# block 1

### config.mk
export PLATFORM = sky130hd
export DESIGN_NAME = reg_write_sched
export DESIGN_NICKNAME = d
export VERILOG_FILES = /design/src/rtl/reg_write_sched.sv
export SDC_FILE = /design/constraint.sdc
export NUM_CORES = 1
export LEC_CHECK = 0
export CORE_UTILIZATION = 50
export DETAILED_ROUTE_END_ITERATION = 12
export MAX_ROUTING_LAYER = met4
export PLACE_DENSITY = 0.79
export SLEW_MARGIN = 20
export SYNTH_ARGS = -nofsm -noshare
export SYNTH_HDL_FRONTEND = slang
export SYNTH_SLANG_ARGS = --single-unit
### constraint.sdc
create_clock -name clk_i -period 3.54 [get_ports clk_i]
set_input_delay 0.531 -clock clk_i [delete_from_list [all_inputs] [get_ports clk_i]]
set_output_delay 0.531 -clock clk_i [all_outputs]
set_load 0.05 [all_outputs]
### src/rtl/reg_write_sched.sv
// rtl/reg_write_sched.sv - shares the register file write port between writeback and load returns
// Load returns that lose to writeback are buffered; a scoreboard stalls decode on pending loads.
module reg_write_sched #(
  parameter int ADDR_WIDTH = 4,
  parameter int WORD       = 32,
  parameter int FIFO_DEPTH = 2
) (
  input  logic                     clk_i,
  input  logic                     rst_n_i,
  input  logic                     wb_valid_i,
  input  logic [ADDR_WIDTH-1:0]    wb_addr_i,
  input  logic [WORD-1:0]          wb_data_i,
  input  logic                     ld_valid_i,
  input  logic [ADDR_WIDTH-1:0]    ld_addr_i,
  input  logic [WORD-1:0]          ld_data_i,
  output logic                     ld_ready_o,
  input  logic                     issue_valid_i,
  input  logic [ADDR_WIDTH-1:0]    issue_addr_i,
  input  logic [2:0]               rd_en_i,
  input  logic [ADDR_WIDTH-1:0]    rd_addr_1_i,
  input  logic [ADDR_WIDTH-1:0]    rd_addr_2_i,
  input  logic [ADDR_WIDTH-1:0]    rd_addr_3_i,
  output logic                     hazard_o,
  output logic                     write_en_o,
  output logic [ADDR_WIDTH-1:0]    write_addr_o,
  output logic [WORD-1:0]          write_data_o,
  output logic [2**ADDR_WIDTH-1:0] pending_o,
  output logic                     waw_err_o
);

  localparam int PTR_W = (FIFO_DEPTH > 1) ? $clog2(FIFO_DEPTH) : 1;
  localparam int REGS  = 2**ADDR_WIDTH;
  localparam logic [PTR_W:0] DEPTH_C = (PTR_W+1)'(FIFO_DEPTH);

  logic [ADDR_WIDTH-1:0] fifo_addr [FIFO_DEPTH];
  logic [WORD-1:0]       fifo_data [FIFO_DEPTH];
  logic [PTR_W-1:0]      rd_ptr;
  logic [PTR_W-1:0]      wr_ptr;
  logic [PTR_W:0]        count;

  logic                  fire;
  logic                  fifo_empty;
  logic                  sel_fifo;
  logic                  sel_byp;
  logic                  push;
  logic                  pop;
  logic [ADDR_WIDTH-1:0] clr_addr;
  logic [REGS-1:0]       pending_next;

  // Ready depends only on registered count and reset, never on ld_valid_i.
  assign ld_ready_o = rst_n_i && (count < DEPTH_C);
  assign fire       = ld_valid_i && ld_ready_o;
  assign fifo_empty = (count == '0);

  always_comb begin
    sel_fifo     = !wb_valid_i && !fifo_empty;
    sel_byp      = !wb_valid_i && fifo_empty && fire;
    pop          = sel_fifo;
    push         = fire && !sel_byp;
    clr_addr     = sel_fifo ? fifo_addr[rd_ptr] : ld_addr_i;
    pending_next = pending_o;
    // Clear first so a same-cycle issue to the same register wins.
    if (sel_fifo || sel_byp) pending_next[clr_addr] = 1'b0;
    if (issue_valid_i)       pending_next[issue_addr_i] = 1'b1;
  end

  always_comb begin
    hazard_o = (rd_en_i[0] && pending_o[rd_addr_1_i]) ||
               (rd_en_i[1] && pending_o[rd_addr_2_i]) ||
               (rd_en_i[2] && pending_o[rd_addr_3_i]) ||
               (issue_valid_i && pending_o[issue_addr_i]);
  end

  always_ff @(posedge clk_i) begin
    if (push) begin
      fifo_addr[wr_ptr] <= ld_addr_i;
      fifo_data[wr_ptr] <= ld_data_i;
    end
  end

  always_ff @(posedge clk_i) begin
    if (!rst_n_i) begin
      write_en_o   <= 1'b0;
      write_addr_o <= '0;
      write_data_o <= '0;
      pending_o    <= '0;
      waw_err_o    <= 1'b0;
      rd_ptr       <= '0;
      wr_ptr       <= '0;
      count        <= '0;
    end else begin
      write_en_o <= wb_valid_i || sel_fifo || sel_byp;
      if (wb_valid_i) begin
        write_addr_o <= wb_addr_i;
        write_data_o <= wb_data_i;
      end else if (sel_fifo) begin
        write_addr_o <= fifo_addr[rd_ptr];
        write_data_o <= fifo_data[rd_ptr];
      end else if (sel_byp) begin
        write_addr_o <= ld_addr_i;
        write_data_o <= ld_data_i;
      end
      if (push) wr_ptr <= wr_ptr + PTR_W'(1);
      if (pop)  rd_ptr <= rd_ptr + PTR_W'(1);
      case ({push, pop})
        2'b10:   count <= count + (PTR_W+1)'(1);
        2'b01:   count <= count - (PTR_W+1)'(1);
        default: count <= count;
      endcase
      pending_o <= pending_next;
      if (wb_valid_i && pending_o[wb_addr_i]) waw_err_o <= 1'b1;
    end
  end

endmodule

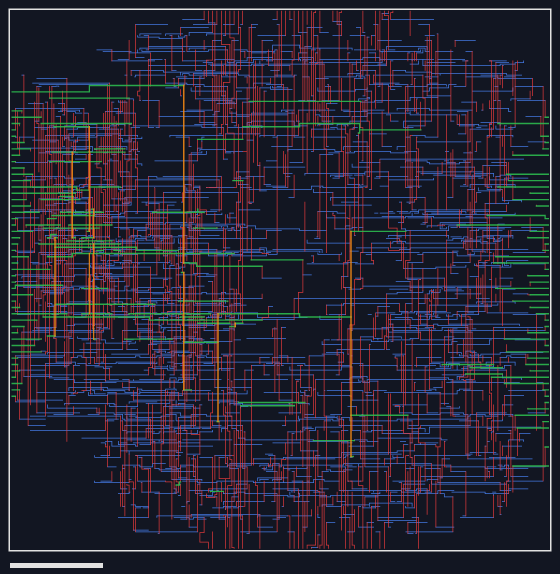
Block 1: metal layers overlaid
Bar = 20 um.
layer	colour	wire length
metal 1	blue	6970 um
metal 2	red	7570 um
metal 3	green	1090 um
metal 4	orange	237 um

==> notes.md <==
Implementation status.

- The synthesized netlist has a Yosys-reported chip area of 6480 um^2.
- The count of warning messages emitted by the tools is 26.
- The number of instances resized during post-cts repair is 0.
- Per the layout area report, the combinational fraction of cell area is 33.9%.
- Counting pins that exceed their max-slew limit in the final report gives 0.
- The highest signal layer in the routed design is met4.
- The detailed router reports a met2 wire length of 7570 um.
- The multiplexer share of the synthesized area is 13.6%.
- The power share of the sequential group is 36.7%.
- The worst reg2reg path startpoint is count[1].
- The area-dominant cell class after layout is registers.
- The longest clock path from root to sink contains 2 buffers.
- The run finished with clean final reports.
- The reg-to-reg critical path endpoint is count[1].
- Across all hold checks on the routed design, the worst slack comes to 0.474 ns.
- The clock network takes up 6.06% of total cell area after layout.
- Leaving out fill and tap cells, the most frequent cell in the layout is sky130_fd_sc_hd__clkdlybuf4s50_1.
- Before antenna repair, the detailed router went through 5 iterations.
- The number of buffers other than clock buffers in the final layout is 159.
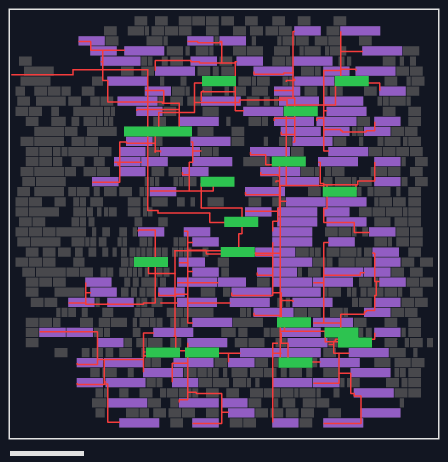
Block 1: clock wires, drivers and flops
Bar = 20 um.
[clock drivers] green | count: 17
[clock wires] red | length: 1470 um
[flip-flops] purple | count: 131
routed clock nets	18


# block 2

`config.mk`:
```
export PLATFORM = sky130hd
export DESIGN_NAME = aurora_link_manager
export DESIGN_NICKNAME = d
export VERILOG_FILES = /design/src/rtl/aurora_link_manager.sv
export SDC_FILE = /design/constraint.sdc
export NUM_CORES = 1
export LEC_CHECK = 0
export CORE_MARGIN = 3
export CORE_UTILIZATION = 50
export CTS_BUF_LIST = sky130_fd_sc_hd__clkbuf_2
export DETAILED_ROUTE_END_ITERATION = 12
export PLACE_DENSITY = 0.68
export RECOVER_POWER = 50
export SLEW_MARGIN = 40
export SYNTH_ARGS = -nofsm -noshare
export SYNTH_HDL_FRONTEND = slang
export SYNTH_SLANG_ARGS = --single-unit
export TNS_END_PERCENT = 20
```
`constraint.sdc`:
```
create_clock -name clk -period 3.55 [get_ports clk]
set_input_delay 0.5325 -clock clk [delete_from_list [all_inputs] [get_ports clk]]
set_output_delay 0.5325 -clock clk [all_outputs]
set_load 0.005 [all_outputs]
```
`src/rtl/aurora_link_manager.sv`:
```
// Reset sequencer and link supervisor for a multi-lane Aurora core: drives the
// reset_pb/pma_init power-up sequence, watches channel/lane status, retries, and parks in FAIL.
module aurora_link_manager #(
  parameter int NUM_LANES         = 4,
  parameter int SIMULATION        = 0,
  parameter int PB_LEAD_CYCLES    = 128,
  parameter int PMA_INIT_CYCLES   = 1 << 20,
  parameter int PB_TRAIL_CYCLES   = 128,
  parameter int UP_TIMEOUT_CYCLES = 1 << 24,
  parameter int DROP_CYCLES       = 16,
  parameter int MAX_RETRIES       = 3
) (
  input  logic                             clk,
  input  logic                             rst,
  input  logic                             sw_reset,
  input  logic                             sys_reset_out,
  input  logic                             gt_pll_lock,
  input  logic                             channel_up,
  input  logic [NUM_LANES-1:0]             lane_up,
  output logic                             reset_pb,
  output logic                             pma_init,
  output logic                             link_ok,
  output logic [$clog2(NUM_LANES+1)-1:0]   lanes_up_count,
  output logic [7:0]                       retry_total,
  output logic                             fail,
  output logic [2:0]                       state
);

  localparam int LEAD_LD  = (SIMULATION != 0) ? 16 : PB_LEAD_CYCLES;
  localparam int PMA_LD   = (SIMULATION != 0) ? 16 : PMA_INIT_CYCLES;
  localparam int TRAIL_LD = (SIMULATION != 0) ? 16 : PB_TRAIL_CYCLES;
  localparam int UP_LD    = (SIMULATION != 0) ? 16 : UP_TIMEOUT_CYCLES;
  localparam int MAX_A    = (LEAD_LD > PMA_LD) ? LEAD_LD : PMA_LD;
  localparam int MAX_B    = (TRAIL_LD > UP_LD) ? TRAIL_LD : UP_LD;
  localparam int MAX_LD   = (MAX_A > MAX_B) ? MAX_A : MAX_B;
  localparam int TMR_W    = $clog2(MAX_LD + 1);
  localparam int FC_W     = $clog2(MAX_RETRIES + 1);
  localparam int DROP_W   = $clog2(DROP_CYCLES + 1);
  localparam int CNT_W    = $clog2(NUM_LANES + 1);

  localparam logic [FC_W-1:0]   FC_LAST   = FC_W'(MAX_RETRIES - 1);
  localparam logic [DROP_W-1:0] DROP_LAST = DROP_W'(DROP_CYCLES - 1);

  typedef enum logic [2:0] {
    S_PB_LEAD  = 3'd0,
    S_PMA      = 3'd1,
    S_PB_TRAIL = 3'd2,
    S_WAIT_UP  = 3'd3,
    S_LINK_UP  = 3'd4,
    S_FAIL     = 3'd5
  } state_t;

  state_t              cur;
  state_t              nxt;
  logic [TMR_W-1:0]    timer;
  logic [FC_W-1:0]     fail_cnt;
  logic [DROP_W-1:0]   drop_cnt;
  logic                sw_q1;
  logic                sw_q2;
  logic                sw_edge;
  logic                up_cond;
  logic                tmr_done;
  logic                timeout;
  logic                drop_hit;

  function automatic logic [TMR_W-1:0] load_for(input state_t s);
    case (s)
      S_PB_LEAD:  return TMR_W'(LEAD_LD);
      S_PMA:      return TMR_W'(PMA_LD);
      S_PB_TRAIL: return TMR_W'(TRAIL_LD);
      S_WAIT_UP:  return TMR_W'(UP_LD);
      default:    return '0;
    endcase
  endfunction

  function automatic logic [CNT_W-1:0] popcount(input logic [NUM_LANES-1:0] v);
    logic [CNT_W-1:0] sum;
    sum = '0;
    for (int i = 0; i < NUM_LANES; i++) sum = sum + CNT_W'(v[i]);
    return sum;
  endfunction

  assign state    = cur;
  assign sw_edge  = sw_q1 & ~sw_q2;
  assign up_cond  = channel_up & gt_pll_lock & ~sys_reset_out;
  assign tmr_done = (timer == TMR_W'(1));
  assign timeout  = (cur == S_WAIT_UP) && tmr_done && !up_cond;
  assign drop_hit = (cur == S_LINK_UP) && !channel_up && (drop_cnt == DROP_LAST);

  always_comb begin
    nxt = cur;
    if (sw_edge) begin
      nxt = S_PB_LEAD;
    end else begin
      case (cur)
        S_PB_LEAD:  if (tmr_done) nxt = S_PMA;
        S_PMA:      if (tmr_done) nxt = S_PB_TRAIL;
        S_PB_TRAIL: if (tmr_done) nxt = S_WAIT_UP;
        S_WAIT_UP: begin
          if (up_cond)       nxt = S_LINK_UP;
          else if (tmr_done) nxt = (fail_cnt == FC_LAST) ? S_FAIL : S_PB_LEAD;
        end
        S_LINK_UP:  if (drop_hit) nxt = S_PB_LEAD;
        default:    nxt = cur;
      endcase
    end
  end

  always_ff @(posedge clk or posedge rst) begin
    if (rst) begin
      cur            <= S_PB_LEAD;
      timer          <= '0;
      fail_cnt       <= '0;
      drop_cnt       <= '0;
      sw_q1          <= 1'b0;
      sw_q2          <= 1'b0;
      reset_pb       <= 1'b1;
      pma_init       <= 1'b0;
      link_ok        <= 1'b0;
      fail           <= 1'b0;
      lanes_up_count <= '0;
      retry_total    <= '0;
    end else begin
      sw_q1 <= sw_reset;
      sw_q2 <= sw_q1;
      cur   <= nxt;

      // Coming out of rst the timer is still 0, so the first PB_LEAD cycle loads it.
      if (sw_edge || (nxt != cur))
        timer <= load_for(nxt);
      else if ((cur == S_PB_LEAD) && (timer == '0))
        timer <= TMR_W'(LEAD_LD);
      else if (timer != '0)
        timer <= timer - TMR_W'(1);

      if (sw_edge || ((nxt == S_LINK_UP) && (cur != S_LINK_UP)))
        fail_cnt <= '0;
      else if (timeout)
        fail_cnt <= fail_cnt + FC_W'(1);

      if ((cur == S_LINK_UP) && !channel_up && !sw_edge && !drop_hit)
        drop_cnt <= drop_cnt + DROP_W'(1);
      else
        drop_cnt <= '0;

      if (!sw_edge && (timeout || drop_hit) && (retry_total != 8'hFF))
        retry_total <= retry_total + 8'd1;

      reset_pb       <= (nxt != S_WAIT_UP) && (nxt != S_LINK_UP);
      pma_init       <= (nxt == S_PMA);
      fail           <= (nxt == S_FAIL);
      link_ok        <= (nxt == S_LINK_UP) && (&lane_up);
      lanes_up_count <= popcount(lane_up);
    end
  end

endmodule

```
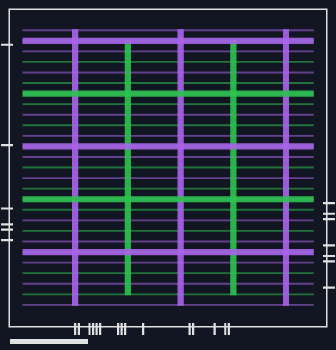
Block 2: power grid
Bar = 20 um. Pins as bars on the die edge.
net	colour
VDD	green
VSS	purple
met1 rails	27
signal pins	28
rows	26
met4 straps	5
met5 straps	5
peak supply drop: 0.412 mV
Core Box Area: 5300 um^2
Die Span Y: 81.4 um
die width: 81.4 um

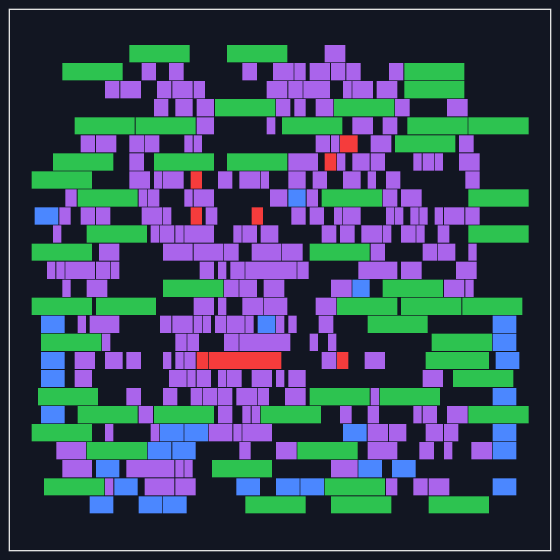
Block 2: placement by cell class
class	colour	cells	share of their area
remaining buffers and delay cells	blue	30	9.2%
clock drivers and dummy loads	red	8	2.1%
combinational and other logic	purple	223	47%
sequential cells	green	52	41%

==> notes.md <==
Implementation status.

- The run finished, with violations left.
- The final reports fail on capacitance limit, slew limit.
- Once detail routing completed, the nets flagged for antenna violations numbered 0.
- Max-cap violations in this run came to 1.
- More flip-flops sit in one register than any other, and that register is timer.
- Pins over their slew limit in the final report were tallied at 53.
- Yosys shows that the main logic family after synthesis is simple AND/OR/NAND/NOR gates.
- The startpoint identified for the worst hold timing path is sw_q1.
- Across every metal layer, demand over resource in global routing totals 18.8%.
- The number of buffers and inverters on the critical path is 1.
- Counting along the longest clock path gives a buffer depth of 2.
- The highest attainable clock frequency is 0.327 GHz.
- The count of warning messages emitted by the tools is 29.
- Looking at the clock tree report, the root buffer type is sky130_fd_sc_hd__clkbuf_2.
- The combinational power is 1.08 mW.
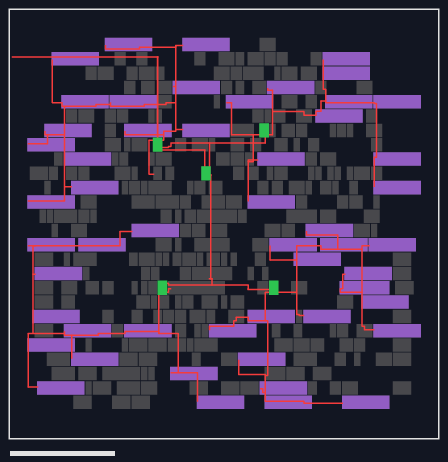
Block 2: clock wires, drivers and flops
Bar = 20 um.
[clock drivers] green | count: 5
[flip-flops] purple | count: 52
[clock wires] red | length: 604 um
flops lie	widely spread
routed clock nets	6
clock latency on the worst-skew pair: 0.44 ns
clock group total power: 0.307 mW
part of the power in the clock network: 13.5%


# block 3

Block 3, power grid:
Bar = 100 um. Pins as bars on the die edge.
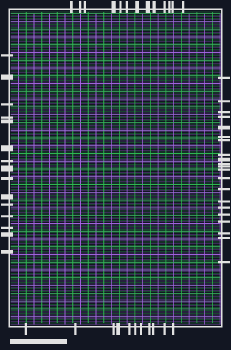
==> src/rtl/bsg_link_downstream_in_if.sv <==
// ---------------------------------------------------------------------------
// bsg_link_downstream_in_if
//   Bundles the link-side receive signals and the core-side FIFO handshake of
//   bsg_link_downstream_in.
//
//   Handshake semantics:
//     link side : io_valid_in marks the P beat of a two-beat word frame; the
//                 following cycle is always the N beat. No backpressure exists
//                 on the link -- flow control is the io_token_out credit toggle.
//     core side : core_valid_out is high whenever the FIFO holds an entry and
//                 core_data_out shows that head entry. core_yumi_in is a
//                 same-cycle consume: when core_valid_out & core_yumi_in at a
//                 rising clk edge, the head is removed. core_yumi_in is ignored
//                 while core_valid_out is low.
//
//   Modports:
//     master : transmitter/core environment (drives inputs of the receiver)
//     slave  : the receiver block itself
// ---------------------------------------------------------------------------
interface bsg_link_downstream_in_if;
  logic        io_valid_in;
  logic [7:0]  io_data_ch0_in;
  logic [7:0]  io_data_ch1_in;
  logic [63:0] core_data_out;
  logic        core_valid_out;
  logic        core_yumi_in;
  logic        io_token_out;

  modport master (
    output io_valid_in, io_data_ch0_in, io_data_ch1_in, core_yumi_in,
    input  core_data_out, core_valid_out, io_token_out
  );

  modport slave (
    input  io_valid_in, io_data_ch0_in, io_data_ch1_in, core_yumi_in,
    output core_data_out, core_valid_out, io_token_out
  );
endinterface

==> src/rtl/bsg_link_downstream_in.sv <==
// ---------------------------------------------------------------------------
// bsg_link_downstream_in
//   Receive side of the DDR link. Each 32-bit word arrives as a P beat
//   (ch0 -> [7:0], ch1 -> [23:16]) followed by an N beat (ch0 -> [15:8],
//   ch1 -> [31:24]). Two consecutive words form one 64-bit entry {word1,word0}
//   which is queued in a FIFO toward the core. Every 2^LG_TOKEN_DECIMATION
//   dequeues toggle io_token_out to return credit to the transmitter.
//
// Ports:
//   clk, rst     : single clock; synchronous active-high reset
//   link         : bsg_link_downstream_in_if.slave (io_* and core_* signals)
//   phase_state  : debug view of the phase FSM (0 = P_IDLE, 1 = N_BEAT)
//   overflow_o   : sticky, an entry was dropped because the FIFO was full
//   err_cnt_o    : [7:0] saturating count of framing errors and dropped
//                  entries; present only when BSG_LINK_DOWNSTREAM_ERR_CNT_EN
//                  is defined
//
// Parameters:
//   FIFO_DEPTH          : 64-bit entries buffered (power of 2, >= 2)
//   LG_TOKEN_DECIMATION : log2 of dequeues per io_token_out toggle (>= 1)
// ---------------------------------------------------------------------------
module bsg_link_downstream_in #(
  parameter int FIFO_DEPTH          = 32,
  parameter int LG_TOKEN_DECIMATION = 1
) (
  input  logic clk,
  input  logic rst,
  bsg_link_downstream_in_if.slave link,
  output logic phase_state,
  output logic overflow_o
`ifdef BSG_LINK_DOWNSTREAM_ERR_CNT_EN
  ,output logic [7:0] err_cnt_o
`endif
);

  localparam int AW = $clog2(FIFO_DEPTH);

  typedef enum logic {P_IDLE = 1'b0, N_BEAT = 1'b1} phase_e;

  phase_e      phase_q, phase_d;
  logic        capture_p;
  logic        complete;
  logic [7:0]  p_ch0_q, p_ch1_q;
  logic [31:0] cur_word;
  logic [31:0] low_word_q;
  logic        word_idx_q;

  logic [63:0] mem [FIFO_DEPTH];
  logic [AW:0] wr_ptr_q, rd_ptr_q;
  logic        empty, full, push, pop, do_write, drop;

  logic [LG_TOKEN_DECIMATION-1:0] tok_cnt_q;
  logic        token_q;
  logic        overflow_q;

  // ---------------- phase FSM ----------------
  always_ff @(posedge clk) begin
    if (rst) phase_q <= P_IDLE;
    else     phase_q <= phase_d;
  end

  // The N beat is taken unconditionally: a valid seen there is a framing
  // error, but its bytes are still used as the N half of the word.
  always_comb begin
    phase_d   = phase_q;
    capture_p = 1'b0;
    complete  = 1'b0;
    unique case (phase_q)
      P_IDLE: begin
        if (link.io_valid_in) begin
          capture_p = 1'b1;
          phase_d   = N_BEAT;
        end
      end
      N_BEAT: begin
        complete = 1'b1;
        phase_d  = P_IDLE;
      end
    endcase
  end

  assign phase_state = phase_q;

  always_ff @(posedge clk) begin
    if (rst) begin
      p_ch0_q <= 8'h00;
      p_ch1_q <= 8'h00;
    end else if (capture_p) begin
      p_ch0_q <= link.io_data_ch0_in;
      p_ch1_q <= link.io_data_ch1_in;
    end
  end

  // Word completes combinationally during the N beat so the entry is written
  // at the end of that cycle and visible the cycle after.
  assign cur_word = {link.io_data_ch1_in, p_ch1_q, link.io_data_ch0_in, p_ch0_q};

  // ---------------- word pairing ----------------
  always_ff @(posedge clk) begin
    if (rst) begin
      word_idx_q <= 1'b0;
      low_word_q <= 32'h0;
    end else if (complete) begin
      word_idx_q <= ~word_idx_q;
      if (!word_idx_q) low_word_q <= cur_word;
    end
  end

  assign push = complete & word_idx_q;

  // ---------------- FIFO ----------------
  assign empty    = (wr_ptr_q == rd_ptr_q);
  assign full     = (wr_ptr_q[AW] != rd_ptr_q[AW]) &&
                    (wr_ptr_q[AW-1:0] == rd_ptr_q[AW-1:0]);
  assign pop      = ~empty & link.core_yumi_in;
  // A pop in the same cycle frees the slot the push lands in, even when full.
  assign do_write = push & (~full | pop);
  assign drop     = push & full & ~pop;

  always_ff @(posedge clk) begin
    if (do_write) mem[wr_ptr_q[AW-1:0]] <= {cur_word, low_word_q};
  end

  always_ff @(posedge clk) begin
    if (rst) begin
      wr_ptr_q <= '0;
      rd_ptr_q <= '0;
    end else begin
      if (do_write) wr_ptr_q <= wr_ptr_q + 1'b1;
      if (pop)      rd_ptr_q <= rd_ptr_q + 1'b1;
    end
  end

  assign link.core_valid_out = ~empty;
  assign link.core_data_out  = empty ? 64'h0 : mem[rd_ptr_q[AW-1:0]];

  // ---------------- credit return ----------------
  always_ff @(posedge clk) begin
    if (rst) begin
      tok_cnt_q <= '0;
      token_q   <= 1'b0;
    end else if (pop) begin
      tok_cnt_q <= tok_cnt_q + 1'b1;
      if (&tok_cnt_q) token_q <= ~token_q;
    end
  end

  assign link.io_token_out = token_q;

  // ---------------- overflow ----------------
  always_ff @(posedge clk) begin
    if (rst)       overflow_q <= 1'b0;
    else if (drop) overflow_q <= 1'b1;
  end

  assign overflow_o = overflow_q;

`ifdef BSG_LINK_DOWNSTREAM_ERR_CNT_EN
  logic       framing_err;
  logic [1:0] err_inc;
  logic [8:0] err_sum;
  logic [7:0] err_cnt_q;

  // Both events can coincide (bad N beat that also completes a dropped entry).
  assign framing_err = complete & link.io_valid_in;
  assign err_inc     = {1'b0, framing_err} + {1'b0, drop};
  assign err_sum     = {1'b0, err_cnt_q} + {7'b0, err_inc};

  always_ff @(posedge clk) begin
    if (rst) err_cnt_q <= 8'h00;
    else     err_cnt_q <= err_sum[8] ? 8'hFF : err_sum[7:0];
  end

  assign err_cnt_o = err_cnt_q;
`endif

endmodule

==> src/flat_wrapper.sv <==
// flat-port wrapper written by rule: the top's interface ports become plain ports
module bsg_link_downstream_in_flat 
#(
  parameter int FIFO_DEPTH          = 32,
  parameter int LG_TOKEN_DECIMATION = 1
)
  (clk, rst, phase_state, overflow_o, link_io_valid_in, link_io_data_ch0_in, link_io_data_ch1_in, link_core_yumi_in, link_core_data_out, link_core_valid_out, link_io_token_out);
  bsg_link_downstream_in_if link_i ();
  input  logic clk;
  input  logic rst;
  output logic phase_state;
  output logic overflow_o;
  input wire logic [$bits(link_i.io_valid_in)-1:0] link_io_valid_in;
  input wire logic [$bits(link_i.io_data_ch0_in)-1:0] link_io_data_ch0_in;
  input wire logic [$bits(link_i.io_data_ch1_in)-1:0] link_io_data_ch1_in;
  input wire logic [$bits(link_i.core_yumi_in)-1:0] link_core_yumi_in;
  output wire logic [$bits(link_i.core_data_out)-1:0] link_core_data_out;
  output wire logic [$bits(link_i.core_valid_out)-1:0] link_core_valid_out;
  output wire logic [$bits(link_i.io_token_out)-1:0] link_io_token_out;
  assign link_i.io_valid_in = link_io_valid_in;
  assign link_i.io_data_ch0_in = link_io_data_ch0_in;
  assign link_i.io_data_ch1_in = link_io_data_ch1_in;
  assign link_i.core_yumi_in = link_core_yumi_in;
  assign link_core_data_out = link_i.core_data_out;
  assign link_core_valid_out = link_i.core_valid_out;
  assign link_io_token_out = link_i.io_token_out;
  bsg_link_downstream_in #(.FIFO_DEPTH(FIFO_DEPTH), .LG_TOKEN_DECIMATION(LG_TOKEN_DECIMATION)) u_core (.clk(clk), .rst(rst), .link(link_i), .phase_state(phase_state), .overflow_o(overflow_o));
endmodule
==> config.mk <==
export PLATFORM = sky130hd
export DESIGN_NAME = bsg_link_downstream_in_flat
export DESIGN_NICKNAME = d
export VERILOG_FILES = /design/src/rtl/bsg_link_downstream_in_if.sv /design/src/rtl/bsg_link_downstream_in.sv /design/src/flat_wrapper.sv
export SDC_FILE = /design/constraint.sdc
export NUM_CORES = 2
export LEC_CHECK = 0
export CAP_MARGIN = 10
export CORE_ASPECT_RATIO = 1.5
export CORE_UTILIZATION = 40
export DETAILED_ROUTE_END_ITERATION = 8
export PLACE_DENSITY = 0.59
export SYNTH_ARGS = -nofsm -noshare
export SYNTH_HDL_FRONTEND = slang
export SYNTH_SLANG_ARGS = --single-unit
==> constraint.sdc <==
create_clock -name clk -period 5.3 [get_ports clk]
set_input_delay 1.06 -clock clk [delete_from_list [all_inputs] [get_ports clk]]
set_output_delay 1.06 -clock clk [all_outputs]
set_load 0.005 [all_outputs]
==> notes.md <==
Implementation status.

- The count of endpoints failing setup in the final report is 0.
- The met2 wire length is 113000 um.
- The number of antenna diodes in the final layout is 3.
- After clock tree synthesis, the flow added hold-fix buffers numbering 0.
- The cell-mix breakdown from Yosys lists the simple-gate area share as 1.76%.
- The global router reports that the layer with the highest usage is met2.
- The layout buffering overhead excluding clock cells is 3.15%.
- The checks that failed: DRC.
- The boundary pin count is 88.
- In the synthesized netlist, mux cells make up 15.9% of the area.
- Per the detail_route report, DRC violations left total 10.
- The worst slack on hold paths is 0.458 ns.
- The transition time at the pin with the least slew margin is 1.30 ns.
- The cell count after synthesis is 3567.
- The count of library flops with an enable pin is 2048.
- The number of instances resized during post-cts repair is 1.
- In this run the tool buffered the top-level ports with 87 buffer cells.
- The power attributed to sequential cells is 18.4 mW.
- The run finished, with violations left.
- The clock network latency to the later pin of the worst-skew pair is 0.84 ns.
- The critical path is of the reg -> out type.
- TritonCTS built the clock tree.
- Once detailed placement completed, the half-perimeter wirelength came to 111000 um.
- The count of clock-net buffers in the final layout is 252.
- The clock buffer count from CTS is 192.
- The total wire length is 214000 um.
## Picture notes: 'power grid' of block 3
net	colour
VDD	green
VSS	purple
met5 straps	40
rows	201
met4 straps	27
signal pins	88
met1 rails	202
peak supply drop: 0.250 mV
Die Span Y: 553 um
die width: 369 um
Core Box Area: 200000 um^2


# block 4

**src/rtl/boot_loader_pkg.sv**
```systemverilog
// Shared types and defaults for the boot loader: state encoding and default widths.
package boot_loader_pkg;

  typedef enum logic [2:0] {
    ST_IDLE       = 3'd0,
    ST_LOAD_DATA  = 3'd1,
    ST_LOAD_INSTR = 3'd2,
    ST_SETTLE     = 3'd3,
    ST_RUN        = 3'd4,
    ST_ERROR      = 3'd5,
    ST_CHECK      = 3'd6
  } boot_state_e;

  localparam int BOOT_ADDR_WIDTH = 10;
  localparam int BOOT_DATA_WIDTH = 32;

endpackage

```
**src/rtl/boot_loader_if.sv**
```systemverilog
// Valid/ready word stream from the host/UART front end into the boot loader.
interface boot_loader_if #(parameter int DATA_WIDTH = 32);
  logic                  s_valid;
  logic [DATA_WIDTH-1:0] s_data;
  logic                  s_ready;

  modport master (output s_valid, output s_data, input s_ready);
  modport slave  (input s_valid, input s_data, output s_ready);
endinterface

```
**src/rtl/boot_word_counter.sv**
```systemverilog
// Word index counter shared by both load phases; cleared on each phase entry,
// flags the last word of the phase and presents the matching byte address.
module boot_word_counter #(
  parameter int ADDR_WIDTH = 10
) (
  input  logic                  clk,
  input  logic                  rst,
  input  logic                  clr_i,
  input  logic                  inc_i,
  input  logic [ADDR_WIDTH-2:0] limit_i,
  output logic                  tc_o,
  output logic [ADDR_WIDTH-1:0] addr_o
);

  localparam logic [ADDR_WIDTH-3:0] CNT_ONE   = {{(ADDR_WIDTH-3){1'b0}}, 1'b1};
  localparam logic [ADDR_WIDTH-2:0] LIMIT_ONE = {{(ADDR_WIDTH-2){1'b0}}, 1'b1};

  logic [ADDR_WIDTH-3:0] cnt_q, cnt_d;

  always_comb begin
    cnt_d = cnt_q;
    if (clr_i)      cnt_d = '0;
    else if (inc_i) cnt_d = cnt_q + CNT_ONE;
  end

  always_ff @(posedge clk) begin
    if (!rst) cnt_q <= '0;
    else      cnt_q <= cnt_d;
  end

  // limit of 0 wraps to all-ones and never matches; zero-length phases are skipped upstream
  assign tc_o   = ({1'b0, cnt_q} == (limit_i - LIMIT_ONE));
  assign addr_o = {cnt_q, 2'b00};

endmodule

```
**src/rtl/boot_loader.sv**
```systemverilog
// Boot sequencer: streams the data image then the program into BRAM and releases the core.
// Optional BOOT_LOADER_CHECKSUM_EN adds a trailing checksum beat (CHECK state).
module boot_loader
  import boot_loader_pkg::*;
#(
  parameter int ADDR_WIDTH = BOOT_ADDR_WIDTH,
  parameter int DATA_WIDTH = BOOT_DATA_WIDTH
) (
  input  logic                  clk,
  input  logic                  rst,
  input  logic                  start_i,
  input  logic [ADDR_WIDTH-2:0] d_count_i,
  input  logic [ADDR_WIDTH-2:0] i_count_i,
  input  logic                  halt_i,
  boot_loader_if.slave          s_if,
  output logic [ADDR_WIDTH-1:0] d_w_addr_o,
  output logic [DATA_WIDTH-1:0] d_w_dat_o,
  output logic                  d_w_enb_o,
  output logic [ADDR_WIDTH-1:0] i_w_addr_o,
  output logic [DATA_WIDTH-1:0] i_w_dat_o,
  output logic                  i_w_enb_o,
  output logic                  d_bram_init_done_o,
  output logic                  pc_stall_o,
  output logic                  rd_enbl_o,
  output logic                  i_r_enb_o,
  output logic                  busy_o,
  output logic                  error_o
);

  localparam int CW = ADDR_WIDTH - 1;
  localparam logic [CW-1:0] DEPTH = CW'(2 ** (ADDR_WIDTH - 2));

`ifdef BOOT_LOADER_CHECKSUM_EN
  localparam boot_state_e ST_END = ST_CHECK;
`else
  localparam boot_state_e ST_END = ST_SETTLE;
`endif

  boot_state_e           state_q, state_d;
  logic [CW-1:0]         d_cnt_q, d_cnt_d, i_cnt_q, i_cnt_d;
  logic                  error_q, error_d;
  logic                  s_ready_q, busy_q, init_done_q, run_q, pc_stall_q;
  logic                  d_we_q, i_we_q, d_we_d, i_we_d;
  logic [ADDR_WIDTH-1:0] d_addr_q, i_addr_q, word_addr;
  logic [DATA_WIDTH-1:0] d_dat_q, i_dat_q;
  logic                  accept, counts_bad, cnt_clr, cnt_tc;
  logic [CW-1:0]         cnt_limit;

  assign accept     = s_if.s_valid && s_ready_q;
  assign counts_bad = (d_count_i > DEPTH) || (i_count_i > DEPTH);
  assign cnt_limit  = (state_q == ST_LOAD_INSTR) ? i_cnt_q : d_cnt_q;

  boot_word_counter #(.ADDR_WIDTH(ADDR_WIDTH)) u_cnt (
    .clk     (clk),
    .rst     (rst),
    .clr_i   (cnt_clr),
    .inc_i   (accept),
    .limit_i (cnt_limit),
    .tc_o    (cnt_tc),
    .addr_o  (word_addr)
  );

`ifdef BOOT_LOADER_CHECKSUM_EN
  logic [DATA_WIDTH-1:0] sum_q, sum_d;
`endif

  always_comb begin
    state_d = state_q;
    d_cnt_d = d_cnt_q;
    i_cnt_d = i_cnt_q;
    error_d = error_q;
    cnt_clr = 1'b0;
`ifdef BOOT_LOADER_CHECKSUM_EN
    sum_d = sum_q;
    if (accept && (state_q == ST_LOAD_DATA || state_q == ST_LOAD_INSTR))
      sum_d = sum_q + s_if.s_data;
`endif
    unique case (state_q)
      ST_IDLE, ST_ERROR: begin
        if (start_i) begin
          error_d = counts_bad;
          d_cnt_d = d_count_i;
          i_cnt_d = i_count_i;
          cnt_clr = 1'b1;
`ifdef BOOT_LOADER_CHECKSUM_EN
          sum_d = '0;
`endif
          if (counts_bad)          state_d = ST_ERROR;
          else if (d_count_i != 0) state_d = ST_LOAD_DATA;
          else if (i_count_i != 0) state_d = ST_LOAD_INSTR;
          else                     state_d = ST_END;
        end
      end
      ST_LOAD_DATA: begin
        if (accept && cnt_tc) begin
          cnt_clr = 1'b1;
          state_d = (i_cnt_q != 0) ? ST_LOAD_INSTR : ST_END;
        end
      end
      ST_LOAD_INSTR: begin
        if (accept && cnt_tc) begin
          cnt_clr = 1'b1;
          state_d = ST_END;
        end
      end
`ifdef BOOT_LOADER_CHECKSUM_EN
      ST_CHECK: begin
        if (accept) begin
          if (s_if.s_data == sum_q) state_d = ST_SETTLE;
          else begin
            state_d = ST_ERROR;
            error_d = 1'b1;
          end
        end
      end
`endif
      ST_SETTLE: state_d = ST_RUN;
      ST_RUN:    if (halt_i) state_d = ST_IDLE;
      default:   state_d = ST_IDLE;
    endcase
  end

  assign d_we_d = accept && (state_q == ST_LOAD_DATA);
  assign i_we_d = accept && (state_q == ST_LOAD_INSTR);

  // Status outputs are registered from the next state so they line up with it.
  always_ff @(posedge clk) begin
    if (!rst) begin
      state_q     <= ST_IDLE;
      d_cnt_q     <= '0;
      i_cnt_q     <= '0;
      error_q     <= 1'b0;
      s_ready_q   <= 1'b0;
      busy_q      <= 1'b0;
      init_done_q <= 1'b0;
      run_q       <= 1'b0;
      pc_stall_q  <= 1'b1;
      d_we_q      <= 1'b0;
      i_we_q      <= 1'b0;
      d_addr_q    <= '0;
      i_addr_q    <= '0;
      d_dat_q     <= '0;
      i_dat_q     <= '0;
`ifdef BOOT_LOADER_CHECKSUM_EN
      sum_q       <= '0;
`endif
    end else begin
      state_q     <= state_d;
      d_cnt_q     <= d_cnt_d;
      i_cnt_q     <= i_cnt_d;
      error_q     <= error_d;
      s_ready_q   <= (state_d == ST_LOAD_DATA) || (state_d == ST_LOAD_INSTR) ||
                     (state_d == ST_CHECK);
      busy_q      <= (state_d == ST_LOAD_DATA) || (state_d == ST_LOAD_INSTR) ||
                     (state_d == ST_SETTLE) || (state_d == ST_CHECK);
      init_done_q <= (state_d == ST_LOAD_INSTR) || (state_d == ST_SETTLE) ||
                     (state_d == ST_RUN) || (state_d == ST_CHECK);
      run_q       <= (state_d == ST_RUN);
      pc_stall_q  <= (state_d != ST_RUN);
      d_we_q      <= d_we_d;
      i_we_q      <= i_we_d;
      if (d_we_d) begin
        d_addr_q <= word_addr;
        d_dat_q  <= s_if.s_data;
      end
      if (i_we_d) begin
        i_addr_q <= word_addr;
        i_dat_q  <= s_if.s_data;
      end
`ifdef BOOT_LOADER_CHECKSUM_EN
      sum_q       <= sum_d;
`endif
    end
  end

  assign s_if.s_ready       = s_ready_q;
  assign d_w_addr_o         = d_addr_q;
  assign d_w_dat_o          = d_dat_q;
  assign d_w_enb_o          = d_we_q;
  assign i_w_addr_o         = i_addr_q;
  assign i_w_dat_o          = i_dat_q;
  assign i_w_enb_o          = i_we_q;
  assign d_bram_init_done_o = init_done_q;
  assign pc_stall_o         = pc_stall_q;
  assign rd_enbl_o          = run_q;
  assign i_r_enb_o          = run_q;
  assign busy_o             = busy_q;
  assign error_o            = error_q;

endmodule

```
**src/flat_wrapper.sv**
```systemverilog
// flat-port wrapper written by rule: the top's interface ports become plain ports
module boot_loader_flat import boot_loader_pkg::*;
#(
  parameter int ADDR_WIDTH = BOOT_ADDR_WIDTH,
  parameter int DATA_WIDTH = BOOT_DATA_WIDTH
)
  (clk, rst, start_i, d_count_i, i_count_i, halt_i, d_w_addr_o, d_w_dat_o, d_w_enb_o, i_w_addr_o, i_w_dat_o, i_w_enb_o, d_bram_init_done_o, pc_stall_o, rd_enbl_o, i_r_enb_o, busy_o, error_o, s_if_s_valid, s_if_s_data, s_if_s_ready);
  boot_loader_if #(.DATA_WIDTH(DATA_WIDTH)) s_if_i ();
  input  logic clk;
  input  logic rst;
  input  logic start_i;
  input  logic [ADDR_WIDTH-2:0] d_count_i;
  input  logic [ADDR_WIDTH-2:0] i_count_i;
  input  logic halt_i;
  output logic [ADDR_WIDTH-1:0] d_w_addr_o;
  output logic [DATA_WIDTH-1:0] d_w_dat_o;
  output logic d_w_enb_o;
  output logic [ADDR_WIDTH-1:0] i_w_addr_o;
  output logic [DATA_WIDTH-1:0] i_w_dat_o;
  output logic i_w_enb_o;
  output logic d_bram_init_done_o;
  output logic pc_stall_o;
  output logic rd_enbl_o;
  output logic i_r_enb_o;
  output logic busy_o;
  output logic error_o;
  input wire logic [$bits(s_if_i.s_valid)-1:0] s_if_s_valid;
  input wire logic [$bits(s_if_i.s_data)-1:0] s_if_s_data;
  output wire logic [$bits(s_if_i.s_ready)-1:0] s_if_s_ready;
  assign s_if_i.s_valid = s_if_s_valid;
  assign s_if_i.s_data = s_if_s_data;
  assign s_if_s_ready = s_if_i.s_ready;
  boot_loader #(.ADDR_WIDTH(ADDR_WIDTH), .DATA_WIDTH(DATA_WIDTH)) u_core (.clk(clk), .rst(rst), .start_i(start_i), .d_count_i(d_count_i), .i_count_i(i_count_i), .halt_i(halt_i), .s_if(s_if_i), .d_w_addr_o(d_w_addr_o), .d_w_dat_o(d_w_dat_o), .d_w_enb_o(d_w_enb_o), .i_w_addr_o(i_w_addr_o), .i_w_dat_o(i_w_dat_o), .i_w_enb_o(i_w_enb_o), .d_bram_init_done_o(d_bram_init_done_o), .pc_stall_o(pc_stall_o), .rd_enbl_o(rd_enbl_o), .i_r_enb_o(i_r_enb_o), .busy_o(busy_o), .error_o(error_o));
endmodule
```
**config.mk**
```make
export PLATFORM = sky130hd
export DESIGN_NAME = boot_loader_flat
export DESIGN_NICKNAME = d
export VERILOG_FILES = /design/src/rtl/boot_loader_pkg.sv /design/src/rtl/boot_loader_if.sv /design/src/rtl/boot_word_counter.sv /design/src/rtl/boot_loader.sv /design/src/flat_wrapper.sv
export SDC_FILE = /design/constraint.sdc
export NUM_CORES = 1
export LEC_CHECK = 0
export CORE_UTILIZATION = 40
export CTS_CLUSTER_SIZE = 25
export DETAILED_ROUTE_END_ITERATION = 6
export PLACE_DENSITY = 0.69
export SLEW_MARGIN = 20
export SYNTH_ARGS = -nofsm -noshare
export SYNTH_HDL_FRONTEND = slang
export SYNTH_SLANG_ARGS = --single-unit
```
**constraint.sdc**
```tcl
create_clock -name clk -period 3.88 [get_ports clk]
set_input_delay 0.776 -clock clk [delete_from_list [all_inputs] [get_ports clk]]
set_output_delay 0.776 -clock clk [all_outputs]
set_load 0.02 [all_outputs]
```
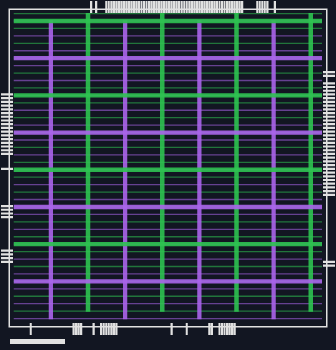
Block 4: power grid
Bar = 20 um. Pins as bars on the die edge.
net	colour
VSS	purple
VDD	green
signal pins	148
met1 rails	42
met4 straps	8
rows	41
Core Box Area: 12600 um^2
die width: 116 um
peak supply drop: 0.218 mV

==> notes.md <==
Implementation status.

- The post-cts hold-fix buffer tally is 0.
- The count of warning messages emitted by the tools is 26.
- The most numerous cell type found on the critical path is sky130_fd_sc_hd__mux2i_1.
- The timing report attributes the biggest portion of critical-path delay to AND-OR/OR-AND gates.
- The routed metal-1 wire length is 6160 um.
- In this run the clock root is driven by a sky130_fd_sc_hd__clkbuf_16.
- The transition time at the pin with the least slew margin is 0.783 ns.
- The share of Yosys cell area claimed by the top area cell type is 45.4%.
- In the synthesized netlist, the cells that appear most often are sky130_fd_sc_hd__nand2_1 (214), sky130_fd_sc_hd__dfxtp_1 (117), sky130_fd_sc_hd__a21boi_0 (98), sky130_fd_sc_hd__clkbuf_1 (36), sky130_fd_sc_hd__nor2_1 (20).
- The number of endpoints with negative hold slack in the final report is 0.
- The HPWL reported at the end of detailed placement is 9700 um.
- The run finished with clean final reports.
- On the final layout, the worst hold slack is 0.460 ns.
- The total cells reported by yosys after synthesis is 616.
- Per the STA report, the cell with the highest stage delay on the worst path is sky130_fd_sc_hd__dfxtp_1.
- The share of cells above drive strength 1 is 7.26%.
- Hold analysis lists the worst path endpoint as u_core.d_w_dat_o[0].
- The later pin in the worst-skew pair is clocked with a latency of 0.41 ns.
- Cell internal power was estimated by the tool at 2.43 mW.
- Per the slew report, the remaining headroom to the max-slew limit stands at 47.7%.
- The startpoint type of the worst setup path is a flop.
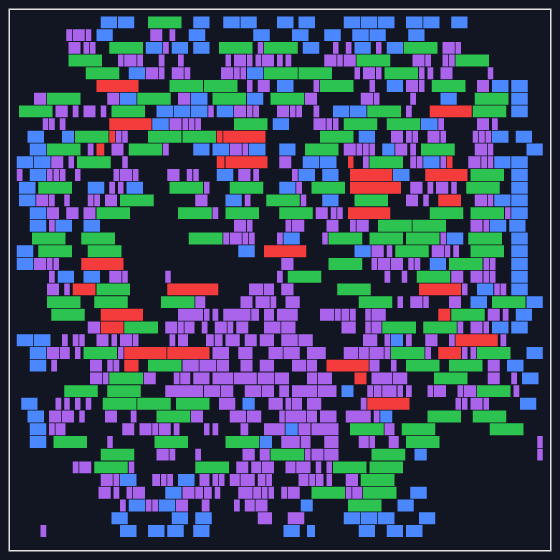
Block 4: placement by cell class
class	colour	cells	share of their area
remaining buffers and delay cells	blue	153	21%
combinational and other logic	purple	456	37%
clock drivers and dummy loads	red	32	8.3%
sequential cells	green	117	33%
final standard cell area without fillers: 7280 um^2
Final Core Density: 58.0%
sequential fraction of total cell area: 32.2%


# block 5

Block 5, power grid:
Bar = 20 um. Pins as bars on the die edge.
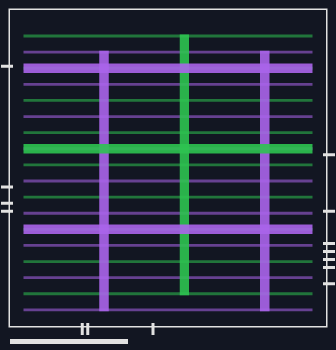
Block 5, placement by cell class:
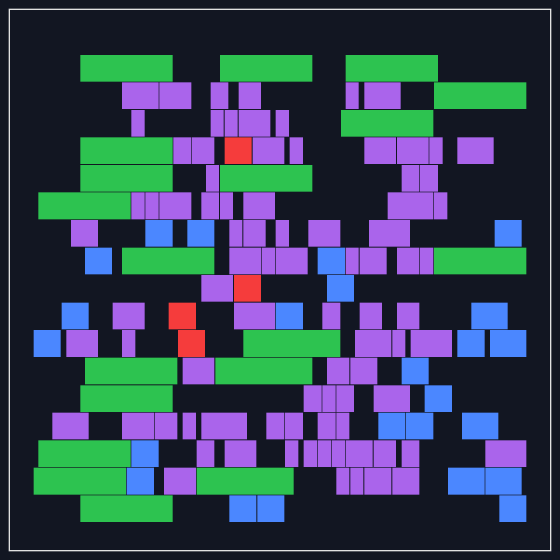
`src/rtl/arb4_rr_ctrl.sv`:
```
// Four-client bus arbiter: round-robin or fixed priority, registered one-hot grant
// plus encoded owner index, with an optional hold limit that forces release and pulses timeout.
module arb4_rr_ctrl #(
    parameter int MAX_HOLD  = 8,
    parameter int FIXED_PRI = 0
) (
    input  logic       clk,
    input  logic       rst_n,
    input  logic [3:0] req,
    output logic [3:0] gnt,
    output logic [1:0] gnt_id,
    output logic       gnt_valid,
    output logic       timeout
);

    typedef enum logic {
        IDLE = 1'b0,
        BUSY = 1'b1
    } state_t;

    localparam bit         HOLD_LIMITED = (MAX_HOLD != 0);
    localparam logic [7:0] HOLD_LAST    = HOLD_LIMITED ? 8'(MAX_HOLD - 1) : 8'd0;

    // Shared 4-to-2 priority encoder: highest set bit wins, 00 when nothing is set.
    function automatic logic [1:0] pri_enc4(input logic [3:0] v);
        logic [1:0] idx;
        if (v[3])      idx = 2'd3;
        else if (v[2]) idx = 2'd2;
        else if (v[1]) idx = 2'd1;
        else           idx = 2'd0;
        return idx;
    endfunction

    // Round-robin pick built on the encoder: the request vector is rotated so the first
    // index in search order (last+1) lands on bit 3, then the encoded slot is mapped back.
    function automatic logic [1:0] rr_pick(input logic [3:0] v, input logic [1:0] last);
        logic [3:0] srch;
        logic [1:0] pos;
        for (int k = 0; k < 4; k++) begin
            srch[3 - k] = v[last + 2'(k + 1)];
        end
        pos = pri_enc4(srch);
        return last + 2'd1 + (2'd3 - pos);
    endfunction

    state_t     state_q,     state_d;
    logic [3:0] gnt_q,       gnt_d;
    logic [1:0] gnt_id_q,    gnt_id_d;
    logic       gnt_valid_q, gnt_valid_d;
    logic       timeout_q,   timeout_d;
    logic [7:0] hold_cnt_q,  hold_cnt_d;
    logic [1:0] last_id_q,   last_id_d;

    logic [1:0] win_id;
    logic       owner_req;
    logic       hold_done;

    always_comb begin
        // NOTE: every next-state signal is given its hold value before the case so that no
        // path through the decode leaves one unassigned and infers a latch.
        state_d     = state_q;
        gnt_d       = gnt_q;
        gnt_id_d    = gnt_id_q;
        gnt_valid_d = gnt_valid_q;
        timeout_d   = 1'b0;
        hold_cnt_d  = hold_cnt_q;
        last_id_d   = last_id_q;

        win_id    = (FIXED_PRI != 0) ? pri_enc4(req) : rr_pick(req, last_id_q);
        owner_req = req[gnt_id_q];
        hold_done = HOLD_LIMITED && (hold_cnt_q == HOLD_LAST);

        case (state_q)
            IDLE: begin
                if (|req) begin
                    state_d     = BUSY;
                    gnt_d       = 4'b0001 << win_id;
                    gnt_id_d    = win_id;
                    gnt_valid_d = 1'b1;
                    hold_cnt_d  = 8'd0;
                    last_id_d   = win_id;
                end
            end
            BUSY: begin
                // A dropped request always wins over the limit, so timeout only
                // fires when the owner was still asking for the bus.
                if (!owner_req || hold_done) begin
                    state_d     = IDLE;
                    gnt_d       = 4'b0000;
                    gnt_id_d    = 2'd0;
                    gnt_valid_d = 1'b0;
                    timeout_d   = owner_req;
                end else if (hold_cnt_q != 8'hFF) begin
                    hold_cnt_d = hold_cnt_q + 8'd1;
                end
            end
            default: begin
                state_d = IDLE;
            end
        endcase
    end

    // NOTE: registers update with non-blocking assignments so every flop sees the
    // pre-edge value of the others regardless of statement order.
    always_ff @(posedge clk or negedge rst_n) begin
        if (!rst_n) begin
            state_q     <= IDLE;
            gnt_q       <= 4'b0000;
            gnt_id_q    <= 2'd0;
            gnt_valid_q <= 1'b0;
            timeout_q   <= 1'b0;
            hold_cnt_q  <= 8'd0;
            last_id_q   <= 2'd3;
        end else begin
            state_q     <= state_d;
            gnt_q       <= gnt_d;
            gnt_id_q    <= gnt_id_d;
            gnt_valid_q <= gnt_valid_d;
            timeout_q   <= timeout_d;
            hold_cnt_q  <= hold_cnt_d;
            last_id_q   <= last_id_d;
        end
    end

    assign gnt       = gnt_q;
    assign gnt_id    = gnt_id_q;
    assign gnt_valid = gnt_valid_q;
    assign timeout   = timeout_q;

endmodule

```
`config.mk`:
```
export PLATFORM = sky130hd
export DESIGN_NAME = arb4_rr_ctrl
export DESIGN_NICKNAME = d
export VERILOG_FILES = /design/src/rtl/arb4_rr_ctrl.sv
export SDC_FILE = /design/constraint.sdc
export NUM_CORES = 1
export LEC_CHECK = 0
export CAP_MARGIN = 20
export CELL_PAD_IN_SITES_DETAIL_PLACEMENT = 0
export CELL_PAD_IN_SITES_GLOBAL_PLACEMENT = 1
export CORE_MARGIN = 2
export CORE_UTILIZATION = 43
export CTS_BUF_LIST = sky130_fd_sc_hd__clkbuf_2 sky130_fd_sc_hd__clkbuf_4 sky130_fd_sc_hd__clkbuf_8
export CTS_CLUSTER_DIAMETER = 100
export CTS_CLUSTER_SIZE = 30
export DETAILED_ROUTE_END_ITERATION = 10
export PLACE_DENSITY_LB_ADDON = 0.05
export SYNTH_ARGS = -nofsm -noshare
export SYNTH_HDL_FRONTEND = slang
export SYNTH_SLANG_ARGS = --single-unit
```
`constraint.sdc`:
```
create_clock -name clk -period 2.3 [get_ports clk]
set_input_delay 0.46 -clock clk [delete_from_list [all_inputs] [get_ports clk]]
set_output_delay 0.46 -clock clk [all_outputs]
set_load 0.1 [all_outputs]
```
==> notes.md <==
Implementation status.

- CTS added clock buffers totalling 3.
- The clock network area share is 2.33%.
- Once detail routing completed, the nets flagged for antenna violations numbered 0.
- The port buffer count is 13.
- The count of distinct cell types in the synthesized netlist is 38.
- The global routing stage identified its most utilized layer as met2.
- The area-dominant cell class after layout is combinational gates.
- Along the worst path, the maximum fanout reaches 3.
- The count of endpoints failing setup in the final report is 0.
- The total wire length is 2320 um.
- The sequential portion of the cell area is 37.2%.
- The flow ran to the end, and the final reports show no timing, DRC or antenna violations.
- For this block, the via count after detailed routing is 892.
- The number of inserted filler cells in the final layout is 220.
- The simple-gate share of the synthesized area is 19.5%.
- The number of flip-flops and latches in the synthesized netlist is 19.
- Summing all multi-input logic gate instances after layout gives 532 um^2.
Notes on 'power grid' of block 5 above:
net	colour
VSS	purple
VDD	green
met1 rails	18
met4 straps	3
met5 straps	3
rows	17
Die Span Y: 53.4 um
peak supply drop: 1.28 mV

Notes on 'placement by cell class' of block 5 above:
class	colour	cells	share of their area
remaining buffers and delay cells	blue	24	15%
sequential cells	green	19	38%
combinational and other logic	purple	85	44%
clock drivers and dummy loads	red	4	2.4%
standard-cell row count: 17
final standard cell area without fillers: 1290 um^2


# block 6

Block 6, power grid:
Bar = 50 um. Pins as bars on the die edge.
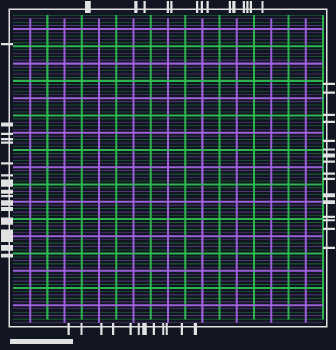
Block 6, placement by cell class:
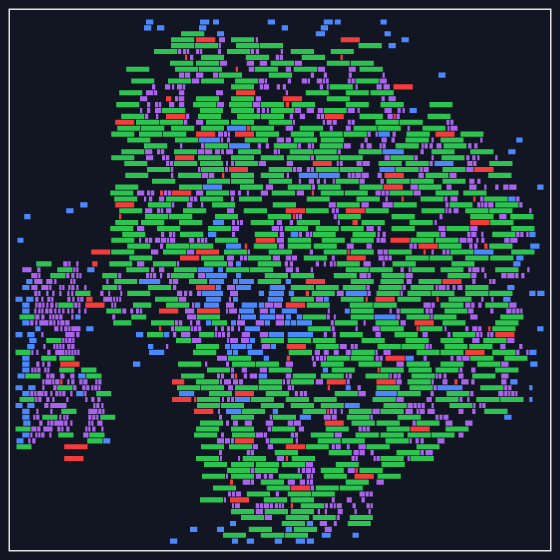
$ cat config.mk
export PLATFORM = sky130hd
export DESIGN_NAME = kernel_cpu_cpu_oci_trace_capture_flat
export DESIGN_NICKNAME = d
export VERILOG_FILES = /design/src/rtl/kernel_cpu_cpu_oci_trace_capture_if.sv /design/src/rtl/kernel_cpu_cpu_oci_trace_capture.sv /design/src/flat_wrapper.sv
export SDC_FILE = /design/constraint.sdc
export NUM_CORES = 1
export LEC_CHECK = 0
export ABC_AREA = 1
export CAP_MARGIN = 20
export CORE_MARGIN = 2
export CORE_UTILIZATION = 35
export DETAILED_ROUTE_END_ITERATION = 7
export SLEW_MARGIN = 15
export SYNTH_ARGS = -nofsm -noshare
export SYNTH_HDL_FRONTEND = slang
export SYNTH_SLANG_ARGS = --single-unit
$ cat constraint.sdc
create_clock -name clk -period 3.05 [get_ports clk]
set_input_delay 0.61 -clock clk [delete_from_list [all_inputs] [get_ports clk]]
set_output_delay 0.61 -clock clk [all_outputs]
set_load 0.005 [all_outputs]
$ cat src/rtl/kernel_cpu_cpu_oci_trace_capture_if.sv
// Trace-capture bus: DCT word stream in, valid/ready host read port out.
interface kernel_cpu_cpu_oci_trace_capture_if #(
  parameter int DATA_W = 30
);
  logic              dct_valid;
  logic [DATA_W-1:0] dct_buffer;
  logic              rd_ready;
  logic              rd_valid;
  logic [DATA_W-1:0] rd_data;

  // Side that produces trace words and consumes the read port.
  modport master (
    output dct_valid, dct_buffer, rd_ready,
    input  rd_valid, rd_data
  );

  // Capture buffer side.
  modport slave (
    input  dct_valid, dct_buffer, rd_ready,
    output rd_valid, rd_data
  );
endinterface

$ cat src/rtl/kernel_cpu_cpu_oci_trace_capture.sv
// OCI DCT trace capture: circular buffer with FWFT read port, overflow and
// dropped-word tracking, and a capture -> drain -> done end-of-test sequence.
//
// state   | meaning
// CAPTURE | words accepted from the OCI stream
// DRAIN   | input ignored, host empties the buffer
// DONE    | buffer drained, test_has_ended held until reset
module kernel_cpu_cpu_oci_trace_capture #(
  parameter int DATA_W    = 30,
  parameter int ADDR_W    = 4,
  parameter int WRAP_MODE = 0,
  parameter int DROP_W    = 16
) (
  input  logic                              clk,
  input  logic                              reset_n,
  kernel_cpu_cpu_oci_trace_capture_if.slave bus,
  input  logic                              test_ending_i,
  output logic [ADDR_W:0]                   dct_count_o,
  output logic                              overflow_o,
  output logic [DROP_W-1:0]                 dropped_count_o,
  output logic                              test_has_ended_o
);

  localparam int DEPTH = 1 << ADDR_W;
  localparam logic [ADDR_W:0] FULL_CNT = (ADDR_W + 1)'(DEPTH);

  typedef enum logic [1:0] {
    CAPTURE = 2'd0,
    DRAIN   = 2'd1,
    DONE    = 2'd2
  } state_t;

  state_t              state_q, state_d;
  logic [ADDR_W-1:0]   wr_q, wr_d;
  logic [ADDR_W-1:0]   rd_q, rd_d;
  logic [ADDR_W:0]     count_q, count_d;
  logic                ovf_q, ovf_d;
  logic [DROP_W-1:0]   drop_q, drop_d;
  logic                ended_q, ended_d;
  logic                we;
  logic                push, pop, full;
  logic [DATA_W-1:0]   mem_q [DEPTH];

  assign push = bus.dct_valid && (state_q == CAPTURE);
  assign pop  = (count_q != '0) && bus.rd_ready;
  assign full = (count_q == FULL_CNT);

  // Next-state for pointers, fill level, loss tracking and sequencer.
  always_comb begin
    state_d = state_q;
    wr_d    = wr_q;
    rd_d    = rd_q;
    count_d = count_q;
    ovf_d   = ovf_q;
    drop_d  = drop_q;
    ended_d = ended_q;
    we      = 1'b0;

    if (push) begin
      if (!full || pop) begin
        we   = 1'b1;
        wr_d = wr_q + 1'b1;
        if (pop) rd_d = rd_q + 1'b1;
        else     count_d = count_q + 1'b1;
      end else begin
        // Full with no room freed: word is lost either way, oldest or newest.
        ovf_d = 1'b1;
        if (drop_q != '1) drop_d = drop_q + 1'b1;
        if (WRAP_MODE != 0) begin
          we   = 1'b1;
          wr_d = wr_q + 1'b1;
          rd_d = rd_q + 1'b1;
        end
      end
    end else if (pop) begin
      rd_d    = rd_q + 1'b1;
      count_d = count_q - 1'b1;
    end

    case (state_q)
      CAPTURE: if (test_ending_i) state_d = DRAIN;
      DRAIN: begin
        if (count_d == '0) begin
          state_d = DONE;
          ended_d = 1'b1;
        end
      end
      DONE:    state_d = DONE;
      default: state_d = CAPTURE;
    endcase
  end

  // Control and status registers with synchronous active-low reset.
  always_ff @(posedge clk) begin
    if (!reset_n) begin
      state_q <= CAPTURE;
      wr_q    <= '0;
      rd_q    <= '0;
      count_q <= '0;
      ovf_q   <= 1'b0;
      drop_q  <= '0;
      ended_q <= 1'b0;
    end else begin
      state_q <= state_d;
      wr_q    <= wr_d;
      rd_q    <= rd_d;
      count_q <= count_d;
      ovf_q   <= ovf_d;
      drop_q  <= drop_d;
      ended_q <= ended_d;
    end
  end

  // Storage array; contents deliberately survive reset.
  always_ff @(posedge clk) begin
    if (we && reset_n) mem_q[wr_q] <= bus.dct_buffer;
  end

  assign bus.rd_valid     = (count_q != '0);
  assign bus.rd_data      = mem_q[rd_q];
  assign dct_count_o      = count_q;
  assign overflow_o       = ovf_q;
  assign dropped_count_o  = drop_q;
  assign test_has_ended_o = ended_q;

endmodule

$ cat src/flat_wrapper.sv
// flat-port wrapper written by rule: the top's interface ports become plain ports
module kernel_cpu_cpu_oci_trace_capture_flat 
#(
  parameter int DATA_W    = 30,
  parameter int ADDR_W    = 4,
  parameter int WRAP_MODE = 0,
  parameter int DROP_W    = 16
)
  (clk, reset_n, test_ending_i, dct_count_o, overflow_o, dropped_count_o, test_has_ended_o, bus_dct_valid, bus_dct_buffer, bus_rd_ready, bus_rd_valid, bus_rd_data);
  kernel_cpu_cpu_oci_trace_capture_if #(.DATA_W(DATA_W)) bus_i ();
  input  logic clk;
  input  logic reset_n;
  input  logic test_ending_i;
  output logic [ADDR_W:0] dct_count_o;
  output logic overflow_o;
  output logic [DROP_W-1:0] dropped_count_o;
  output logic test_has_ended_o;
  input wire logic [$bits(bus_i.dct_valid)-1:0] bus_dct_valid;
  input wire logic [$bits(bus_i.dct_buffer)-1:0] bus_dct_buffer;
  input wire logic [$bits(bus_i.rd_ready)-1:0] bus_rd_ready;
  output wire logic [$bits(bus_i.rd_valid)-1:0] bus_rd_valid;
  output wire logic [$bits(bus_i.rd_data)-1:0] bus_rd_data;
  assign bus_i.dct_valid = bus_dct_valid;
  assign bus_i.dct_buffer = bus_dct_buffer;
  assign bus_i.rd_ready = bus_rd_ready;
  assign bus_rd_valid = bus_i.rd_valid;
  assign bus_rd_data = bus_i.rd_data;
  kernel_cpu_cpu_oci_trace_capture #(.DATA_W(DATA_W), .ADDR_W(ADDR_W), .WRAP_MODE(WRAP_MODE), .DROP_W(DROP_W)) u_core (.clk(clk), .reset_n(reset_n), .bus(bus_i), .test_ending_i(test_ending_i), .dct_count_o(dct_count_o), .overflow_o(overflow_o), .dropped_count_o(dropped_count_o), .test_has_ended_o(test_has_ended_o));
endmodule
==> notes.md <==
Implementation status.

- In this run the most critical hold path is launched from u_core.test_has_ended_o.
- The class occupying the most area after layout is reported as registers.
- The layout multi-input combinational cell count is 786.
- In the final report, the number of endpoints failing setup comes to 1.
- The clock network latency to the later pin of the worst-skew pair is 0.60 ns.
- Per the synthesis report, the number of distinct cell types is 34.
- Once placement finished, the instance area stood at 23400 um^2.
- The largest register by flop count is u_core.mem_q.
- The violation tally recorded at the end of detailed-routing iteration 0 is 1145.
- In the post-route analysis, the smallest setup slack over all paths is -0.0423 ns.
- The share of Yosys cell area claimed by the top area cell type is 68.6%.
- The group that draws the most power in this run is sequential cells.
- The flow ran to the end, but the final reports show violations.
- The number of endpoints with negative hold slack in the final report is 0.
- The power report attributes to the combinational group a share of 30.3%.
- The last weighted congestion value of the routability-driven placer is 0.775.
- The net count entering floorplan is 1604.
- The area fraction in compound gates after synthesis is 11.8%.
- The clock network is responsible for 30.1% of the overall power.
- The number of buffers other than clock buffers in the final layout is 172.
- The HPWL reported at the end of detailed placement is 28900 um.
- The flop count is 517.
- The checks that failed: setup timing.
About 'power grid' of block 6:
net	colour
VSS	purple
VDD	green
met5 straps	17
met1 rails	90
peak supply drop: 0.532 mV
Die Span Y: 249 um
die width: 249 um
Core Box Area: 59100 um^2

About 'placement by cell class' of block 6:
class	colour	cells	share of their area
clock drivers and dummy loads	red	97	6.6%
combinational and other logic	purple	949	23%
sequential cells	green	517	62%
remaining buffers and delay cells	blue	172	8.9%
final standard cell area without fillers: 25600 um^2
sequential fraction of total cell area: 59.3%
standard-cell row count: 89


# block 7

Block 7, power grid:
Bar = 20 um. Pins as bars on the die edge.
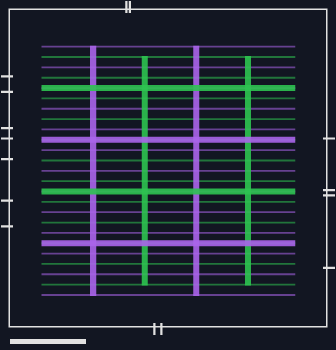
Block 7, placement by cell class:
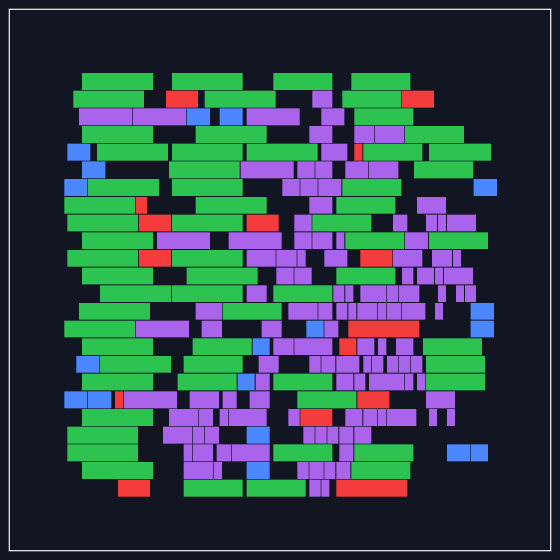
--- src/rtl/uart_transmit_if.sv ---
// Byte handshake and serial-line status bundle for uart_transmit.
interface uart_transmit_if;
    logic       i_Tx_Valid;
    logic [7:0] i_Tx_Byte;
    logic       o_Tx_Ready;
    logic       o_Tx_Serial;
    logic       o_Tx_Busy;
    logic       o_Tx_Done;

    modport master (
        output i_Tx_Valid, i_Tx_Byte,
        input  o_Tx_Ready, o_Tx_Serial, o_Tx_Busy, o_Tx_Done
    );

    modport slave (
        input  i_Tx_Valid, i_Tx_Byte,
        output o_Tx_Ready, o_Tx_Serial, o_Tx_Busy, o_Tx_Done
    );
endinterface

--- src/rtl/uart_transmit.sv ---
// FIFO-fed UART transmitter, 8N1 by default; defining UART_TX_PARITY_EN adds an
// even-parity bit (8E1). Frames are sent back to back while the FIFO holds data.
module uart_transmit #(
    parameter int CLKS_PER_BIT = 217,
    parameter int FIFO_DEPTH   = 4
) (
    input  logic           i_CLK,
    input  logic           i_RST_N,
    uart_transmit_if.slave tx
);
    localparam int PW = $clog2(FIFO_DEPTH) + 1;
    localparam int CW = $clog2(CLKS_PER_BIT);

`ifdef UART_TX_PARITY_EN
    typedef enum logic [2:0] {IDLE, START, DATA, PARITY, STOP} state_t;
`else
    typedef enum logic [2:0] {IDLE, START, DATA, STOP} state_t;
`endif

    state_t          state, state_nx;
    logic [7:0]      mem [FIFO_DEPTH];
    logic [PW-1:0]   wr_ptr, rd_ptr;
    logic            empty, full, push, pop;
    logic [7:0]      head, shift;
    logic [2:0]      bit_idx;
    logic [CW-1:0]   clk_cnt;
    logic            cnt_last;
    logic            line, line_d, done, done_d;
`ifdef UART_TX_PARITY_EN
    logic            par;
`endif

    assign empty    = (wr_ptr == rd_ptr);
    assign full     = (wr_ptr[PW-1] != rd_ptr[PW-1]) && (wr_ptr[PW-2:0] == rd_ptr[PW-2:0]);
    // No full-bypass: a pop in the same cycle does not make room for a push.
    assign push     = tx.i_Tx_Valid && !full;
    assign head     = mem[rd_ptr[PW-2:0]];
    assign cnt_last = (clk_cnt == CW'(CLKS_PER_BIT - 1));

    always_ff @(posedge i_CLK)
        if (push) mem[wr_ptr[PW-2:0]] <= tx.i_Tx_Byte;

    always_ff @(posedge i_CLK or negedge i_RST_N) begin
        if (!i_RST_N) begin
            wr_ptr <= '0;
            rd_ptr <= '0;
        end else begin
            if (push) wr_ptr <= wr_ptr + PW'(1);
            if (pop)  rd_ptr <= rd_ptr + PW'(1);
        end
    end

    always_ff @(posedge i_CLK or negedge i_RST_N) begin
        if (!i_RST_N) state <= IDLE;
        else          state <= state_nx;
    end

    always_comb begin
        state_nx = state;
        case (state)
            IDLE:   if (!empty) state_nx = START;
            START:  if (cnt_last) state_nx = DATA;
`ifdef UART_TX_PARITY_EN
            DATA:   if (cnt_last && bit_idx == 3'd7) state_nx = PARITY;
            PARITY: if (cnt_last) state_nx = STOP;
`else
            DATA:   if (cnt_last && bit_idx == 3'd7) state_nx = STOP;
`endif
            STOP:   if (cnt_last) state_nx = empty ? IDLE : START;
            default: state_nx = IDLE;
        endcase
    end

    always_comb begin
        pop    = 1'b0;
        line_d = 1'b1;
        done_d = 1'b0;
        case (state)
            IDLE:   pop = !empty;
            START:  line_d = 1'b0;
            DATA:   line_d = shift[0];
`ifdef UART_TX_PARITY_EN
            PARITY: line_d = par;
`endif
            STOP: begin
                done_d = cnt_last;
                pop    = cnt_last && !empty;
            end
            default: line_d = 1'b1;
        endcase
    end

    // Line and done are registered from the state, so both trail it by one clock.
    always_ff @(posedge i_CLK or negedge i_RST_N) begin
        if (!i_RST_N) begin
            line    <= 1'b1;
            done    <= 1'b0;
            shift   <= '0;
            bit_idx <= '0;
            clk_cnt <= '0;
`ifdef UART_TX_PARITY_EN
            par     <= 1'b0;
`endif
        end else begin
            line <= line_d;
            done <= done_d;
            if (pop) begin
                shift   <= head;
                bit_idx <= '0;
                clk_cnt <= '0;
`ifdef UART_TX_PARITY_EN
                par     <= ^head;
`endif
            end else if (state != IDLE) begin
                if (cnt_last) begin
                    clk_cnt <= '0;
                    if (state == DATA) begin
                        shift   <= shift >> 1;
                        bit_idx <= bit_idx + 3'd1;
                    end
                end else begin
                    clk_cnt <= clk_cnt + CW'(1);
                end
            end
        end
    end

    assign tx.o_Tx_Ready  = !full;
    assign tx.o_Tx_Serial = line;
    assign tx.o_Tx_Done   = done;
    assign tx.o_Tx_Busy   = (state != IDLE) || !empty;
endmodule

--- src/flat_wrapper.sv ---
// flat-port wrapper written by rule: the top's interface ports become plain ports
module uart_transmit_flat 
#(
    parameter int CLKS_PER_BIT = 217,
    parameter int FIFO_DEPTH   = 4
)
  (i_CLK, i_RST_N, tx_i_Tx_Valid, tx_i_Tx_Byte, tx_o_Tx_Ready, tx_o_Tx_Serial, tx_o_Tx_Busy, tx_o_Tx_Done);
  uart_transmit_if tx_i ();
  input  logic i_CLK;
  input  logic i_RST_N;
  input wire logic [$bits(tx_i.i_Tx_Valid)-1:0] tx_i_Tx_Valid;
  input wire logic [$bits(tx_i.i_Tx_Byte)-1:0] tx_i_Tx_Byte;
  output wire logic [$bits(tx_i.o_Tx_Ready)-1:0] tx_o_Tx_Ready;
  output wire logic [$bits(tx_i.o_Tx_Serial)-1:0] tx_o_Tx_Serial;
  output wire logic [$bits(tx_i.o_Tx_Busy)-1:0] tx_o_Tx_Busy;
  output wire logic [$bits(tx_i.o_Tx_Done)-1:0] tx_o_Tx_Done;
  assign tx_i.i_Tx_Valid = tx_i_Tx_Valid;
  assign tx_i.i_Tx_Byte = tx_i_Tx_Byte;
  assign tx_o_Tx_Ready = tx_i.o_Tx_Ready;
  assign tx_o_Tx_Serial = tx_i.o_Tx_Serial;
  assign tx_o_Tx_Busy = tx_i.o_Tx_Busy;
  assign tx_o_Tx_Done = tx_i.o_Tx_Done;
  uart_transmit #(.CLKS_PER_BIT(CLKS_PER_BIT), .FIFO_DEPTH(FIFO_DEPTH)) u_core (.i_CLK(i_CLK), .i_RST_N(i_RST_N), .tx(tx_i));
endmodule
--- config.mk ---
export PLATFORM = sky130hd
export DESIGN_NAME = uart_transmit_flat
export DESIGN_NICKNAME = d
export VERILOG_FILES = /design/src/rtl/uart_transmit_if.sv /design/src/rtl/uart_transmit.sv /design/src/flat_wrapper.sv
export SDC_FILE = /design/constraint.sdc
export NUM_CORES = 1
export LEC_CHECK = 0
export ABC_CLOCK_PERIOD_IN_PS = 2600
export CAP_MARGIN = 20
export CORE_MARGIN = 8
export CORE_UTILIZATION = 62
export CTS_BUF_LIST = sky130_fd_sc_hd__clkbuf_8
export CTS_CLUSTER_SIZE = 20
export DETAILED_ROUTE_END_ITERATION = 8
export GPL_ROUTABILITY_DRIVEN = 0
export PLACE_DENSITY = 0.82
export SYNTH_ARGS = -nofsm -noshare
export SYNTH_HDL_FRONTEND = slang
export SYNTH_SLANG_ARGS = --single-unit
--- constraint.sdc ---
create_clock -name i_CLK -period 2.6 [get_ports i_CLK]
set_input_delay 0.52 -clock i_CLK [delete_from_list [all_inputs] [get_ports i_CLK]]
set_output_delay 0.52 -clock i_CLK [all_outputs]
set_load 0.005 [all_outputs]
==> notes.md <==
Implementation status.

- The launch point of the worst register-to-register path is recorded as u_core.state[0].
- The pre-antenna-repair detailed-routing pass consisted of 4 iterations.
- In this run the tool buffered the top-level ports with 14 buffer cells.
- The maximum clock path buffer count is 2.
- The layer flagged by global routing as most heavily used is met2.
- The flow ran to the end, and the final reports show no timing, DRC or antenna violations.
- The highest signal layer in the routed design is met4.
- The cell internal power dissipation is 1.80 mW.
- On the final layout, the worst clock skew is 0.00447 ns.
- The xor and xnor fraction of the mapped netlist area is 3.05%.
- Once the floorplan was initialized, standard cells occupied 64.1% of the core.
- The data arrival time of the critical path is 1.96 ns.
- The multiplexer share of the synthesized area is 7.98%.
- The H-tree generated during clock tree synthesis spans 3 levels.
- The total cells reported by yosys after synthesis is 191.
- The reg-to-reg critical path endpoint is u_core.clk_cnt[4].
## Picture notes: 'power grid' of block 7
net	colour
VDD	green
VSS	purple
met4 straps	4
signal pins	15
Die Span Y: 83.1 um
die width: 83.1 um
peak supply drop: 0.583 mV
Core Box Area: 4350 um^2

## Picture notes: 'placement by cell class' of block 7
class	colour	cells	share of their area
sequential cells	green	61	54%
combinational and other logic	purple	123	34%
clock drivers and dummy loads	red	15	6.6%
remaining buffers and delay cells	blue	18	5.5%
sequential fraction of total cell area: 53.2%
standard-cell row count: 24
Final Core Density: 72.9%
final standard cell area without fillers: 3170 um^2


# block 8

Block 8, power grid:
Bar = 20 um. Pins as bars on the die edge.
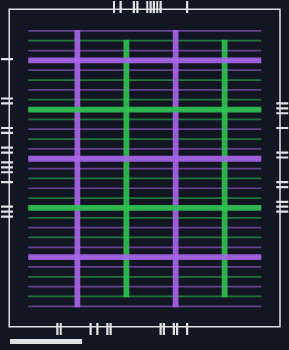
Block 8, placement by cell class:
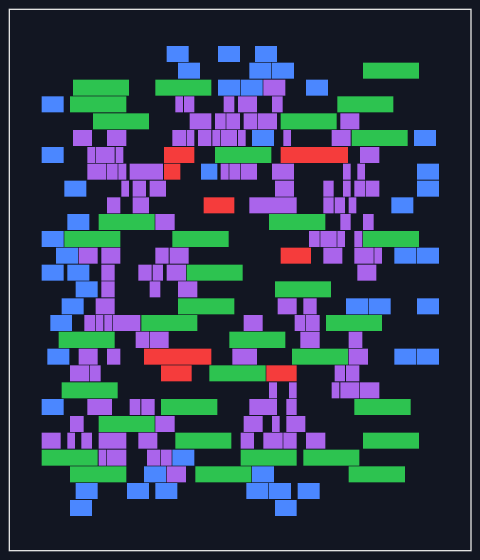
Block 8, clock wires, drivers and flops:
Bar = 20 um.
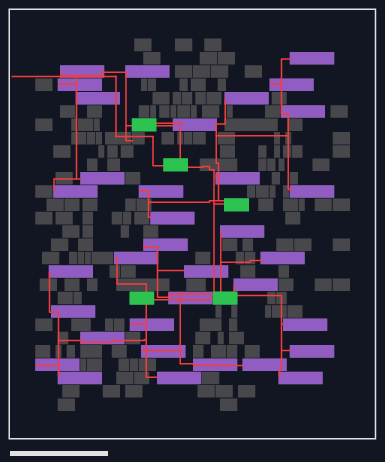
$ cat src/rtl/pipe_ctrl_pkg.sv
// Shared state encodings, counter width default and control-bundle constants
// for the pipeline stall/flush controller.
package pipe_ctrl_pkg;

    localparam int unsigned CNT_W_DEF = 16;
    localparam int unsigned STATE_W   = 3;

    typedef enum logic [STATE_W-1:0] {
        ST_RUN = 3'd0,
        ST_LU  = 3'd1,
        ST_MD  = 3'd2,
        ST_FL  = 3'd3,
        ST_HLT = 3'd4
    } state_e;

    typedef struct packed {
        logic pc_we;
        logic ifid_we;
        logic ifid_flush;
        logic idex_flush;
    } ctrl_t;

    localparam ctrl_t CTRL_RUN   = '{pc_we: 1'b1, ifid_we: 1'b1, ifid_flush: 1'b0, idex_flush: 1'b0};
    localparam ctrl_t CTRL_STALL = '{pc_we: 1'b0, ifid_we: 1'b0, ifid_flush: 1'b0, idex_flush: 1'b1};
    localparam ctrl_t CTRL_REDIR = '{pc_we: 1'b1, ifid_we: 1'b1, ifid_flush: 1'b1, idex_flush: 1'b0};
    localparam ctrl_t CTRL_HALT  = '{pc_we: 1'b0, ifid_we: 1'b0, ifid_flush: 1'b1, idex_flush: 1'b1};

endpackage

$ cat src/rtl/sat_counter.sv
// Saturating up-counter: increments on inc, sticks at all-ones until reset.
module sat_counter #(
    parameter int unsigned W = 16
) (
    input  logic         clk,
    input  logic         rst,
    input  logic         inc,
    output logic [W-1:0] cnt
);

    logic [W-1:0] cnt_q;
    logic [W-1:0] cnt_d;

    always_comb begin
        cnt_d = cnt_q;
        if (inc && (cnt_q != '1)) begin
            cnt_d = cnt_q + W'(1);
        end
    end

    always_ff @(posedge clk or posedge rst) begin
        if (rst) begin
            cnt_q <= '0;
        end else begin
            cnt_q <= cnt_d;
        end
    end

    assign cnt = cnt_q;

endmodule

$ cat src/rtl/pipe_stall_ctrl.sv
// Pipeline hazard controller: turns hazard requests into PC/IF-ID/ID-EX
// enables and flushes, and counts stall and flush events.
module pipe_stall_ctrl
    import pipe_ctrl_pkg::*;
#(
    parameter int unsigned CNT_W = CNT_W_DEF
) (
    input  logic               clk,
    input  logic               rst,
    input  logic [1:0]         bubble,
    input  logic               redirect,
    input  logic               md_busy,
    input  logic               halt,
    output logic               pc_we,
    output logic               ifid_we,
    output logic               ifid_flush,
    output logic               idex_flush,
    output logic [STATE_W-1:0] state,
    output logic [CNT_W-1:0]   stall_cnt,
    output logic [CNT_W-1:0]   flush_cnt
);

    state_e state_q;
    state_e state_d;
    ctrl_t  ctrl;
    logic   stall_inc;
    logic   flush_inc;

    // Controls are decoded from the current state and live requests so a
    // request acts on the very edge that follows it.
    always_comb begin
        state_d = state_q;
        ctrl    = CTRL_RUN;
        case (state_q)
            ST_RUN: begin
                if (redirect) begin
                    ctrl    = CTRL_REDIR;
                    state_d = ST_FL;
                end else if (md_busy) begin
                    ctrl    = CTRL_STALL;
                    state_d = ST_MD;
                end else if (bubble != 2'd0) begin
                    ctrl    = CTRL_STALL;
                    state_d = ST_LU;
                end
            end
            ST_LU: begin
                if (redirect) begin
                    ctrl    = CTRL_REDIR;
                    state_d = ST_FL;
                end else begin
                    ctrl    = CTRL_STALL;
                    state_d = ST_RUN;
                end
            end
            ST_MD: begin
                if (redirect) begin
                    ctrl    = CTRL_REDIR;
                    state_d = ST_FL;
                end else if (md_busy) begin
                    ctrl    = CTRL_STALL;
                end else begin
                    state_d = ST_RUN;
                end
            end
            ST_FL: begin
                state_d = ST_RUN;
            end
            ST_HLT: begin
                ctrl = CTRL_HALT;
            end
            default: begin
                state_d = ST_RUN;
            end
        endcase
        if (halt) begin
            ctrl    = CTRL_HALT;
            state_d = ST_HLT;
        end
        if (rst) begin
            ctrl    = CTRL_RUN;
            state_d = ST_RUN;
        end
    end

    always_ff @(posedge clk or posedge rst) begin
        if (rst) begin
            state_q <= ST_RUN;
        end else begin
            state_q <= state_d;
        end
    end

    assign pc_we      = ctrl.pc_we;
    assign ifid_we    = ctrl.ifid_we;
    assign ifid_flush = ctrl.ifid_flush;
    assign idex_flush = ctrl.idex_flush;
    assign state      = state_q;

    // A halted pipeline is not counted as stalling or flushing.
    assign stall_inc = !ctrl.pc_we && (state_q != ST_HLT);
    assign flush_inc = ctrl.ifid_flush && (state_q != ST_HLT);

    sat_counter #(.W(CNT_W)) u_stall_cnt (
        .clk (clk),
        .rst (rst),
        .inc (stall_inc),
        .cnt (stall_cnt)
    );

    sat_counter #(.W(CNT_W)) u_flush_cnt (
        .clk (clk),
        .rst (rst),
        .inc (flush_inc),
        .cnt (flush_cnt)
    );

endmodule

$ cat config.mk
export PLATFORM = sky130hd
export DESIGN_NAME = pipe_stall_ctrl
export DESIGN_NICKNAME = d
export VERILOG_FILES = /design/src/rtl/pipe_ctrl_pkg.sv /design/src/rtl/sat_counter.sv /design/src/rtl/pipe_stall_ctrl.sv
export SDC_FILE = /design/constraint.sdc
export NUM_CORES = 1
export LEC_CHECK = 0
export ABC_CLOCK_PERIOD_IN_PS = 5400
export CAP_MARGIN = 20
export CORE_ASPECT_RATIO = 1.2
export CORE_MARGIN = 5
export CORE_UTILIZATION = 35
export CTS_BUF_LIST = sky130_fd_sc_hd__clkbuf_8
export DETAILED_ROUTE_END_ITERATION = 8
export PLACE_DENSITY_LB_ADDON = 0.12
export SYNTH_ARGS = -nofsm -noshare
export SYNTH_HDL_FRONTEND = slang
export SYNTH_SLANG_ARGS = --single-unit
$ cat constraint.sdc
create_clock -name clk -period 5.4 [get_ports clk]
set_input_delay 1.08 -clock clk [delete_from_list [all_inputs] [get_ports clk]]
set_output_delay 1.08 -clock clk [all_outputs]
set_load 0.02 [all_outputs]
==> notes.md <==
Implementation status.

- The filler-free cell count of the finished design is 272.
- The flow ran to the end, and the final reports show no timing, DRC or antenna violations.
- The library cell occupying the most area in the post-synthesis netlist is sky130_fd_sc_hd__dfrtp_1.
- For reference, the critical path is launched at halt.
- The master cell of the clock root buffer is sky130_fd_sc_hd__clkbuf_8.
- Combinational logic is responsible for 28.9% of the overall power.
- The count of nets after finishing is 220.
- The net switching power figure is 0.291 mW.
- The average wire length per cell after detail routing is 14.4 um.
- For this run the detailed placement stage logged an HPWL of 2800 um.
- The hold path endpoint is u_stall_cnt.cnt[7].
- The power attributed to sequential cells is 0.371 mW.
- The clock-pin slew of the registers on the worst-case setup and hold paths is 0.07 ns.
- Before antenna repair, the detailed router went through 4 iterations.
- The number of endpoints with negative hold slack in the final report is 0.
- The instance count along the most critical hold path is 1.
- The worst slew slack as a fraction of its limit is 25.5%.
- The final report lists the setup-violating endpoint count as 0.
- The number of cells on the critical path is 5.
- The clock network area share is 5.71%.
- The routed design uses 209 um of met3 wire.
Notes on 'power grid' of block 8 above:
net	colour
VDD	green
VSS	purple
met4 straps	4
met1 rails	29
met5 straps	5
rows	28
signal pins	46
Core Box Area: 4900 um^2
peak supply drop: 0.228 mV
Die Span Y: 87.4 um

Notes on 'placement by cell class' of block 8 above:
class	colour	cells	share of their area
clock drivers and dummy loads	red	8	5.9%
remaining buffers and delay cells	blue	46	20%
combinational and other logic	purple	123	36%
sequential cells	green	35	38%

Notes on 'clock wires, drivers and flops' of block 8 above:
[clock drivers] green | count: 5
[clock wires] red | length: 501 um
[flip-flops] purple | count: 35
flops lie	widely spread
routed clock nets	6
clock latency on the worst-skew pair: 0.29 ns
clock tree skew after final layout: 0.00995 ns
part of the power in the clock network: 30.8%
clock group total power: 0.283 mW


# block 9

==> src/rtl/shot_aim_controller_pkg.sv <==
// Shared types and default tuning constants for the shot aim controller.
package billiard_aim_pkg;

   localparam int unsigned VEL_W_DEF         = 11;
   localparam int unsigned VEL_LIMIT_DEF     = 200;
   localparam int unsigned STEP_SLOW_DEF     = 1;
   localparam int unsigned STEP_FAST_DEF     = 4;
   localparam int unsigned ACCEL_FRAMES_DEF  = 16;
   localparam int unsigned SETTLE_FRAMES_DEF = 2;

   typedef enum logic [1:0] {
      IDLE      = 2'd0,
      AIM       = 2'd1,
      FIRE      = 2'd2,
      WAIT_STOP = 2'd3
   } aim_state_t;

endpackage

==> src/rtl/shot_aim_controller_if.sv <==
// Keypad/frame inputs and velocity handoff outputs of the shot aim controller.
interface shot_aim_if
   import billiard_aim_pkg::*;
#(
   parameter int unsigned VEL_W = VEL_W_DEF
);
   logic                    drawLine;
   logic                    startOfFrame;
   logic                    ballsStopped;
   logic                    key2IsPressed;
   logic                    key8IsPressed;
   logic                    key4IsPressed;
   logic                    key6IsPressed;
   logic                    keyEnterIsPressed;
   logic signed [VEL_W-1:0] newVelocityX;
   logic signed [VEL_W-1:0] newVelocityY;
   logic                    velocityWriteEnable;
   logic                    aimActive;

   modport master (
      output drawLine, startOfFrame, ballsStopped,
      output key2IsPressed, key8IsPressed, key4IsPressed, key6IsPressed, keyEnterIsPressed,
      input  newVelocityX, newVelocityY, velocityWriteEnable, aimActive
   );

   modport slave (
      input  drawLine, startOfFrame, ballsStopped,
      input  key2IsPressed, key8IsPressed, key4IsPressed, key6IsPressed, keyEnterIsPressed,
      output newVelocityX, newVelocityY, velocityWriteEnable, aimActive
   );
endinterface

==> src/rtl/shot_aim_controller_axis.sv <==
// One aim axis: key-hold acceleration counter, step select and saturating velocity.
module aim_axis_stepper
   import billiard_aim_pkg::*;
#(
   parameter int unsigned VEL_W        = VEL_W_DEF,
   parameter int unsigned VEL_LIMIT    = VEL_LIMIT_DEF,
   parameter int unsigned STEP_SLOW    = STEP_SLOW_DEF,
   parameter int unsigned STEP_FAST    = STEP_FAST_DEF,
   parameter int unsigned ACCEL_FRAMES = ACCEL_FRAMES_DEF
)(
   input  logic                    clk,
   input  logic                    rst,
   input  logic                    i_inc,
   input  logic                    i_dec,
   input  logic                    i_tick,
   input  logic                    i_clear,
   output logic signed [VEL_W-1:0] o_vel,
   output logic signed [VEL_W-1:0] o_next_c
);
   localparam int unsigned CNT_W = $clog2(ACCEL_FRAMES + 1);
   localparam int unsigned SUM_W = VEL_W + 1;
   localparam logic signed [SUM_W-1:0] LIM_P = SUM_W'(VEL_LIMIT);
   localparam logic signed [SUM_W-1:0] LIM_N = -LIM_P;
   localparam logic [CNT_W-1:0] CNT_MAX = CNT_W'(ACCEL_FRAMES);

   logic signed [VEL_W-1:0] r_vel;
   logic [CNT_W-1:0]        r_cnt;
   logic signed [1:0]       r_dir;

   logic signed [1:0]       w_dir;
   logic [CNT_W-1:0]        w_cnt_eff;
   logic [CNT_W-1:0]        w_cnt_nxt;
   logic signed [SUM_W-1:0] w_step;
   logic signed [SUM_W-1:0] w_sum;
   logic signed [VEL_W-1:0] w_clamp;

   // A reversal restarts the hold count so the first reversed frame is a slow step.
   always_comb begin
      w_dir = 2'sd0;
      if (i_inc && !i_dec)      w_dir = 2'sd1;
      else if (i_dec && !i_inc) w_dir = -2'sd1;

      w_cnt_eff = (w_dir == r_dir) ? r_cnt : '0;
      if (w_dir == 2'sd0)            w_cnt_nxt = '0;
      else if (w_cnt_eff >= CNT_MAX) w_cnt_nxt = CNT_MAX;
      else                           w_cnt_nxt = w_cnt_eff + CNT_W'(1);

      w_step = (w_cnt_eff >= CNT_MAX) ? SUM_W'(STEP_FAST) : SUM_W'(STEP_SLOW);
      w_sum  = {r_vel[VEL_W-1], r_vel};
      if (w_dir == 2'sd1)       w_sum = w_sum + w_step;
      else if (w_dir == -2'sd1) w_sum = w_sum - w_step;

      w_clamp = w_sum[VEL_W-1:0];
      if (w_sum > LIM_P)      w_clamp = LIM_P[VEL_W-1:0];
      else if (w_sum < LIM_N) w_clamp = LIM_N[VEL_W-1:0];

      o_next_c = r_vel;
      if (i_clear)     o_next_c = '0;
      else if (i_tick) o_next_c = w_clamp;
   end

   always_ff @(posedge clk or posedge rst) begin
      if (rst) begin
         r_vel <= '0;
         r_cnt <= '0;
         r_dir <= 2'sd0;
      end else if (i_clear) begin
         r_vel <= '0;
         r_cnt <= '0;
         r_dir <= 2'sd0;
      end else if (i_tick) begin
         r_vel <= w_clamp;
         r_cnt <= w_cnt_nxt;
         r_dir <= w_dir;
      end
   end

   assign o_vel = r_vel;

endmodule

==> src/rtl/shot_aim_controller.sv <==
// Keypad aim to shot velocity: aim FSM, Enter edge detect and settle timer around two axis steppers.
module shot_aim_controller
   import billiard_aim_pkg::*;
#(
   parameter int unsigned VEL_W         = VEL_W_DEF,
   parameter int unsigned VEL_LIMIT     = VEL_LIMIT_DEF,
   parameter int unsigned STEP_SLOW     = STEP_SLOW_DEF,
   parameter int unsigned STEP_FAST     = STEP_FAST_DEF,
   parameter int unsigned ACCEL_FRAMES  = ACCEL_FRAMES_DEF,
   parameter int unsigned SETTLE_FRAMES = SETTLE_FRAMES_DEF
)(
   input  logic     clk,
   input  logic     reset,
   shot_aim_if.slave bus
);
   localparam int unsigned SET_W = (SETTLE_FRAMES > 0) ? $clog2(SETTLE_FRAMES + 1) : 1;
   localparam logic [SET_W-1:0] SETTLE_MAX = SET_W'(SETTLE_FRAMES);

   aim_state_t        r_state;
   aim_state_t        w_state_nxt;
   logic              r_enter_prev;
   logic              r_we;
   logic              r_aim;
   logic [SET_W-1:0]  r_settle;

   logic                    w_fire;
   logic                    w_clear;
   logic                    w_tick;
   logic signed [VEL_W-1:0] w_vel_x;
   logic signed [VEL_W-1:0] w_vel_y;
   logic signed [VEL_W-1:0] w_next_x;
   logic signed [VEL_W-1:0] w_next_y;

   assign w_fire  = bus.startOfFrame && bus.keyEnterIsPressed && !r_enter_prev;
   assign w_clear = (r_state != AIM) || !bus.drawLine;
   assign w_tick  = bus.startOfFrame && (r_state == AIM);

   aim_axis_stepper #(
      .VEL_W(VEL_W), .VEL_LIMIT(VEL_LIMIT), .STEP_SLOW(STEP_SLOW),
      .STEP_FAST(STEP_FAST), .ACCEL_FRAMES(ACCEL_FRAMES)
   ) u_axis_x (
      .clk(clk), .rst(reset), .i_inc(bus.key6IsPressed), .i_dec(bus.key4IsPressed),
      .i_tick(w_tick), .i_clear(w_clear), .o_vel(w_vel_x), .o_next_c(w_next_x)
   );

   aim_axis_stepper #(
      .VEL_W(VEL_W), .VEL_LIMIT(VEL_LIMIT), .STEP_SLOW(STEP_SLOW),
      .STEP_FAST(STEP_FAST), .ACCEL_FRAMES(ACCEL_FRAMES)
   ) u_axis_y (
      .clk(clk), .rst(reset), .i_inc(bus.key2IsPressed), .i_dec(bus.key8IsPressed),
      .i_tick(w_tick), .i_clear(w_clear), .o_vel(w_vel_y), .o_next_c(w_next_y)
   );

   // Fire decision looks at post-step velocities so the shot never carries a zero vector.
   always_comb begin
      w_state_nxt = r_state;
      case (r_state)
         IDLE:      if (bus.drawLine && bus.ballsStopped) w_state_nxt = AIM;
         AIM: begin
            if (!bus.drawLine)
               w_state_nxt = IDLE;
            else if (w_fire && ((w_next_x != '0) || (w_next_y != '0)))
               w_state_nxt = FIRE;
         end
         FIRE:      w_state_nxt = WAIT_STOP;
         WAIT_STOP: if ((r_settle >= SETTLE_MAX) && bus.ballsStopped) w_state_nxt = IDLE;
         default:   w_state_nxt = IDLE;
      endcase
   end

   always_ff @(posedge clk or posedge reset) begin
      if (reset) begin
         r_state      <= IDLE;
         r_enter_prev <= 1'b0;
         r_we         <= 1'b0;
         r_aim        <= 1'b0;
         r_settle     <= '0;
      end else begin
         r_state <= w_state_nxt;
         r_we    <= (w_state_nxt == FIRE);
         r_aim   <= (w_state_nxt == AIM);
         if (bus.startOfFrame) r_enter_prev <= bus.keyEnterIsPressed;
         if (r_state != WAIT_STOP)
            r_settle <= '0;
         else if (bus.startOfFrame && (r_settle < SETTLE_MAX))
            r_settle <= r_settle + SET_W'(1);
      end
   end

   assign bus.newVelocityX        = w_vel_x;
   assign bus.newVelocityY        = w_vel_y;
   assign bus.velocityWriteEnable = r_we;
   assign bus.aimActive           = r_aim;

endmodule

==> src/flat_wrapper.sv <==
// flat-port wrapper written by rule: the top's interface ports become plain ports
module shot_aim_controller_flat import billiard_aim_pkg::*;
#(
   parameter int unsigned VEL_W         = VEL_W_DEF,
   parameter int unsigned VEL_LIMIT     = VEL_LIMIT_DEF,
   parameter int unsigned STEP_SLOW     = STEP_SLOW_DEF,
   parameter int unsigned STEP_FAST     = STEP_FAST_DEF,
   parameter int unsigned ACCEL_FRAMES  = ACCEL_FRAMES_DEF,
   parameter int unsigned SETTLE_FRAMES = SETTLE_FRAMES_DEF
)
  (clk, reset, bus_drawLine, bus_startOfFrame, bus_ballsStopped, bus_key2IsPressed, bus_key8IsPressed, bus_key4IsPressed, bus_key6IsPressed, bus_keyEnterIsPressed, bus_newVelocityX, bus_newVelocityY, bus_velocityWriteEnable, bus_aimActive);
  shot_aim_if #(.VEL_W(VEL_W)) bus_i ();
  input  logic clk;
  input  logic reset;
  input wire logic [$bits(bus_i.drawLine)-1:0] bus_drawLine;
  input wire logic [$bits(bus_i.startOfFrame)-1:0] bus_startOfFrame;
  input wire logic [$bits(bus_i.ballsStopped)-1:0] bus_ballsStopped;
  input wire logic [$bits(bus_i.key2IsPressed)-1:0] bus_key2IsPressed;
  input wire logic [$bits(bus_i.key8IsPressed)-1:0] bus_key8IsPressed;
  input wire logic [$bits(bus_i.key4IsPressed)-1:0] bus_key4IsPressed;
  input wire logic [$bits(bus_i.key6IsPressed)-1:0] bus_key6IsPressed;
  input wire logic [$bits(bus_i.keyEnterIsPressed)-1:0] bus_keyEnterIsPressed;
  output wire logic [$bits(bus_i.newVelocityX)-1:0] bus_newVelocityX;
  output wire logic [$bits(bus_i.newVelocityY)-1:0] bus_newVelocityY;
  output wire logic [$bits(bus_i.velocityWriteEnable)-1:0] bus_velocityWriteEnable;
  output wire logic [$bits(bus_i.aimActive)-1:0] bus_aimActive;
  assign bus_i.drawLine = bus_drawLine;
  assign bus_i.startOfFrame = bus_startOfFrame;
  assign bus_i.ballsStopped = bus_ballsStopped;
  assign bus_i.key2IsPressed = bus_key2IsPressed;
  assign bus_i.key8IsPressed = bus_key8IsPressed;
  assign bus_i.key4IsPressed = bus_key4IsPressed;
  assign bus_i.key6IsPressed = bus_key6IsPressed;
  assign bus_i.keyEnterIsPressed = bus_keyEnterIsPressed;
  assign bus_newVelocityX = bus_i.newVelocityX;
  assign bus_newVelocityY = bus_i.newVelocityY;
  assign bus_velocityWriteEnable = bus_i.velocityWriteEnable;
  assign bus_aimActive = bus_i.aimActive;
  shot_aim_controller #(.VEL_W(VEL_W), .VEL_LIMIT(VEL_LIMIT), .STEP_SLOW(STEP_SLOW), .STEP_FAST(STEP_FAST), .ACCEL_FRAMES(ACCEL_FRAMES), .SETTLE_FRAMES(SETTLE_FRAMES)) u_core (.clk(clk), .reset(reset), .bus(bus_i));
endmodule
==> config.mk <==
export PLATFORM = sky130hd
export DESIGN_NAME = shot_aim_controller_flat
export DESIGN_NICKNAME = d
export VERILOG_FILES = /design/src/rtl/shot_aim_controller_pkg.sv /design/src/rtl/shot_aim_controller_if.sv /design/src/rtl/shot_aim_controller_axis.sv /design/src/rtl/shot_aim_controller.sv /design/src/flat_wrapper.sv
export SDC_FILE = /design/constraint.sdc
export NUM_CORES = 1
export LEC_CHECK = 0
export CORE_ASPECT_RATIO = 0.75
export CORE_MARGIN = 1
export CORE_UTILIZATION = 60
export CTS_CLUSTER_SIZE = 30
export DETAILED_ROUTE_END_ITERATION = 10
export PLACE_DENSITY = 0.8
export SETUP_SLACK_MARGIN = 0.4
export SYNTH_ARGS = -nofsm -noshare
export SYNTH_HDL_FRONTEND = slang
export SYNTH_SLANG_ARGS = --single-unit
==> constraint.sdc <==
create_clock -name clk -period 11.1 [get_ports clk]
set_input_delay 1.11 -clock clk [delete_from_list [all_inputs] [get_ports clk]]
set_output_delay 1.11 -clock clk [all_outputs]
set_load 0.02 [all_outputs]
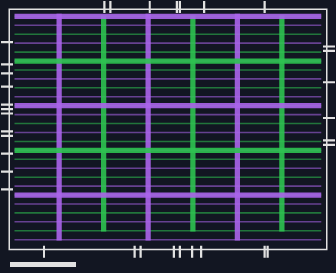
Block 9: power grid
Bar = 20 um. Pins as bars on the die edge.
net	colour
VDD	green
VSS	purple
signal pins	34
met1 rails	26
rows	25
met4 straps	6
met5 straps	5

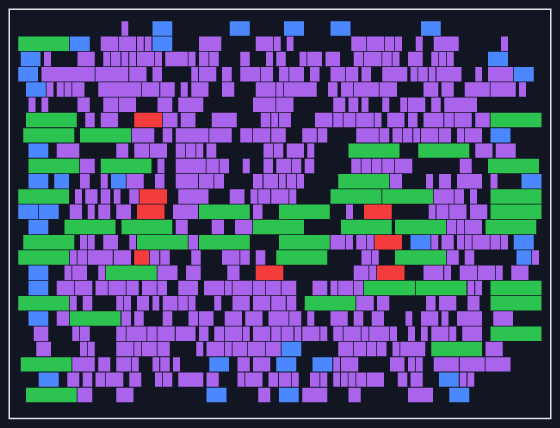
Block 9: placement by cell class
class	colour	cells	share of their area
remaining buffers and delay cells	blue	36	8.2%
combinational and other logic	purple	417	64%
clock drivers and dummy loads	red	8	2.4%
sequential cells	green	43	25%
sequential fraction of total cell area: 24.6%
final standard cell area without fillers: 4380 um^2

==> notes.md <==
Implementation status.

- Of the cells placed in the final design, the portion with a size suffix greater than 1 is 7.74%.
- Dividing total power by cell area gives a power density of 151 nW/um^2.
- The net count entering floorplan is 515.
- The launch point of the worst hold path is u_core.r_enter_prev.
- The power group with the largest share is combinational cells.
- The layout buffering overhead excluding clock cells is 8.05%.
- Of the total power, the share spent switching nets is 44.5%.
- The run finished with clean final reports.
- The number of nets with antenna violations after detailed routing is 0.
- The number of logic inverters in the finished layout is 27.
- OpenSTA, run right after detailed placement, puts the worst setup slack at 5.18 ns.
- The script reports the combined buffer and inverter count of the critical path as 2.
- The initial antenna violation count is 0.
- The count of clock-net buffers in the final layout is 7.
- The most used flip-flop cell after synthesis is sky130_fd_sc_hd__dfrtp_1.

# block 10

`src/rtl/inst_encoder.sv`:
```
// Packs field-level commands into 16-bit instruction words and writes them
// sequentially into instruction memory, rejecting illegal opcodes.
module inst_encoder #(
    parameter int                ADDR_W    = 8,
    parameter logic [ADDR_W-1:0] BASE_ADDR = '0
) (
    input  logic              CLK,
    input  logic              RST,
    input  logic              CLR,
    input  logic              IN_VALID,
    output logic              IN_READY,
    input  logic              IN_LAST,
    input  logic [3:0]        OP,
    input  logic [2:0]        RS,
    input  logic [2:0]        RT,
    input  logic [2:0]        RD,
    input  logic [2:0]        FUNCT,
    input  logic [5:0]        IMM,
    output logic              IMEM_WE,
    output logic [ADDR_W-1:0] IMEM_ADDR,
    output logic [15:0]       IMEM_DATA,
    output logic [ADDR_W:0]   COUNT,
    output logic              DONE,
    output logic              FULL,
    output logic              ERR
);

    typedef enum logic [1:0] {
        S_IDLE  = 2'd0,
        S_WRITE = 2'd1,
        S_DONE  = 2'd2,
        S_FULL  = 2'd3
    } state_t;

    localparam logic [3:0] OP_NOP = 4'b0000;
    localparam logic [3:0] OP_R2R = 4'b1111;
    localparam logic [ADDR_W:0] CAPACITY = {1'b1, {ADDR_W{1'b0}}};

    state_t              state_q, state_d;
    logic [ADDR_W-1:0]   addr_q, addr_d;
    logic [ADDR_W:0]     count_q, count_d;
    logic [15:0]         data_q, data_d;
    logic                last_q, last_d;
    logic                done_q, done_d;
    logic                full_q, full_d;
    logic                err_q, err_d;

    function automatic logic op_legal(input logic [3:0] op);
        case (op)
            4'b0000, 4'b0010, 4'b0100, 4'b0101, 4'b0110, 4'b0111,
            4'b1000, 4'b1001, 4'b1010, 4'b1011, 4'b1111: op_legal = 1'b1;
            default:                                     op_legal = 1'b0;
        endcase
    endfunction

    function automatic logic [15:0] encode(
        input logic [3:0] op,
        input logic [2:0] rs,
        input logic [2:0] rt,
        input logic [2:0] rd,
        input logic [2:0] funct,
        input logic [5:0] imm
    );
        if (op == OP_NOP)      encode = 16'h0000;
        else if (op == OP_R2R) encode = {op, rs, rt, rd, funct};
        else                   encode = {op, rs, rt, imm};
    endfunction

    always_ff @(posedge CLK or posedge RST) begin
        if (RST) begin
            state_q <= S_IDLE;
            addr_q  <= BASE_ADDR;
            count_q <= '0;
            data_q  <= '0;
            last_q  <= 1'b0;
            done_q  <= 1'b0;
            full_q  <= 1'b0;
            err_q   <= 1'b0;
        end else begin
            state_q <= state_d;
            addr_q  <= addr_d;
            count_q <= count_d;
            data_q  <= data_d;
            last_q  <= last_d;
            done_q  <= done_d;
            full_q  <= full_d;
            err_q   <= err_d;
        end
    end

    always_comb begin
        state_d = state_q;
        addr_d  = addr_q;
        count_d = count_q;
        data_d  = data_q;
        last_d  = last_q;
        done_d  = done_q;
        full_d  = full_q;
        err_d   = err_q;
        // CLR wins over everything, but the last encoded word stays visible
        if (CLR) begin
            state_d = S_IDLE;
            addr_d  = BASE_ADDR;
            count_d = '0;
            done_d  = 1'b0;
            full_d  = 1'b0;
            err_d   = 1'b0;
        end else begin
            case (state_q)
                S_IDLE: begin
                    if (IN_VALID) begin
                        if (op_legal(OP)) begin
                            data_d  = encode(OP, RS, RT, RD, FUNCT, IMM);
                            last_d  = IN_LAST;
                            state_d = S_WRITE;
                        end else begin
                            err_d = 1'b1;
                        end
                    end
                end
                S_WRITE: begin
                    addr_d  = addr_q + 1'b1;
                    count_d = count_q + 1'b1;
                    if (count_d == CAPACITY) full_d = 1'b1;
                    if (last_q) begin
                        done_d  = 1'b1;
                        state_d = S_DONE;
                    end else if (count_d == CAPACITY) begin
                        state_d = S_FULL;
                    end else begin
                        state_d = S_IDLE;
                    end
                end
                default: state_d = state_q;
            endcase
        end
    end

    always_comb begin
        IN_READY = (state_q == S_IDLE);
        IMEM_WE  = (state_q == S_WRITE) && !CLR;
    end

    assign IMEM_ADDR = addr_q;
    assign IMEM_DATA = data_q;
    assign COUNT     = count_q;
    assign DONE      = done_q;
    assign FULL      = full_q;
    assign ERR       = err_q;

endmodule

```
`config.mk`:
```
export PLATFORM = sky130hd
export DESIGN_NAME = inst_encoder
export DESIGN_NICKNAME = d
export VERILOG_FILES = /design/src/rtl/inst_encoder.sv
export SDC_FILE = /design/constraint.sdc
export NUM_CORES = 1
export LEC_CHECK = 0
export CAP_MARGIN = 5
export CORE_UTILIZATION = 45
export CTS_CLUSTER_DIAMETER = 80
export DETAILED_ROUTE_END_ITERATION = 10
export GPL_ROUTABILITY_DRIVEN = 0
export GPL_TIMING_DRIVEN = 0
export PLACE_DENSITY = 0.8
export SLEW_MARGIN = 20
export SYNTH_ARGS = -nofsm -noshare
export SYNTH_HDL_FRONTEND = slang
export SYNTH_SLANG_ARGS = --single-unit
```
`constraint.sdc`:
```
create_clock -name CLK -period 2.5 [get_ports CLK]
set_input_delay 0.5 -clock CLK [delete_from_list [all_inputs] [get_ports CLK]]
set_output_delay 0.5 -clock CLK [all_outputs]
set_load 0.01 [all_outputs]
```
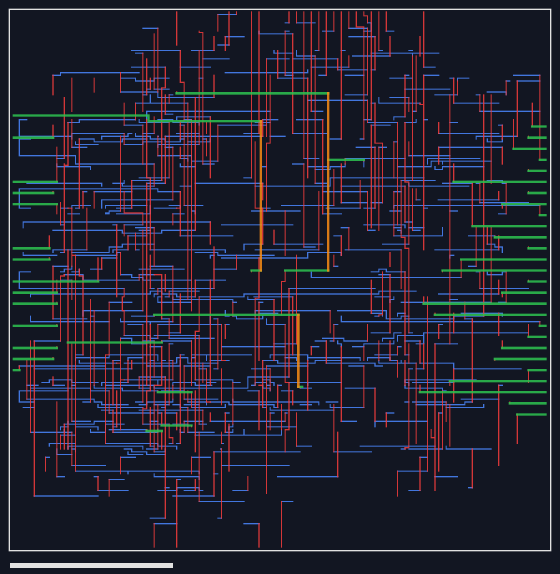
Block 10: metal layers overlaid
Bar = 20 um.
layer	colour	wire length
metal 1	blue	1980 um
metal 2	red	1940 um
metal 4	orange	49.0 um
metal 3	green	323 um

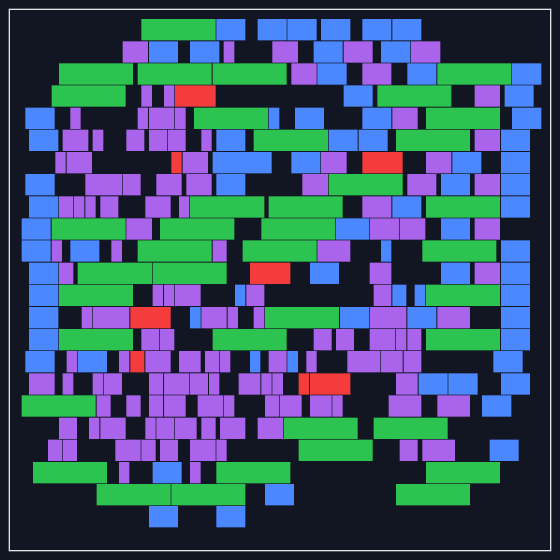
Block 10: placement by cell class
class	colour	cells	share of their area
sequential cells	green	39	38%
remaining buffers and delay cells	blue	73	27%
combinational and other logic	purple	126	33%
clock drivers and dummy loads	red	8	3.1%
standard-cell row count: 23
final standard cell area without fillers: 2660 um^2

==> notes.md <==
Implementation status.

- The flow ran to the end, and the final reports show no timing, DRC or antenna violations.
- Per the layout area report, the register area comes to 976 um^2.
- The sequential portion of the cell area is 36.7%.
- The area used by multi-input combinational logic is 833 um^2.
- The cell count after synthesis is 174.
- The highest signal layer in the routed design is met4.
- The count of final max-slew check failures is 0.
- The total overflow left after global routing is 0.
- The commonest cells after synthesis are sky130_fd_sc_hd__dfrtp_1 (39), sky130_fd_sc_hd__nor2_1 (20), sky130_fd_sc_hd__nand2_1 (13), sky130_fd_sc_hd__xnor2_1 (8).
- Per the area breakdown, the dominant cell category is registers.
- The total power is 1.51 mW.
- The placed standard-cell area is 2580 um^2.
- The top flip-flop cell by instance count after synthesis is sky130_fd_sc_hd__dfrtp_1.
- The start-to-end type of the worst setup path is reg -> out.
- TritonCTS built the clock tree.
- The power report lists the combinational group at 0.361 mW.
- Power attributed to the clock group is 0.402 mW.
- The die footprint is 4400 um^2.
- All stages included, the depth of the critical timing path comes to 4.
- The net switching power in the latest report is 0.390 mW.
- The required time of the worst setup path is 2.00 ns.
- After detailed routing, the met3 layer carries 322 um of wire.
- The layout has 73 buffers outside the clock class.
- The worst reg2reg path startpoint is state_q[0].

# block 11

Block 11, power grid:
Bar = 50 um. Pins as bars on the die edge.
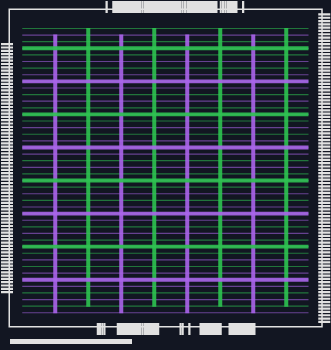
Block 11, placement by cell class:
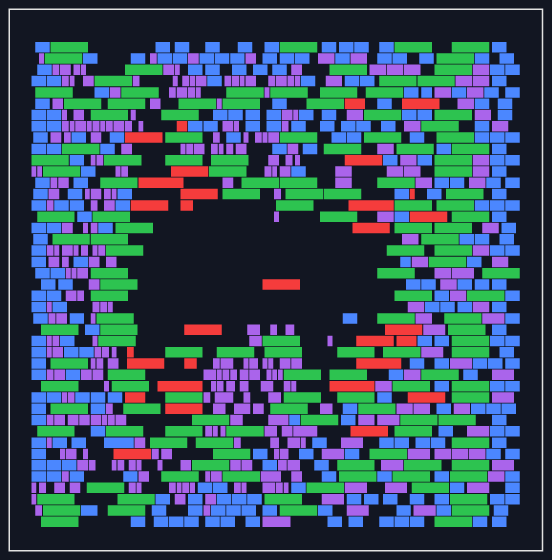
<file path="src/rtl/div_issue_ctrl.sv">
`default_nettype none
// ============================================================================
// Module   : div_issue_ctrl
// Purpose  : Request sequencer in front of the SRT divider. Accepts one
//            divide request at a time, launches the divider with a single
//            start pulse, waits for completion under a watchdog, and returns
//            quotient/remainder with tag and status on a response handshake.
// Options  : DIV_SPECIAL_CASE_EN - when defined, divide-by-zero and the
//            most-negative / -1 overflow are answered directly, without
//            launching the divider.
// Revision : 1.0 - initial release
// ============================================================================
module div_issue_ctrl #(
    parameter int WIDTH   = 32,
    parameter int TAG_W   = 4,
    parameter int TIMEOUT = 255
) (
    input  logic             clk,
    input  logic             reset,
    input  logic             req_valid,
    output logic             req_ready,
    input  logic [WIDTH-1:0] req_dividend,
    input  logic [WIDTH-1:0] req_divisor,
    input  logic [TAG_W-1:0] req_tag,
    output logic             div_start,
    output logic [WIDTH-1:0] div_dividend,
    output logic [WIDTH-1:0] div_divisor,
    input  logic [WIDTH-1:0] div_quotient,
    input  logic [WIDTH-1:0] div_remainder,
    input  logic             div_ready,
    output logic             rsp_valid,
    input  logic             rsp_ready,
    output logic [WIDTH-1:0] rsp_quotient,
    output logic [WIDTH-1:0] rsp_remainder,
    output logic [TAG_W-1:0] rsp_tag,
    output logic [1:0]       rsp_status,
    output logic             busy
);

    localparam logic [1:0] c_ST_OK      = 2'b00;
    localparam logic [1:0] c_ST_DIVZERO = 2'b01;
    localparam logic [1:0] c_ST_OVF     = 2'b10;
    localparam logic [1:0] c_ST_TIMEOUT = 2'b11;
    localparam logic [7:0] c_TIMEOUT_CNT = 8'(TIMEOUT);

    typedef enum logic [2:0] {
        S_IDLE   = 3'd0,
        S_LAUNCH = 3'd1,
        S_ARM    = 3'd2,
        S_WAIT   = 3'd3,
        S_RESP   = 3'd4
    } state_t;

    state_t           r_state;
    state_t           w_next;

    logic [WIDTH-1:0] r_dividend;
    logic [WIDTH-1:0] r_divisor;
    logic [TAG_W-1:0] r_tag;
    logic [WIDTH-1:0] r_rsp_q;
    logic [WIDTH-1:0] r_rsp_r;
    logic [1:0]       r_status;
    logic [7:0]       r_wdog;

    logic             w_accept;
    logic             w_div_zero;
    logic             w_ovf;
    logic             w_special;
    logic             w_timeout;

`ifdef DIV_SPECIAL_CASE_EN
    localparam logic [WIDTH-1:0] c_MOST_NEG = {1'b1, {(WIDTH-1){1'b0}}};
    assign w_div_zero = (req_divisor == '0);
    assign w_ovf      = (req_dividend == c_MOST_NEG) && (req_divisor == '1);
`else
    assign w_div_zero = 1'b0;
    assign w_ovf      = 1'b0;
`endif

    assign w_special = w_div_zero | w_ovf;
    assign w_accept  = req_valid && (r_state == S_IDLE);
    // Watchdog expiry only matters when the divider has not finished this cycle.
    assign w_timeout = (r_wdog == c_TIMEOUT_CNT);

    assign div_dividend  = r_dividend;
    assign div_divisor   = r_divisor;
    assign rsp_quotient  = r_rsp_q;
    assign rsp_remainder = r_rsp_r;
    assign rsp_tag       = r_tag;
    assign rsp_status    = r_status;

    // State register.
    always_ff @(posedge clk or negedge reset) begin
        if (!reset) begin
            r_state <= S_IDLE;
        end else begin
            r_state <= w_next;
        end
    end

    // Next-state and handshake outputs; divider ready wins over the watchdog.
    always_comb begin
        w_next    = r_state;
        req_ready = 1'b0;
        div_start = 1'b0;
        rsp_valid = 1'b0;
        busy      = 1'b1;
        case (r_state)
            S_IDLE: begin
                req_ready = 1'b1;
                busy      = 1'b0;
                if (req_valid) begin
                    w_next = w_special ? S_RESP : S_LAUNCH;
                end
            end
            S_LAUNCH: begin
                div_start = 1'b1;
                w_next    = S_ARM;
            end
            S_ARM: begin
                // Divider ready is still high the cycle after start; skip it.
                w_next = S_WAIT;
            end
            S_WAIT: begin
                if (div_ready || w_timeout) begin
                    w_next = S_RESP;
                end
            end
            S_RESP: begin
                rsp_valid = 1'b1;
                if (rsp_ready) begin
                    w_next = S_IDLE;
                end
            end
            default: begin
                w_next = S_IDLE;
            end
        endcase
    end

    // Operand/tag capture, watchdog, and response payload registers.
    always_ff @(posedge clk or negedge reset) begin
        if (!reset) begin
            r_dividend <= '0;
            r_divisor  <= '0;
            r_tag      <= '0;
            r_rsp_q    <= '0;
            r_rsp_r    <= '0;
            r_status   <= c_ST_OK;
            r_wdog     <= '0;
        end else begin
            if (w_accept) begin
                r_dividend <= req_dividend;
                r_divisor  <= req_divisor;
                r_tag      <= req_tag;
                if (w_div_zero) begin
                    r_rsp_q  <= '1;
                    r_rsp_r  <= req_dividend;
                    r_status <= c_ST_DIVZERO;
                end else if (w_ovf) begin
                    r_rsp_q  <= req_dividend;
                    r_rsp_r  <= '0;
                    r_status <= c_ST_OVF;
                end
            end
            if (r_state == S_ARM) begin
                r_wdog <= '0;
            end
            if (r_state == S_WAIT) begin
                r_wdog <= r_wdog + 8'd1;
                if (div_ready) begin
                    r_rsp_q  <= div_quotient;
                    r_rsp_r  <= div_remainder;
                    r_status <= c_ST_OK;
                end else if (w_timeout) begin
                    r_rsp_q  <= '0;
                    r_rsp_r  <= '0;
                    r_status <= c_ST_TIMEOUT;
                end
            end
        end
    end

endmodule
`default_nettype wire

</file>
<file path="config.mk">
export PLATFORM = sky130hd
export DESIGN_NAME = div_issue_ctrl
export DESIGN_NICKNAME = d
export VERILOG_FILES = /design/src/rtl/div_issue_ctrl.sv
export SDC_FILE = /design/constraint.sdc
export NUM_CORES = 1
export LEC_CHECK = 0
export CORE_AREA = 5 5 123 125
export DETAILED_ROUTE_END_ITERATION = 8
export DIE_AREA = 0 0 128 130
export HOLD_SLACK_MARGIN = 0.1
export PLACE_DENSITY = 0.87
export SETUP_SLACK_MARGIN = 0.05
export SLEW_MARGIN = 20
export SYNTH_ARGS = -nofsm -noshare
export SYNTH_HDL_FRONTEND = slang
export SYNTH_SLANG_ARGS = --single-unit
</file>
<file path="constraint.sdc">
create_clock -name clk -period 4.55 [get_ports clk]
set_clock_uncertainty 0.05 [all_clocks]
set_input_delay 1.1375 -clock clk [delete_from_list [all_inputs] [get_ports clk]]
set_output_delay 1.1375 -clock clk [all_outputs]
set_load 0.005 [all_outputs]
</file>
==> notes.md <==
Implementation status.

- The hold path endpoint is div_dividend[11].
- The average cell area after synthesis is 12.3 um^2.
- The flow ran to the end, and the final reports show no timing, DRC or antenna violations.
- The filler-free cell count of the finished design is 947.
- The xor and xnor fraction of the mapped netlist area is 0.144%.
- In this run the deepest clock path goes through 2 buffers.
- The sequential portion of the cell area is 37.8%.
- The utilization after layout is 69.2%.
- The count of cells along the worst register-to-register path is 3.
- The end-of-flow timing check tallies setup violations at 0.
- Per the GRT congestion report, total overflow comes to 0.
- Wire segments on met2 add up to 8410 um in the final route.
- The initial antenna violation count is 0.
- The layout has 67 inverters outside the clock class.
- The number of inserted filler cells in the final layout is 942.
- Per the detail_route report, vias per standard cell equal 5.16.
- The leakage power total is 4.23 nW.
Notes on 'power grid' of block 11 above:
net	colour
VDD	green
VSS	purple
met4 straps	8
signal pins	275
die width: 128 um
Core Box Area: 13800 um^2
Die Span Y: 130 um

Notes on 'placement by cell class' of block 11 above:
class	colour	cells	share of their area
combinational and other logic	purple	315	24%
remaining buffers and delay cells	blue	278	30%
sequential cells	green	144	39%
clock drivers and dummy loads	red	30	7.0%


# block 12

Block 12, power grid:
Bar = 20 um. Pins as bars on the die edge.
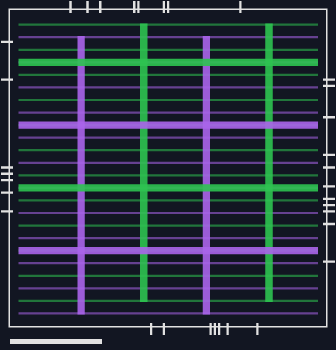
Block 12, placement by cell class:
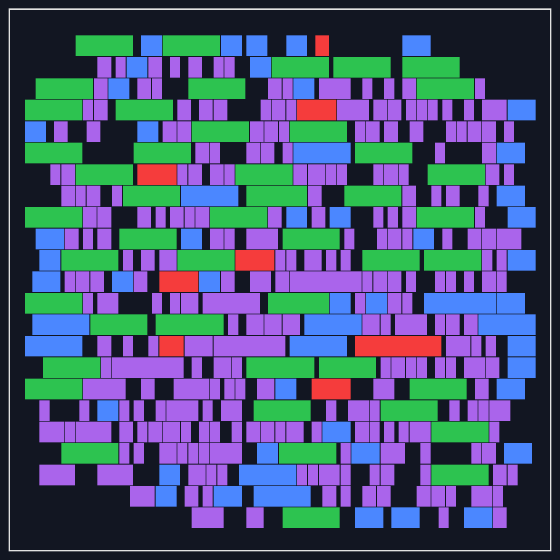
Block 12, clock wires, drivers and flops:
Bar = 20 um.
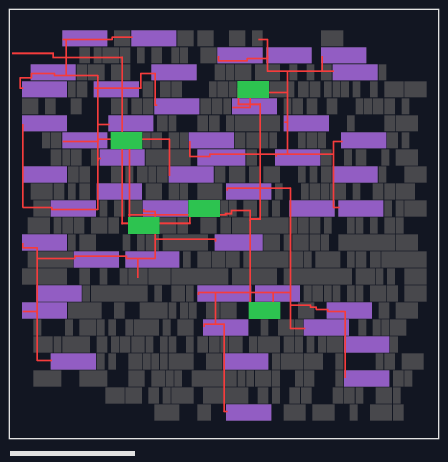
## config.mk

```make
export PLATFORM = sky130hd
export DESIGN_NAME = spi_reg_master
export DESIGN_NICKNAME = d
export VERILOG_FILES = /design/src/rtl/spi_reg_master.sv
export SDC_FILE = /design/constraint.sdc
export NUM_CORES = 1
export LEC_CHECK = 0
export ABC_AREA = 1
export CAP_MARGIN = 0
export CORE_MARGIN = 1.5
export CORE_UTILIZATION = 54
export CTS_CLUSTER_DIAMETER = 120
export DETAILED_ROUTE_END_ITERATION = 6
export PLACE_DENSITY_LB_ADDON = 0.25
export SYNTH_ARGS = -nofsm -noshare
export SYNTH_HDL_FRONTEND = slang
export SYNTH_SLANG_ARGS = --single-unit
```

## constraint.sdc

```tcl
create_clock -name clk -period 1.6 [get_ports clk]
set_input_delay 0.32 -clock clk [delete_from_list [all_inputs] [get_ports clk]]
set_output_delay 0.32 -clock clk [all_outputs]
set_load 0.05 [all_outputs]
```

## src/rtl/spi_reg_master.sv

```systemverilog
// rtl/spi_reg_master.sv - SPI mode-0 register-access master, one 16-bit frame per transaction
//
// Purpose: sends {rw, addr[6:0]} followed by wr_data (write) or 8'h00 (read)
// under a single chip-select low period. For a read, the second received byte
// is returned on rd_data.
//
// Ports:
//   clk, reset_n             single rising-edge clock, synchronous active-low reset
//   start, rw, addr, wr_data transaction request and its fields, captured together
//   busy, done, rd_data      status, one-cycle completion pulse, last read byte
//   spi_cs0, spi_clk         chip select (active low), SPI clock (idles low)
//   spi_mosi, spi_miso       serial data out / in, MSB first
module spi_reg_master #(
    parameter int CLK_DIV = 4,
    parameter int CS_GAP  = 2
) (
    input  logic       clk,
    input  logic       reset_n,
    input  logic       start,
    input  logic       rw,
    input  logic [6:0] addr,
    input  logic [7:0] wr_data,
    output logic       busy,
    output logic       done,
    output logic [7:0] rd_data,
    output logic       spi_cs0,
    output logic       spi_clk,
    output logic       spi_mosi,
    input  logic       spi_miso
);

    // One counter times every phase: CS setup/hold and spi_clk half-periods
    // (CLK_DIV) as well as the inter-frame gap (CS_GAP).
    localparam int CNT_MAX = (CLK_DIV > CS_GAP) ? CLK_DIV : CS_GAP;
    localparam int CNT_W   = $clog2(CNT_MAX + 1);
    localparam logic [CNT_W-1:0] DIV_LAST = CNT_W'(CLK_DIV - 1);
    localparam logic [CNT_W-1:0] GAP_LAST = CNT_W'((CS_GAP > 0) ? CS_GAP - 1 : 0);

    typedef enum logic [2:0] {
        IDLE,
        CS_SETUP,
        SHIFT,
        CS_HOLD,
        GAP
    } state_t;

    state_t            state;
    state_t            state_n;
    logic [CNT_W-1:0]  cnt;
    logic [4:0]        edge_cnt;
    logic [15:0]       tx_shift;
    logic [7:0]        rx_shift;
    logic              rw_q;
    logic              div_last;
    logic              gap_last;
    logic              last_edge;

    assign div_last  = (cnt == DIV_LAST);
    assign gap_last  = (cnt == GAP_LAST);
    // edge_cnt counts spi_clk toggles within SHIFT; toggle 31 is the 16th falling edge.
    assign last_edge = (edge_cnt == 5'd31);

    always_comb begin
        state_n = state;
        case (state)
            IDLE: begin
                if (start) begin
                    state_n = CS_SETUP;
                end
            end
            CS_SETUP: begin
                if (div_last) begin
                    state_n = SHIFT;
                end
            end
            SHIFT: begin
                if (div_last && last_edge) begin
                    state_n = CS_HOLD;
                end
            end
            CS_HOLD: begin
                if (div_last) begin
                    state_n = (CS_GAP == 0) ? IDLE : GAP;
                end
            end
            GAP: begin
                if (gap_last) begin
                    state_n = IDLE;
                end
            end
            default: state_n = IDLE;
        endcase
    end

    always_comb begin
        busy     = 1'b0;
        spi_cs0  = 1'b1;
        spi_mosi = 1'b0;
        if (state != IDLE) begin
            busy = 1'b1;
        end
        if (state == CS_SETUP || state == SHIFT || state == CS_HOLD) begin
            spi_cs0  = 1'b0;
            spi_mosi = tx_shift[15];
        end
    end

    always_ff @(posedge clk) begin
        if (!reset_n) begin
            state    <= IDLE;
            cnt      <= '0;
            edge_cnt <= 5'd0;
            tx_shift <= 16'h0000;
            rx_shift <= 8'h00;
            rw_q     <= 1'b0;
            spi_clk  <= 1'b0;
            done     <= 1'b0;
            rd_data  <= 8'h00;
        end else begin
            state <= state_n;
            done  <= 1'b0;
            case (state)
                IDLE: begin
                    cnt      <= '0;
                    edge_cnt <= 5'd0;
                    spi_clk  <= 1'b0;
                    if (start) begin
                        rw_q     <= rw;
                        tx_shift <= {rw, addr, (rw ? 8'h00 : wr_data)};
                    end
                end
                CS_SETUP: begin
                    cnt <= div_last ? '0 : cnt + CNT_W'(1);
                end
                SHIFT: begin
                    if (div_last) begin
                        cnt     <= '0;
                        spi_clk <= ~spi_clk;
                        if (!last_edge) begin
                            edge_cnt <= edge_cnt + 5'd1;
                        end
                        if (!spi_clk) begin
                            // rising edge: sample; only the last 8 bits survive
                            rx_shift <= {rx_shift[6:0], spi_miso};
                        end else if (!last_edge) begin
                            // falling edge: present next bit; the final bit stays through CS_HOLD
                            tx_shift <= {tx_shift[14:0], 1'b0};
                        end
                    end else begin
                        cnt <= cnt + CNT_W'(1);
                    end
                end
                CS_HOLD: begin
                    if (div_last) begin
                        cnt  <= '0;
                        done <= 1'b1;
                        if (rw_q) begin
                            rd_data <= rx_shift;
                        end
                    end else begin
                        cnt <= cnt + CNT_W'(1);
                    end
                end
                GAP: begin
                    cnt <= gap_last ? '0 : cnt + CNT_W'(1);
                end
                default: begin
                    cnt <= '0;
                end
            endcase
        end
    end

endmodule

```

==> notes.md <==
Implementation status.

- The run finished with clean final reports.
- Per the synthesis report, the XOR/XNOR share of the synthesized area is 0%.
- The commonest cells after synthesis are sky130_fd_sc_hd__nand2_1 (72), sky130_fd_sc_hd__dfxtp_1 (46), sky130_fd_sc_hd__a21oi_1 (43), sky130_fd_sc_hd__inv_1 (34), sky130_fd_sc_hd__nand3_1 (33).
- In the final layout, the fill cell count is 316.
- The layout summary lists the proportion of cells stronger than drive strength 1 as 22.2%.
- The via count normalized by instance count is 5.27.
- The share of Yosys cell area claimed by the top area cell type is 39.8%.
- The number of instances in the placed design is 408.
- Non-clock buffers in the final layout number 53.
- The global routing usage on met1 is 27.6%.
- In this run the critical register-to-register path is captured at state[0].
- The flip-flop count of the largest register after layout is 16.
- The registers reported with the highest flop counts are tx_shift x16, rd_data x8, rx_shift x8.
- The synthesis stats list as the most numerous cell sky130_fd_sc_hd__nand2_1.
- The last weighted congestion value of the routability-driven placer is 0.818.
- For hold timing, the worst endpoint is rd_data[4].
- Per the OpenROAD timing report, the critical path contains 5 cells.
- The cell type with the highest occurrence count on the critical path is sky130_fd_sc_hd__nor2_4.
- The launch point of the worst min-delay path is recorded as rd_data[4].
About 'power grid' of block 12:
net	colour
VDD	green
VSS	purple
met4 straps	4
signal pins	33
rows	23
met5 straps	4
met1 rails	24
peak supply drop: 0.927 mV
die width: 68.5 um
Core Box Area: 4060 um^2
Die Span Y: 68.5 um

About 'placement by cell class' of block 12:
class	colour	cells	share of their area
combinational and other logic	purple	263	46%
remaining buffers and delay cells	blue	53	19%
clock drivers and dummy loads	red	8	3.7%
sequential cells	green	46	31%
standard-cell row count: 23
sequential fraction of total cell area: 30.4%
Final Core Density: 75.6%

About 'clock wires, drivers and flops' of block 12:
[flip-flops] purple | count: 46
[clock drivers] green | count: 5
[clock wires] red | length: 519 um
routed clock nets	6
clock latency on the worst-skew pair: 0.30 ns
part of the power in the clock network: 21.1%
clock tree skew after final layout: 0.00791 ns
clock group total power: 0.864 mW



==> gallery <==
Clock wires, drivers and flops.
panel A
Bar = 20 um.
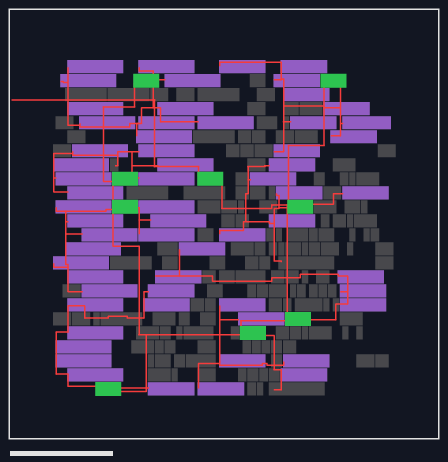
panel B
Bar = 20 um.
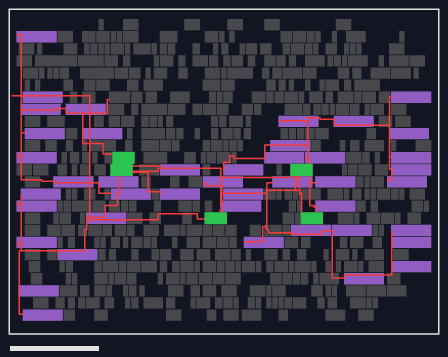
panel C
Bar = 20 um.
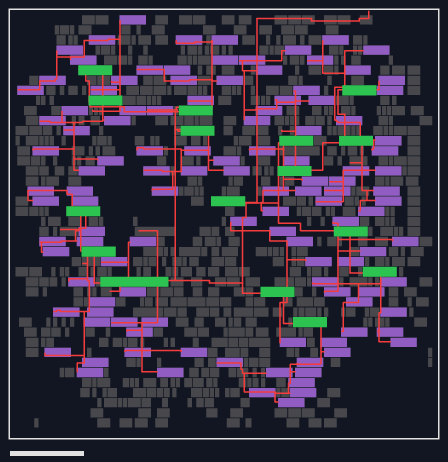
panel D
Bar = 100 um.
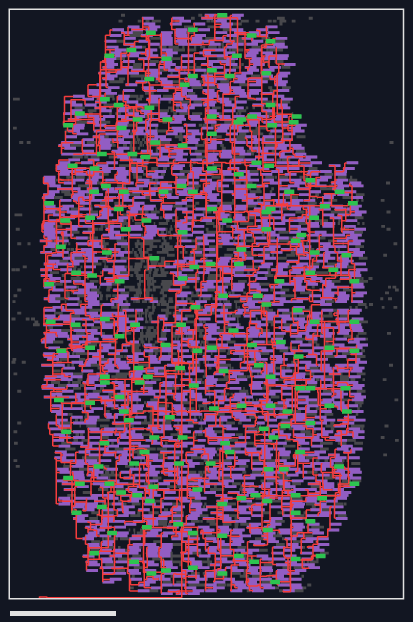
panel E
Bar = 50 um.
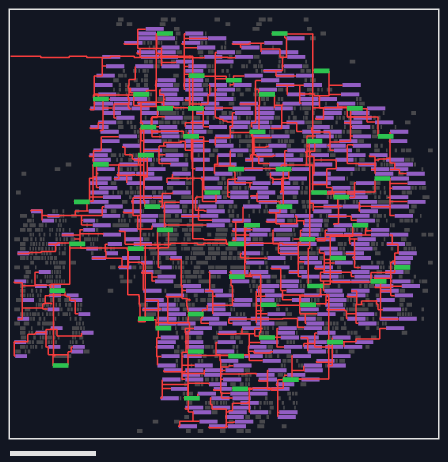
panel F
Bar = 20 um.
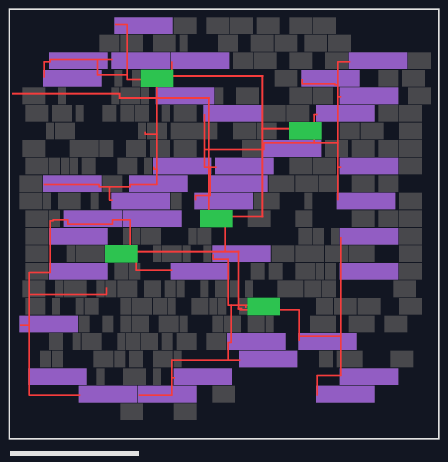
| picture | from |
|---|---|
| panel E | block 6 |
| panel F | block 10 |
| panel C | block 4 |
| panel D | block 3 |
| panel A | block 7 |
| panel B | block 9 |
Of these, largest die: panel D


## Gallery

The clock network.
(a)
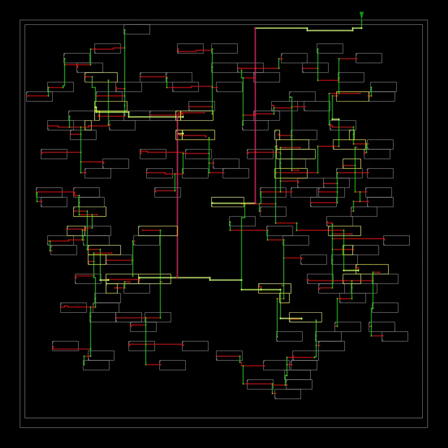
(b)
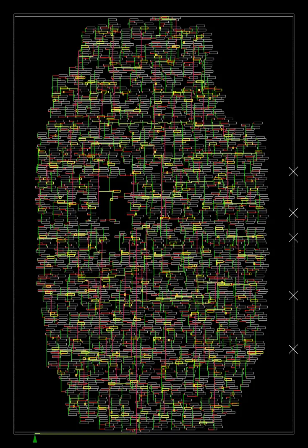
(c)
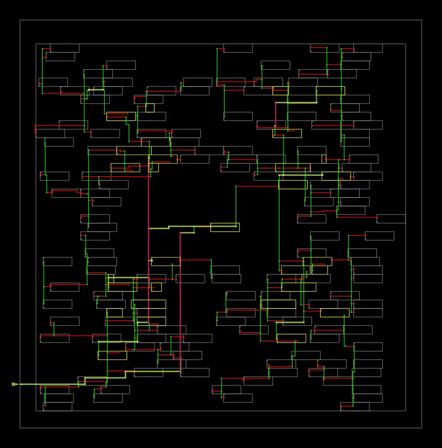
(d)
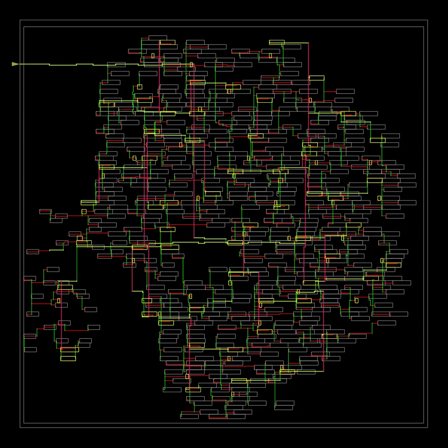
(e)
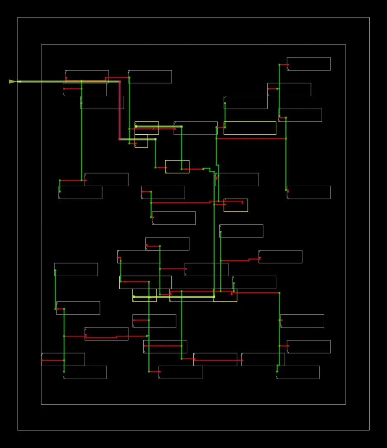
(f)
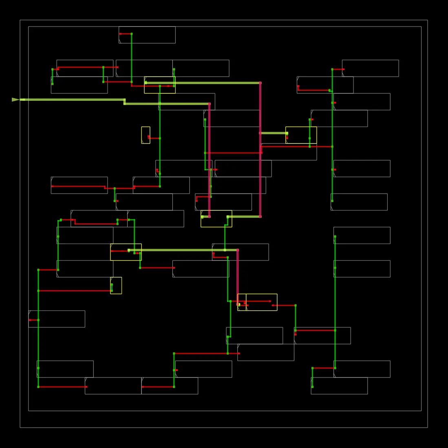
Of these, most sequential cells: (b)
Of these, most clock buffers: (b)
- (b) = block 3
- (f) = block 10
- (c) = block 11
- (a) = block 4
- (d) = block 6
- (e) = block 8

No activity file was given, so power comes from the tool's default toggle rates.
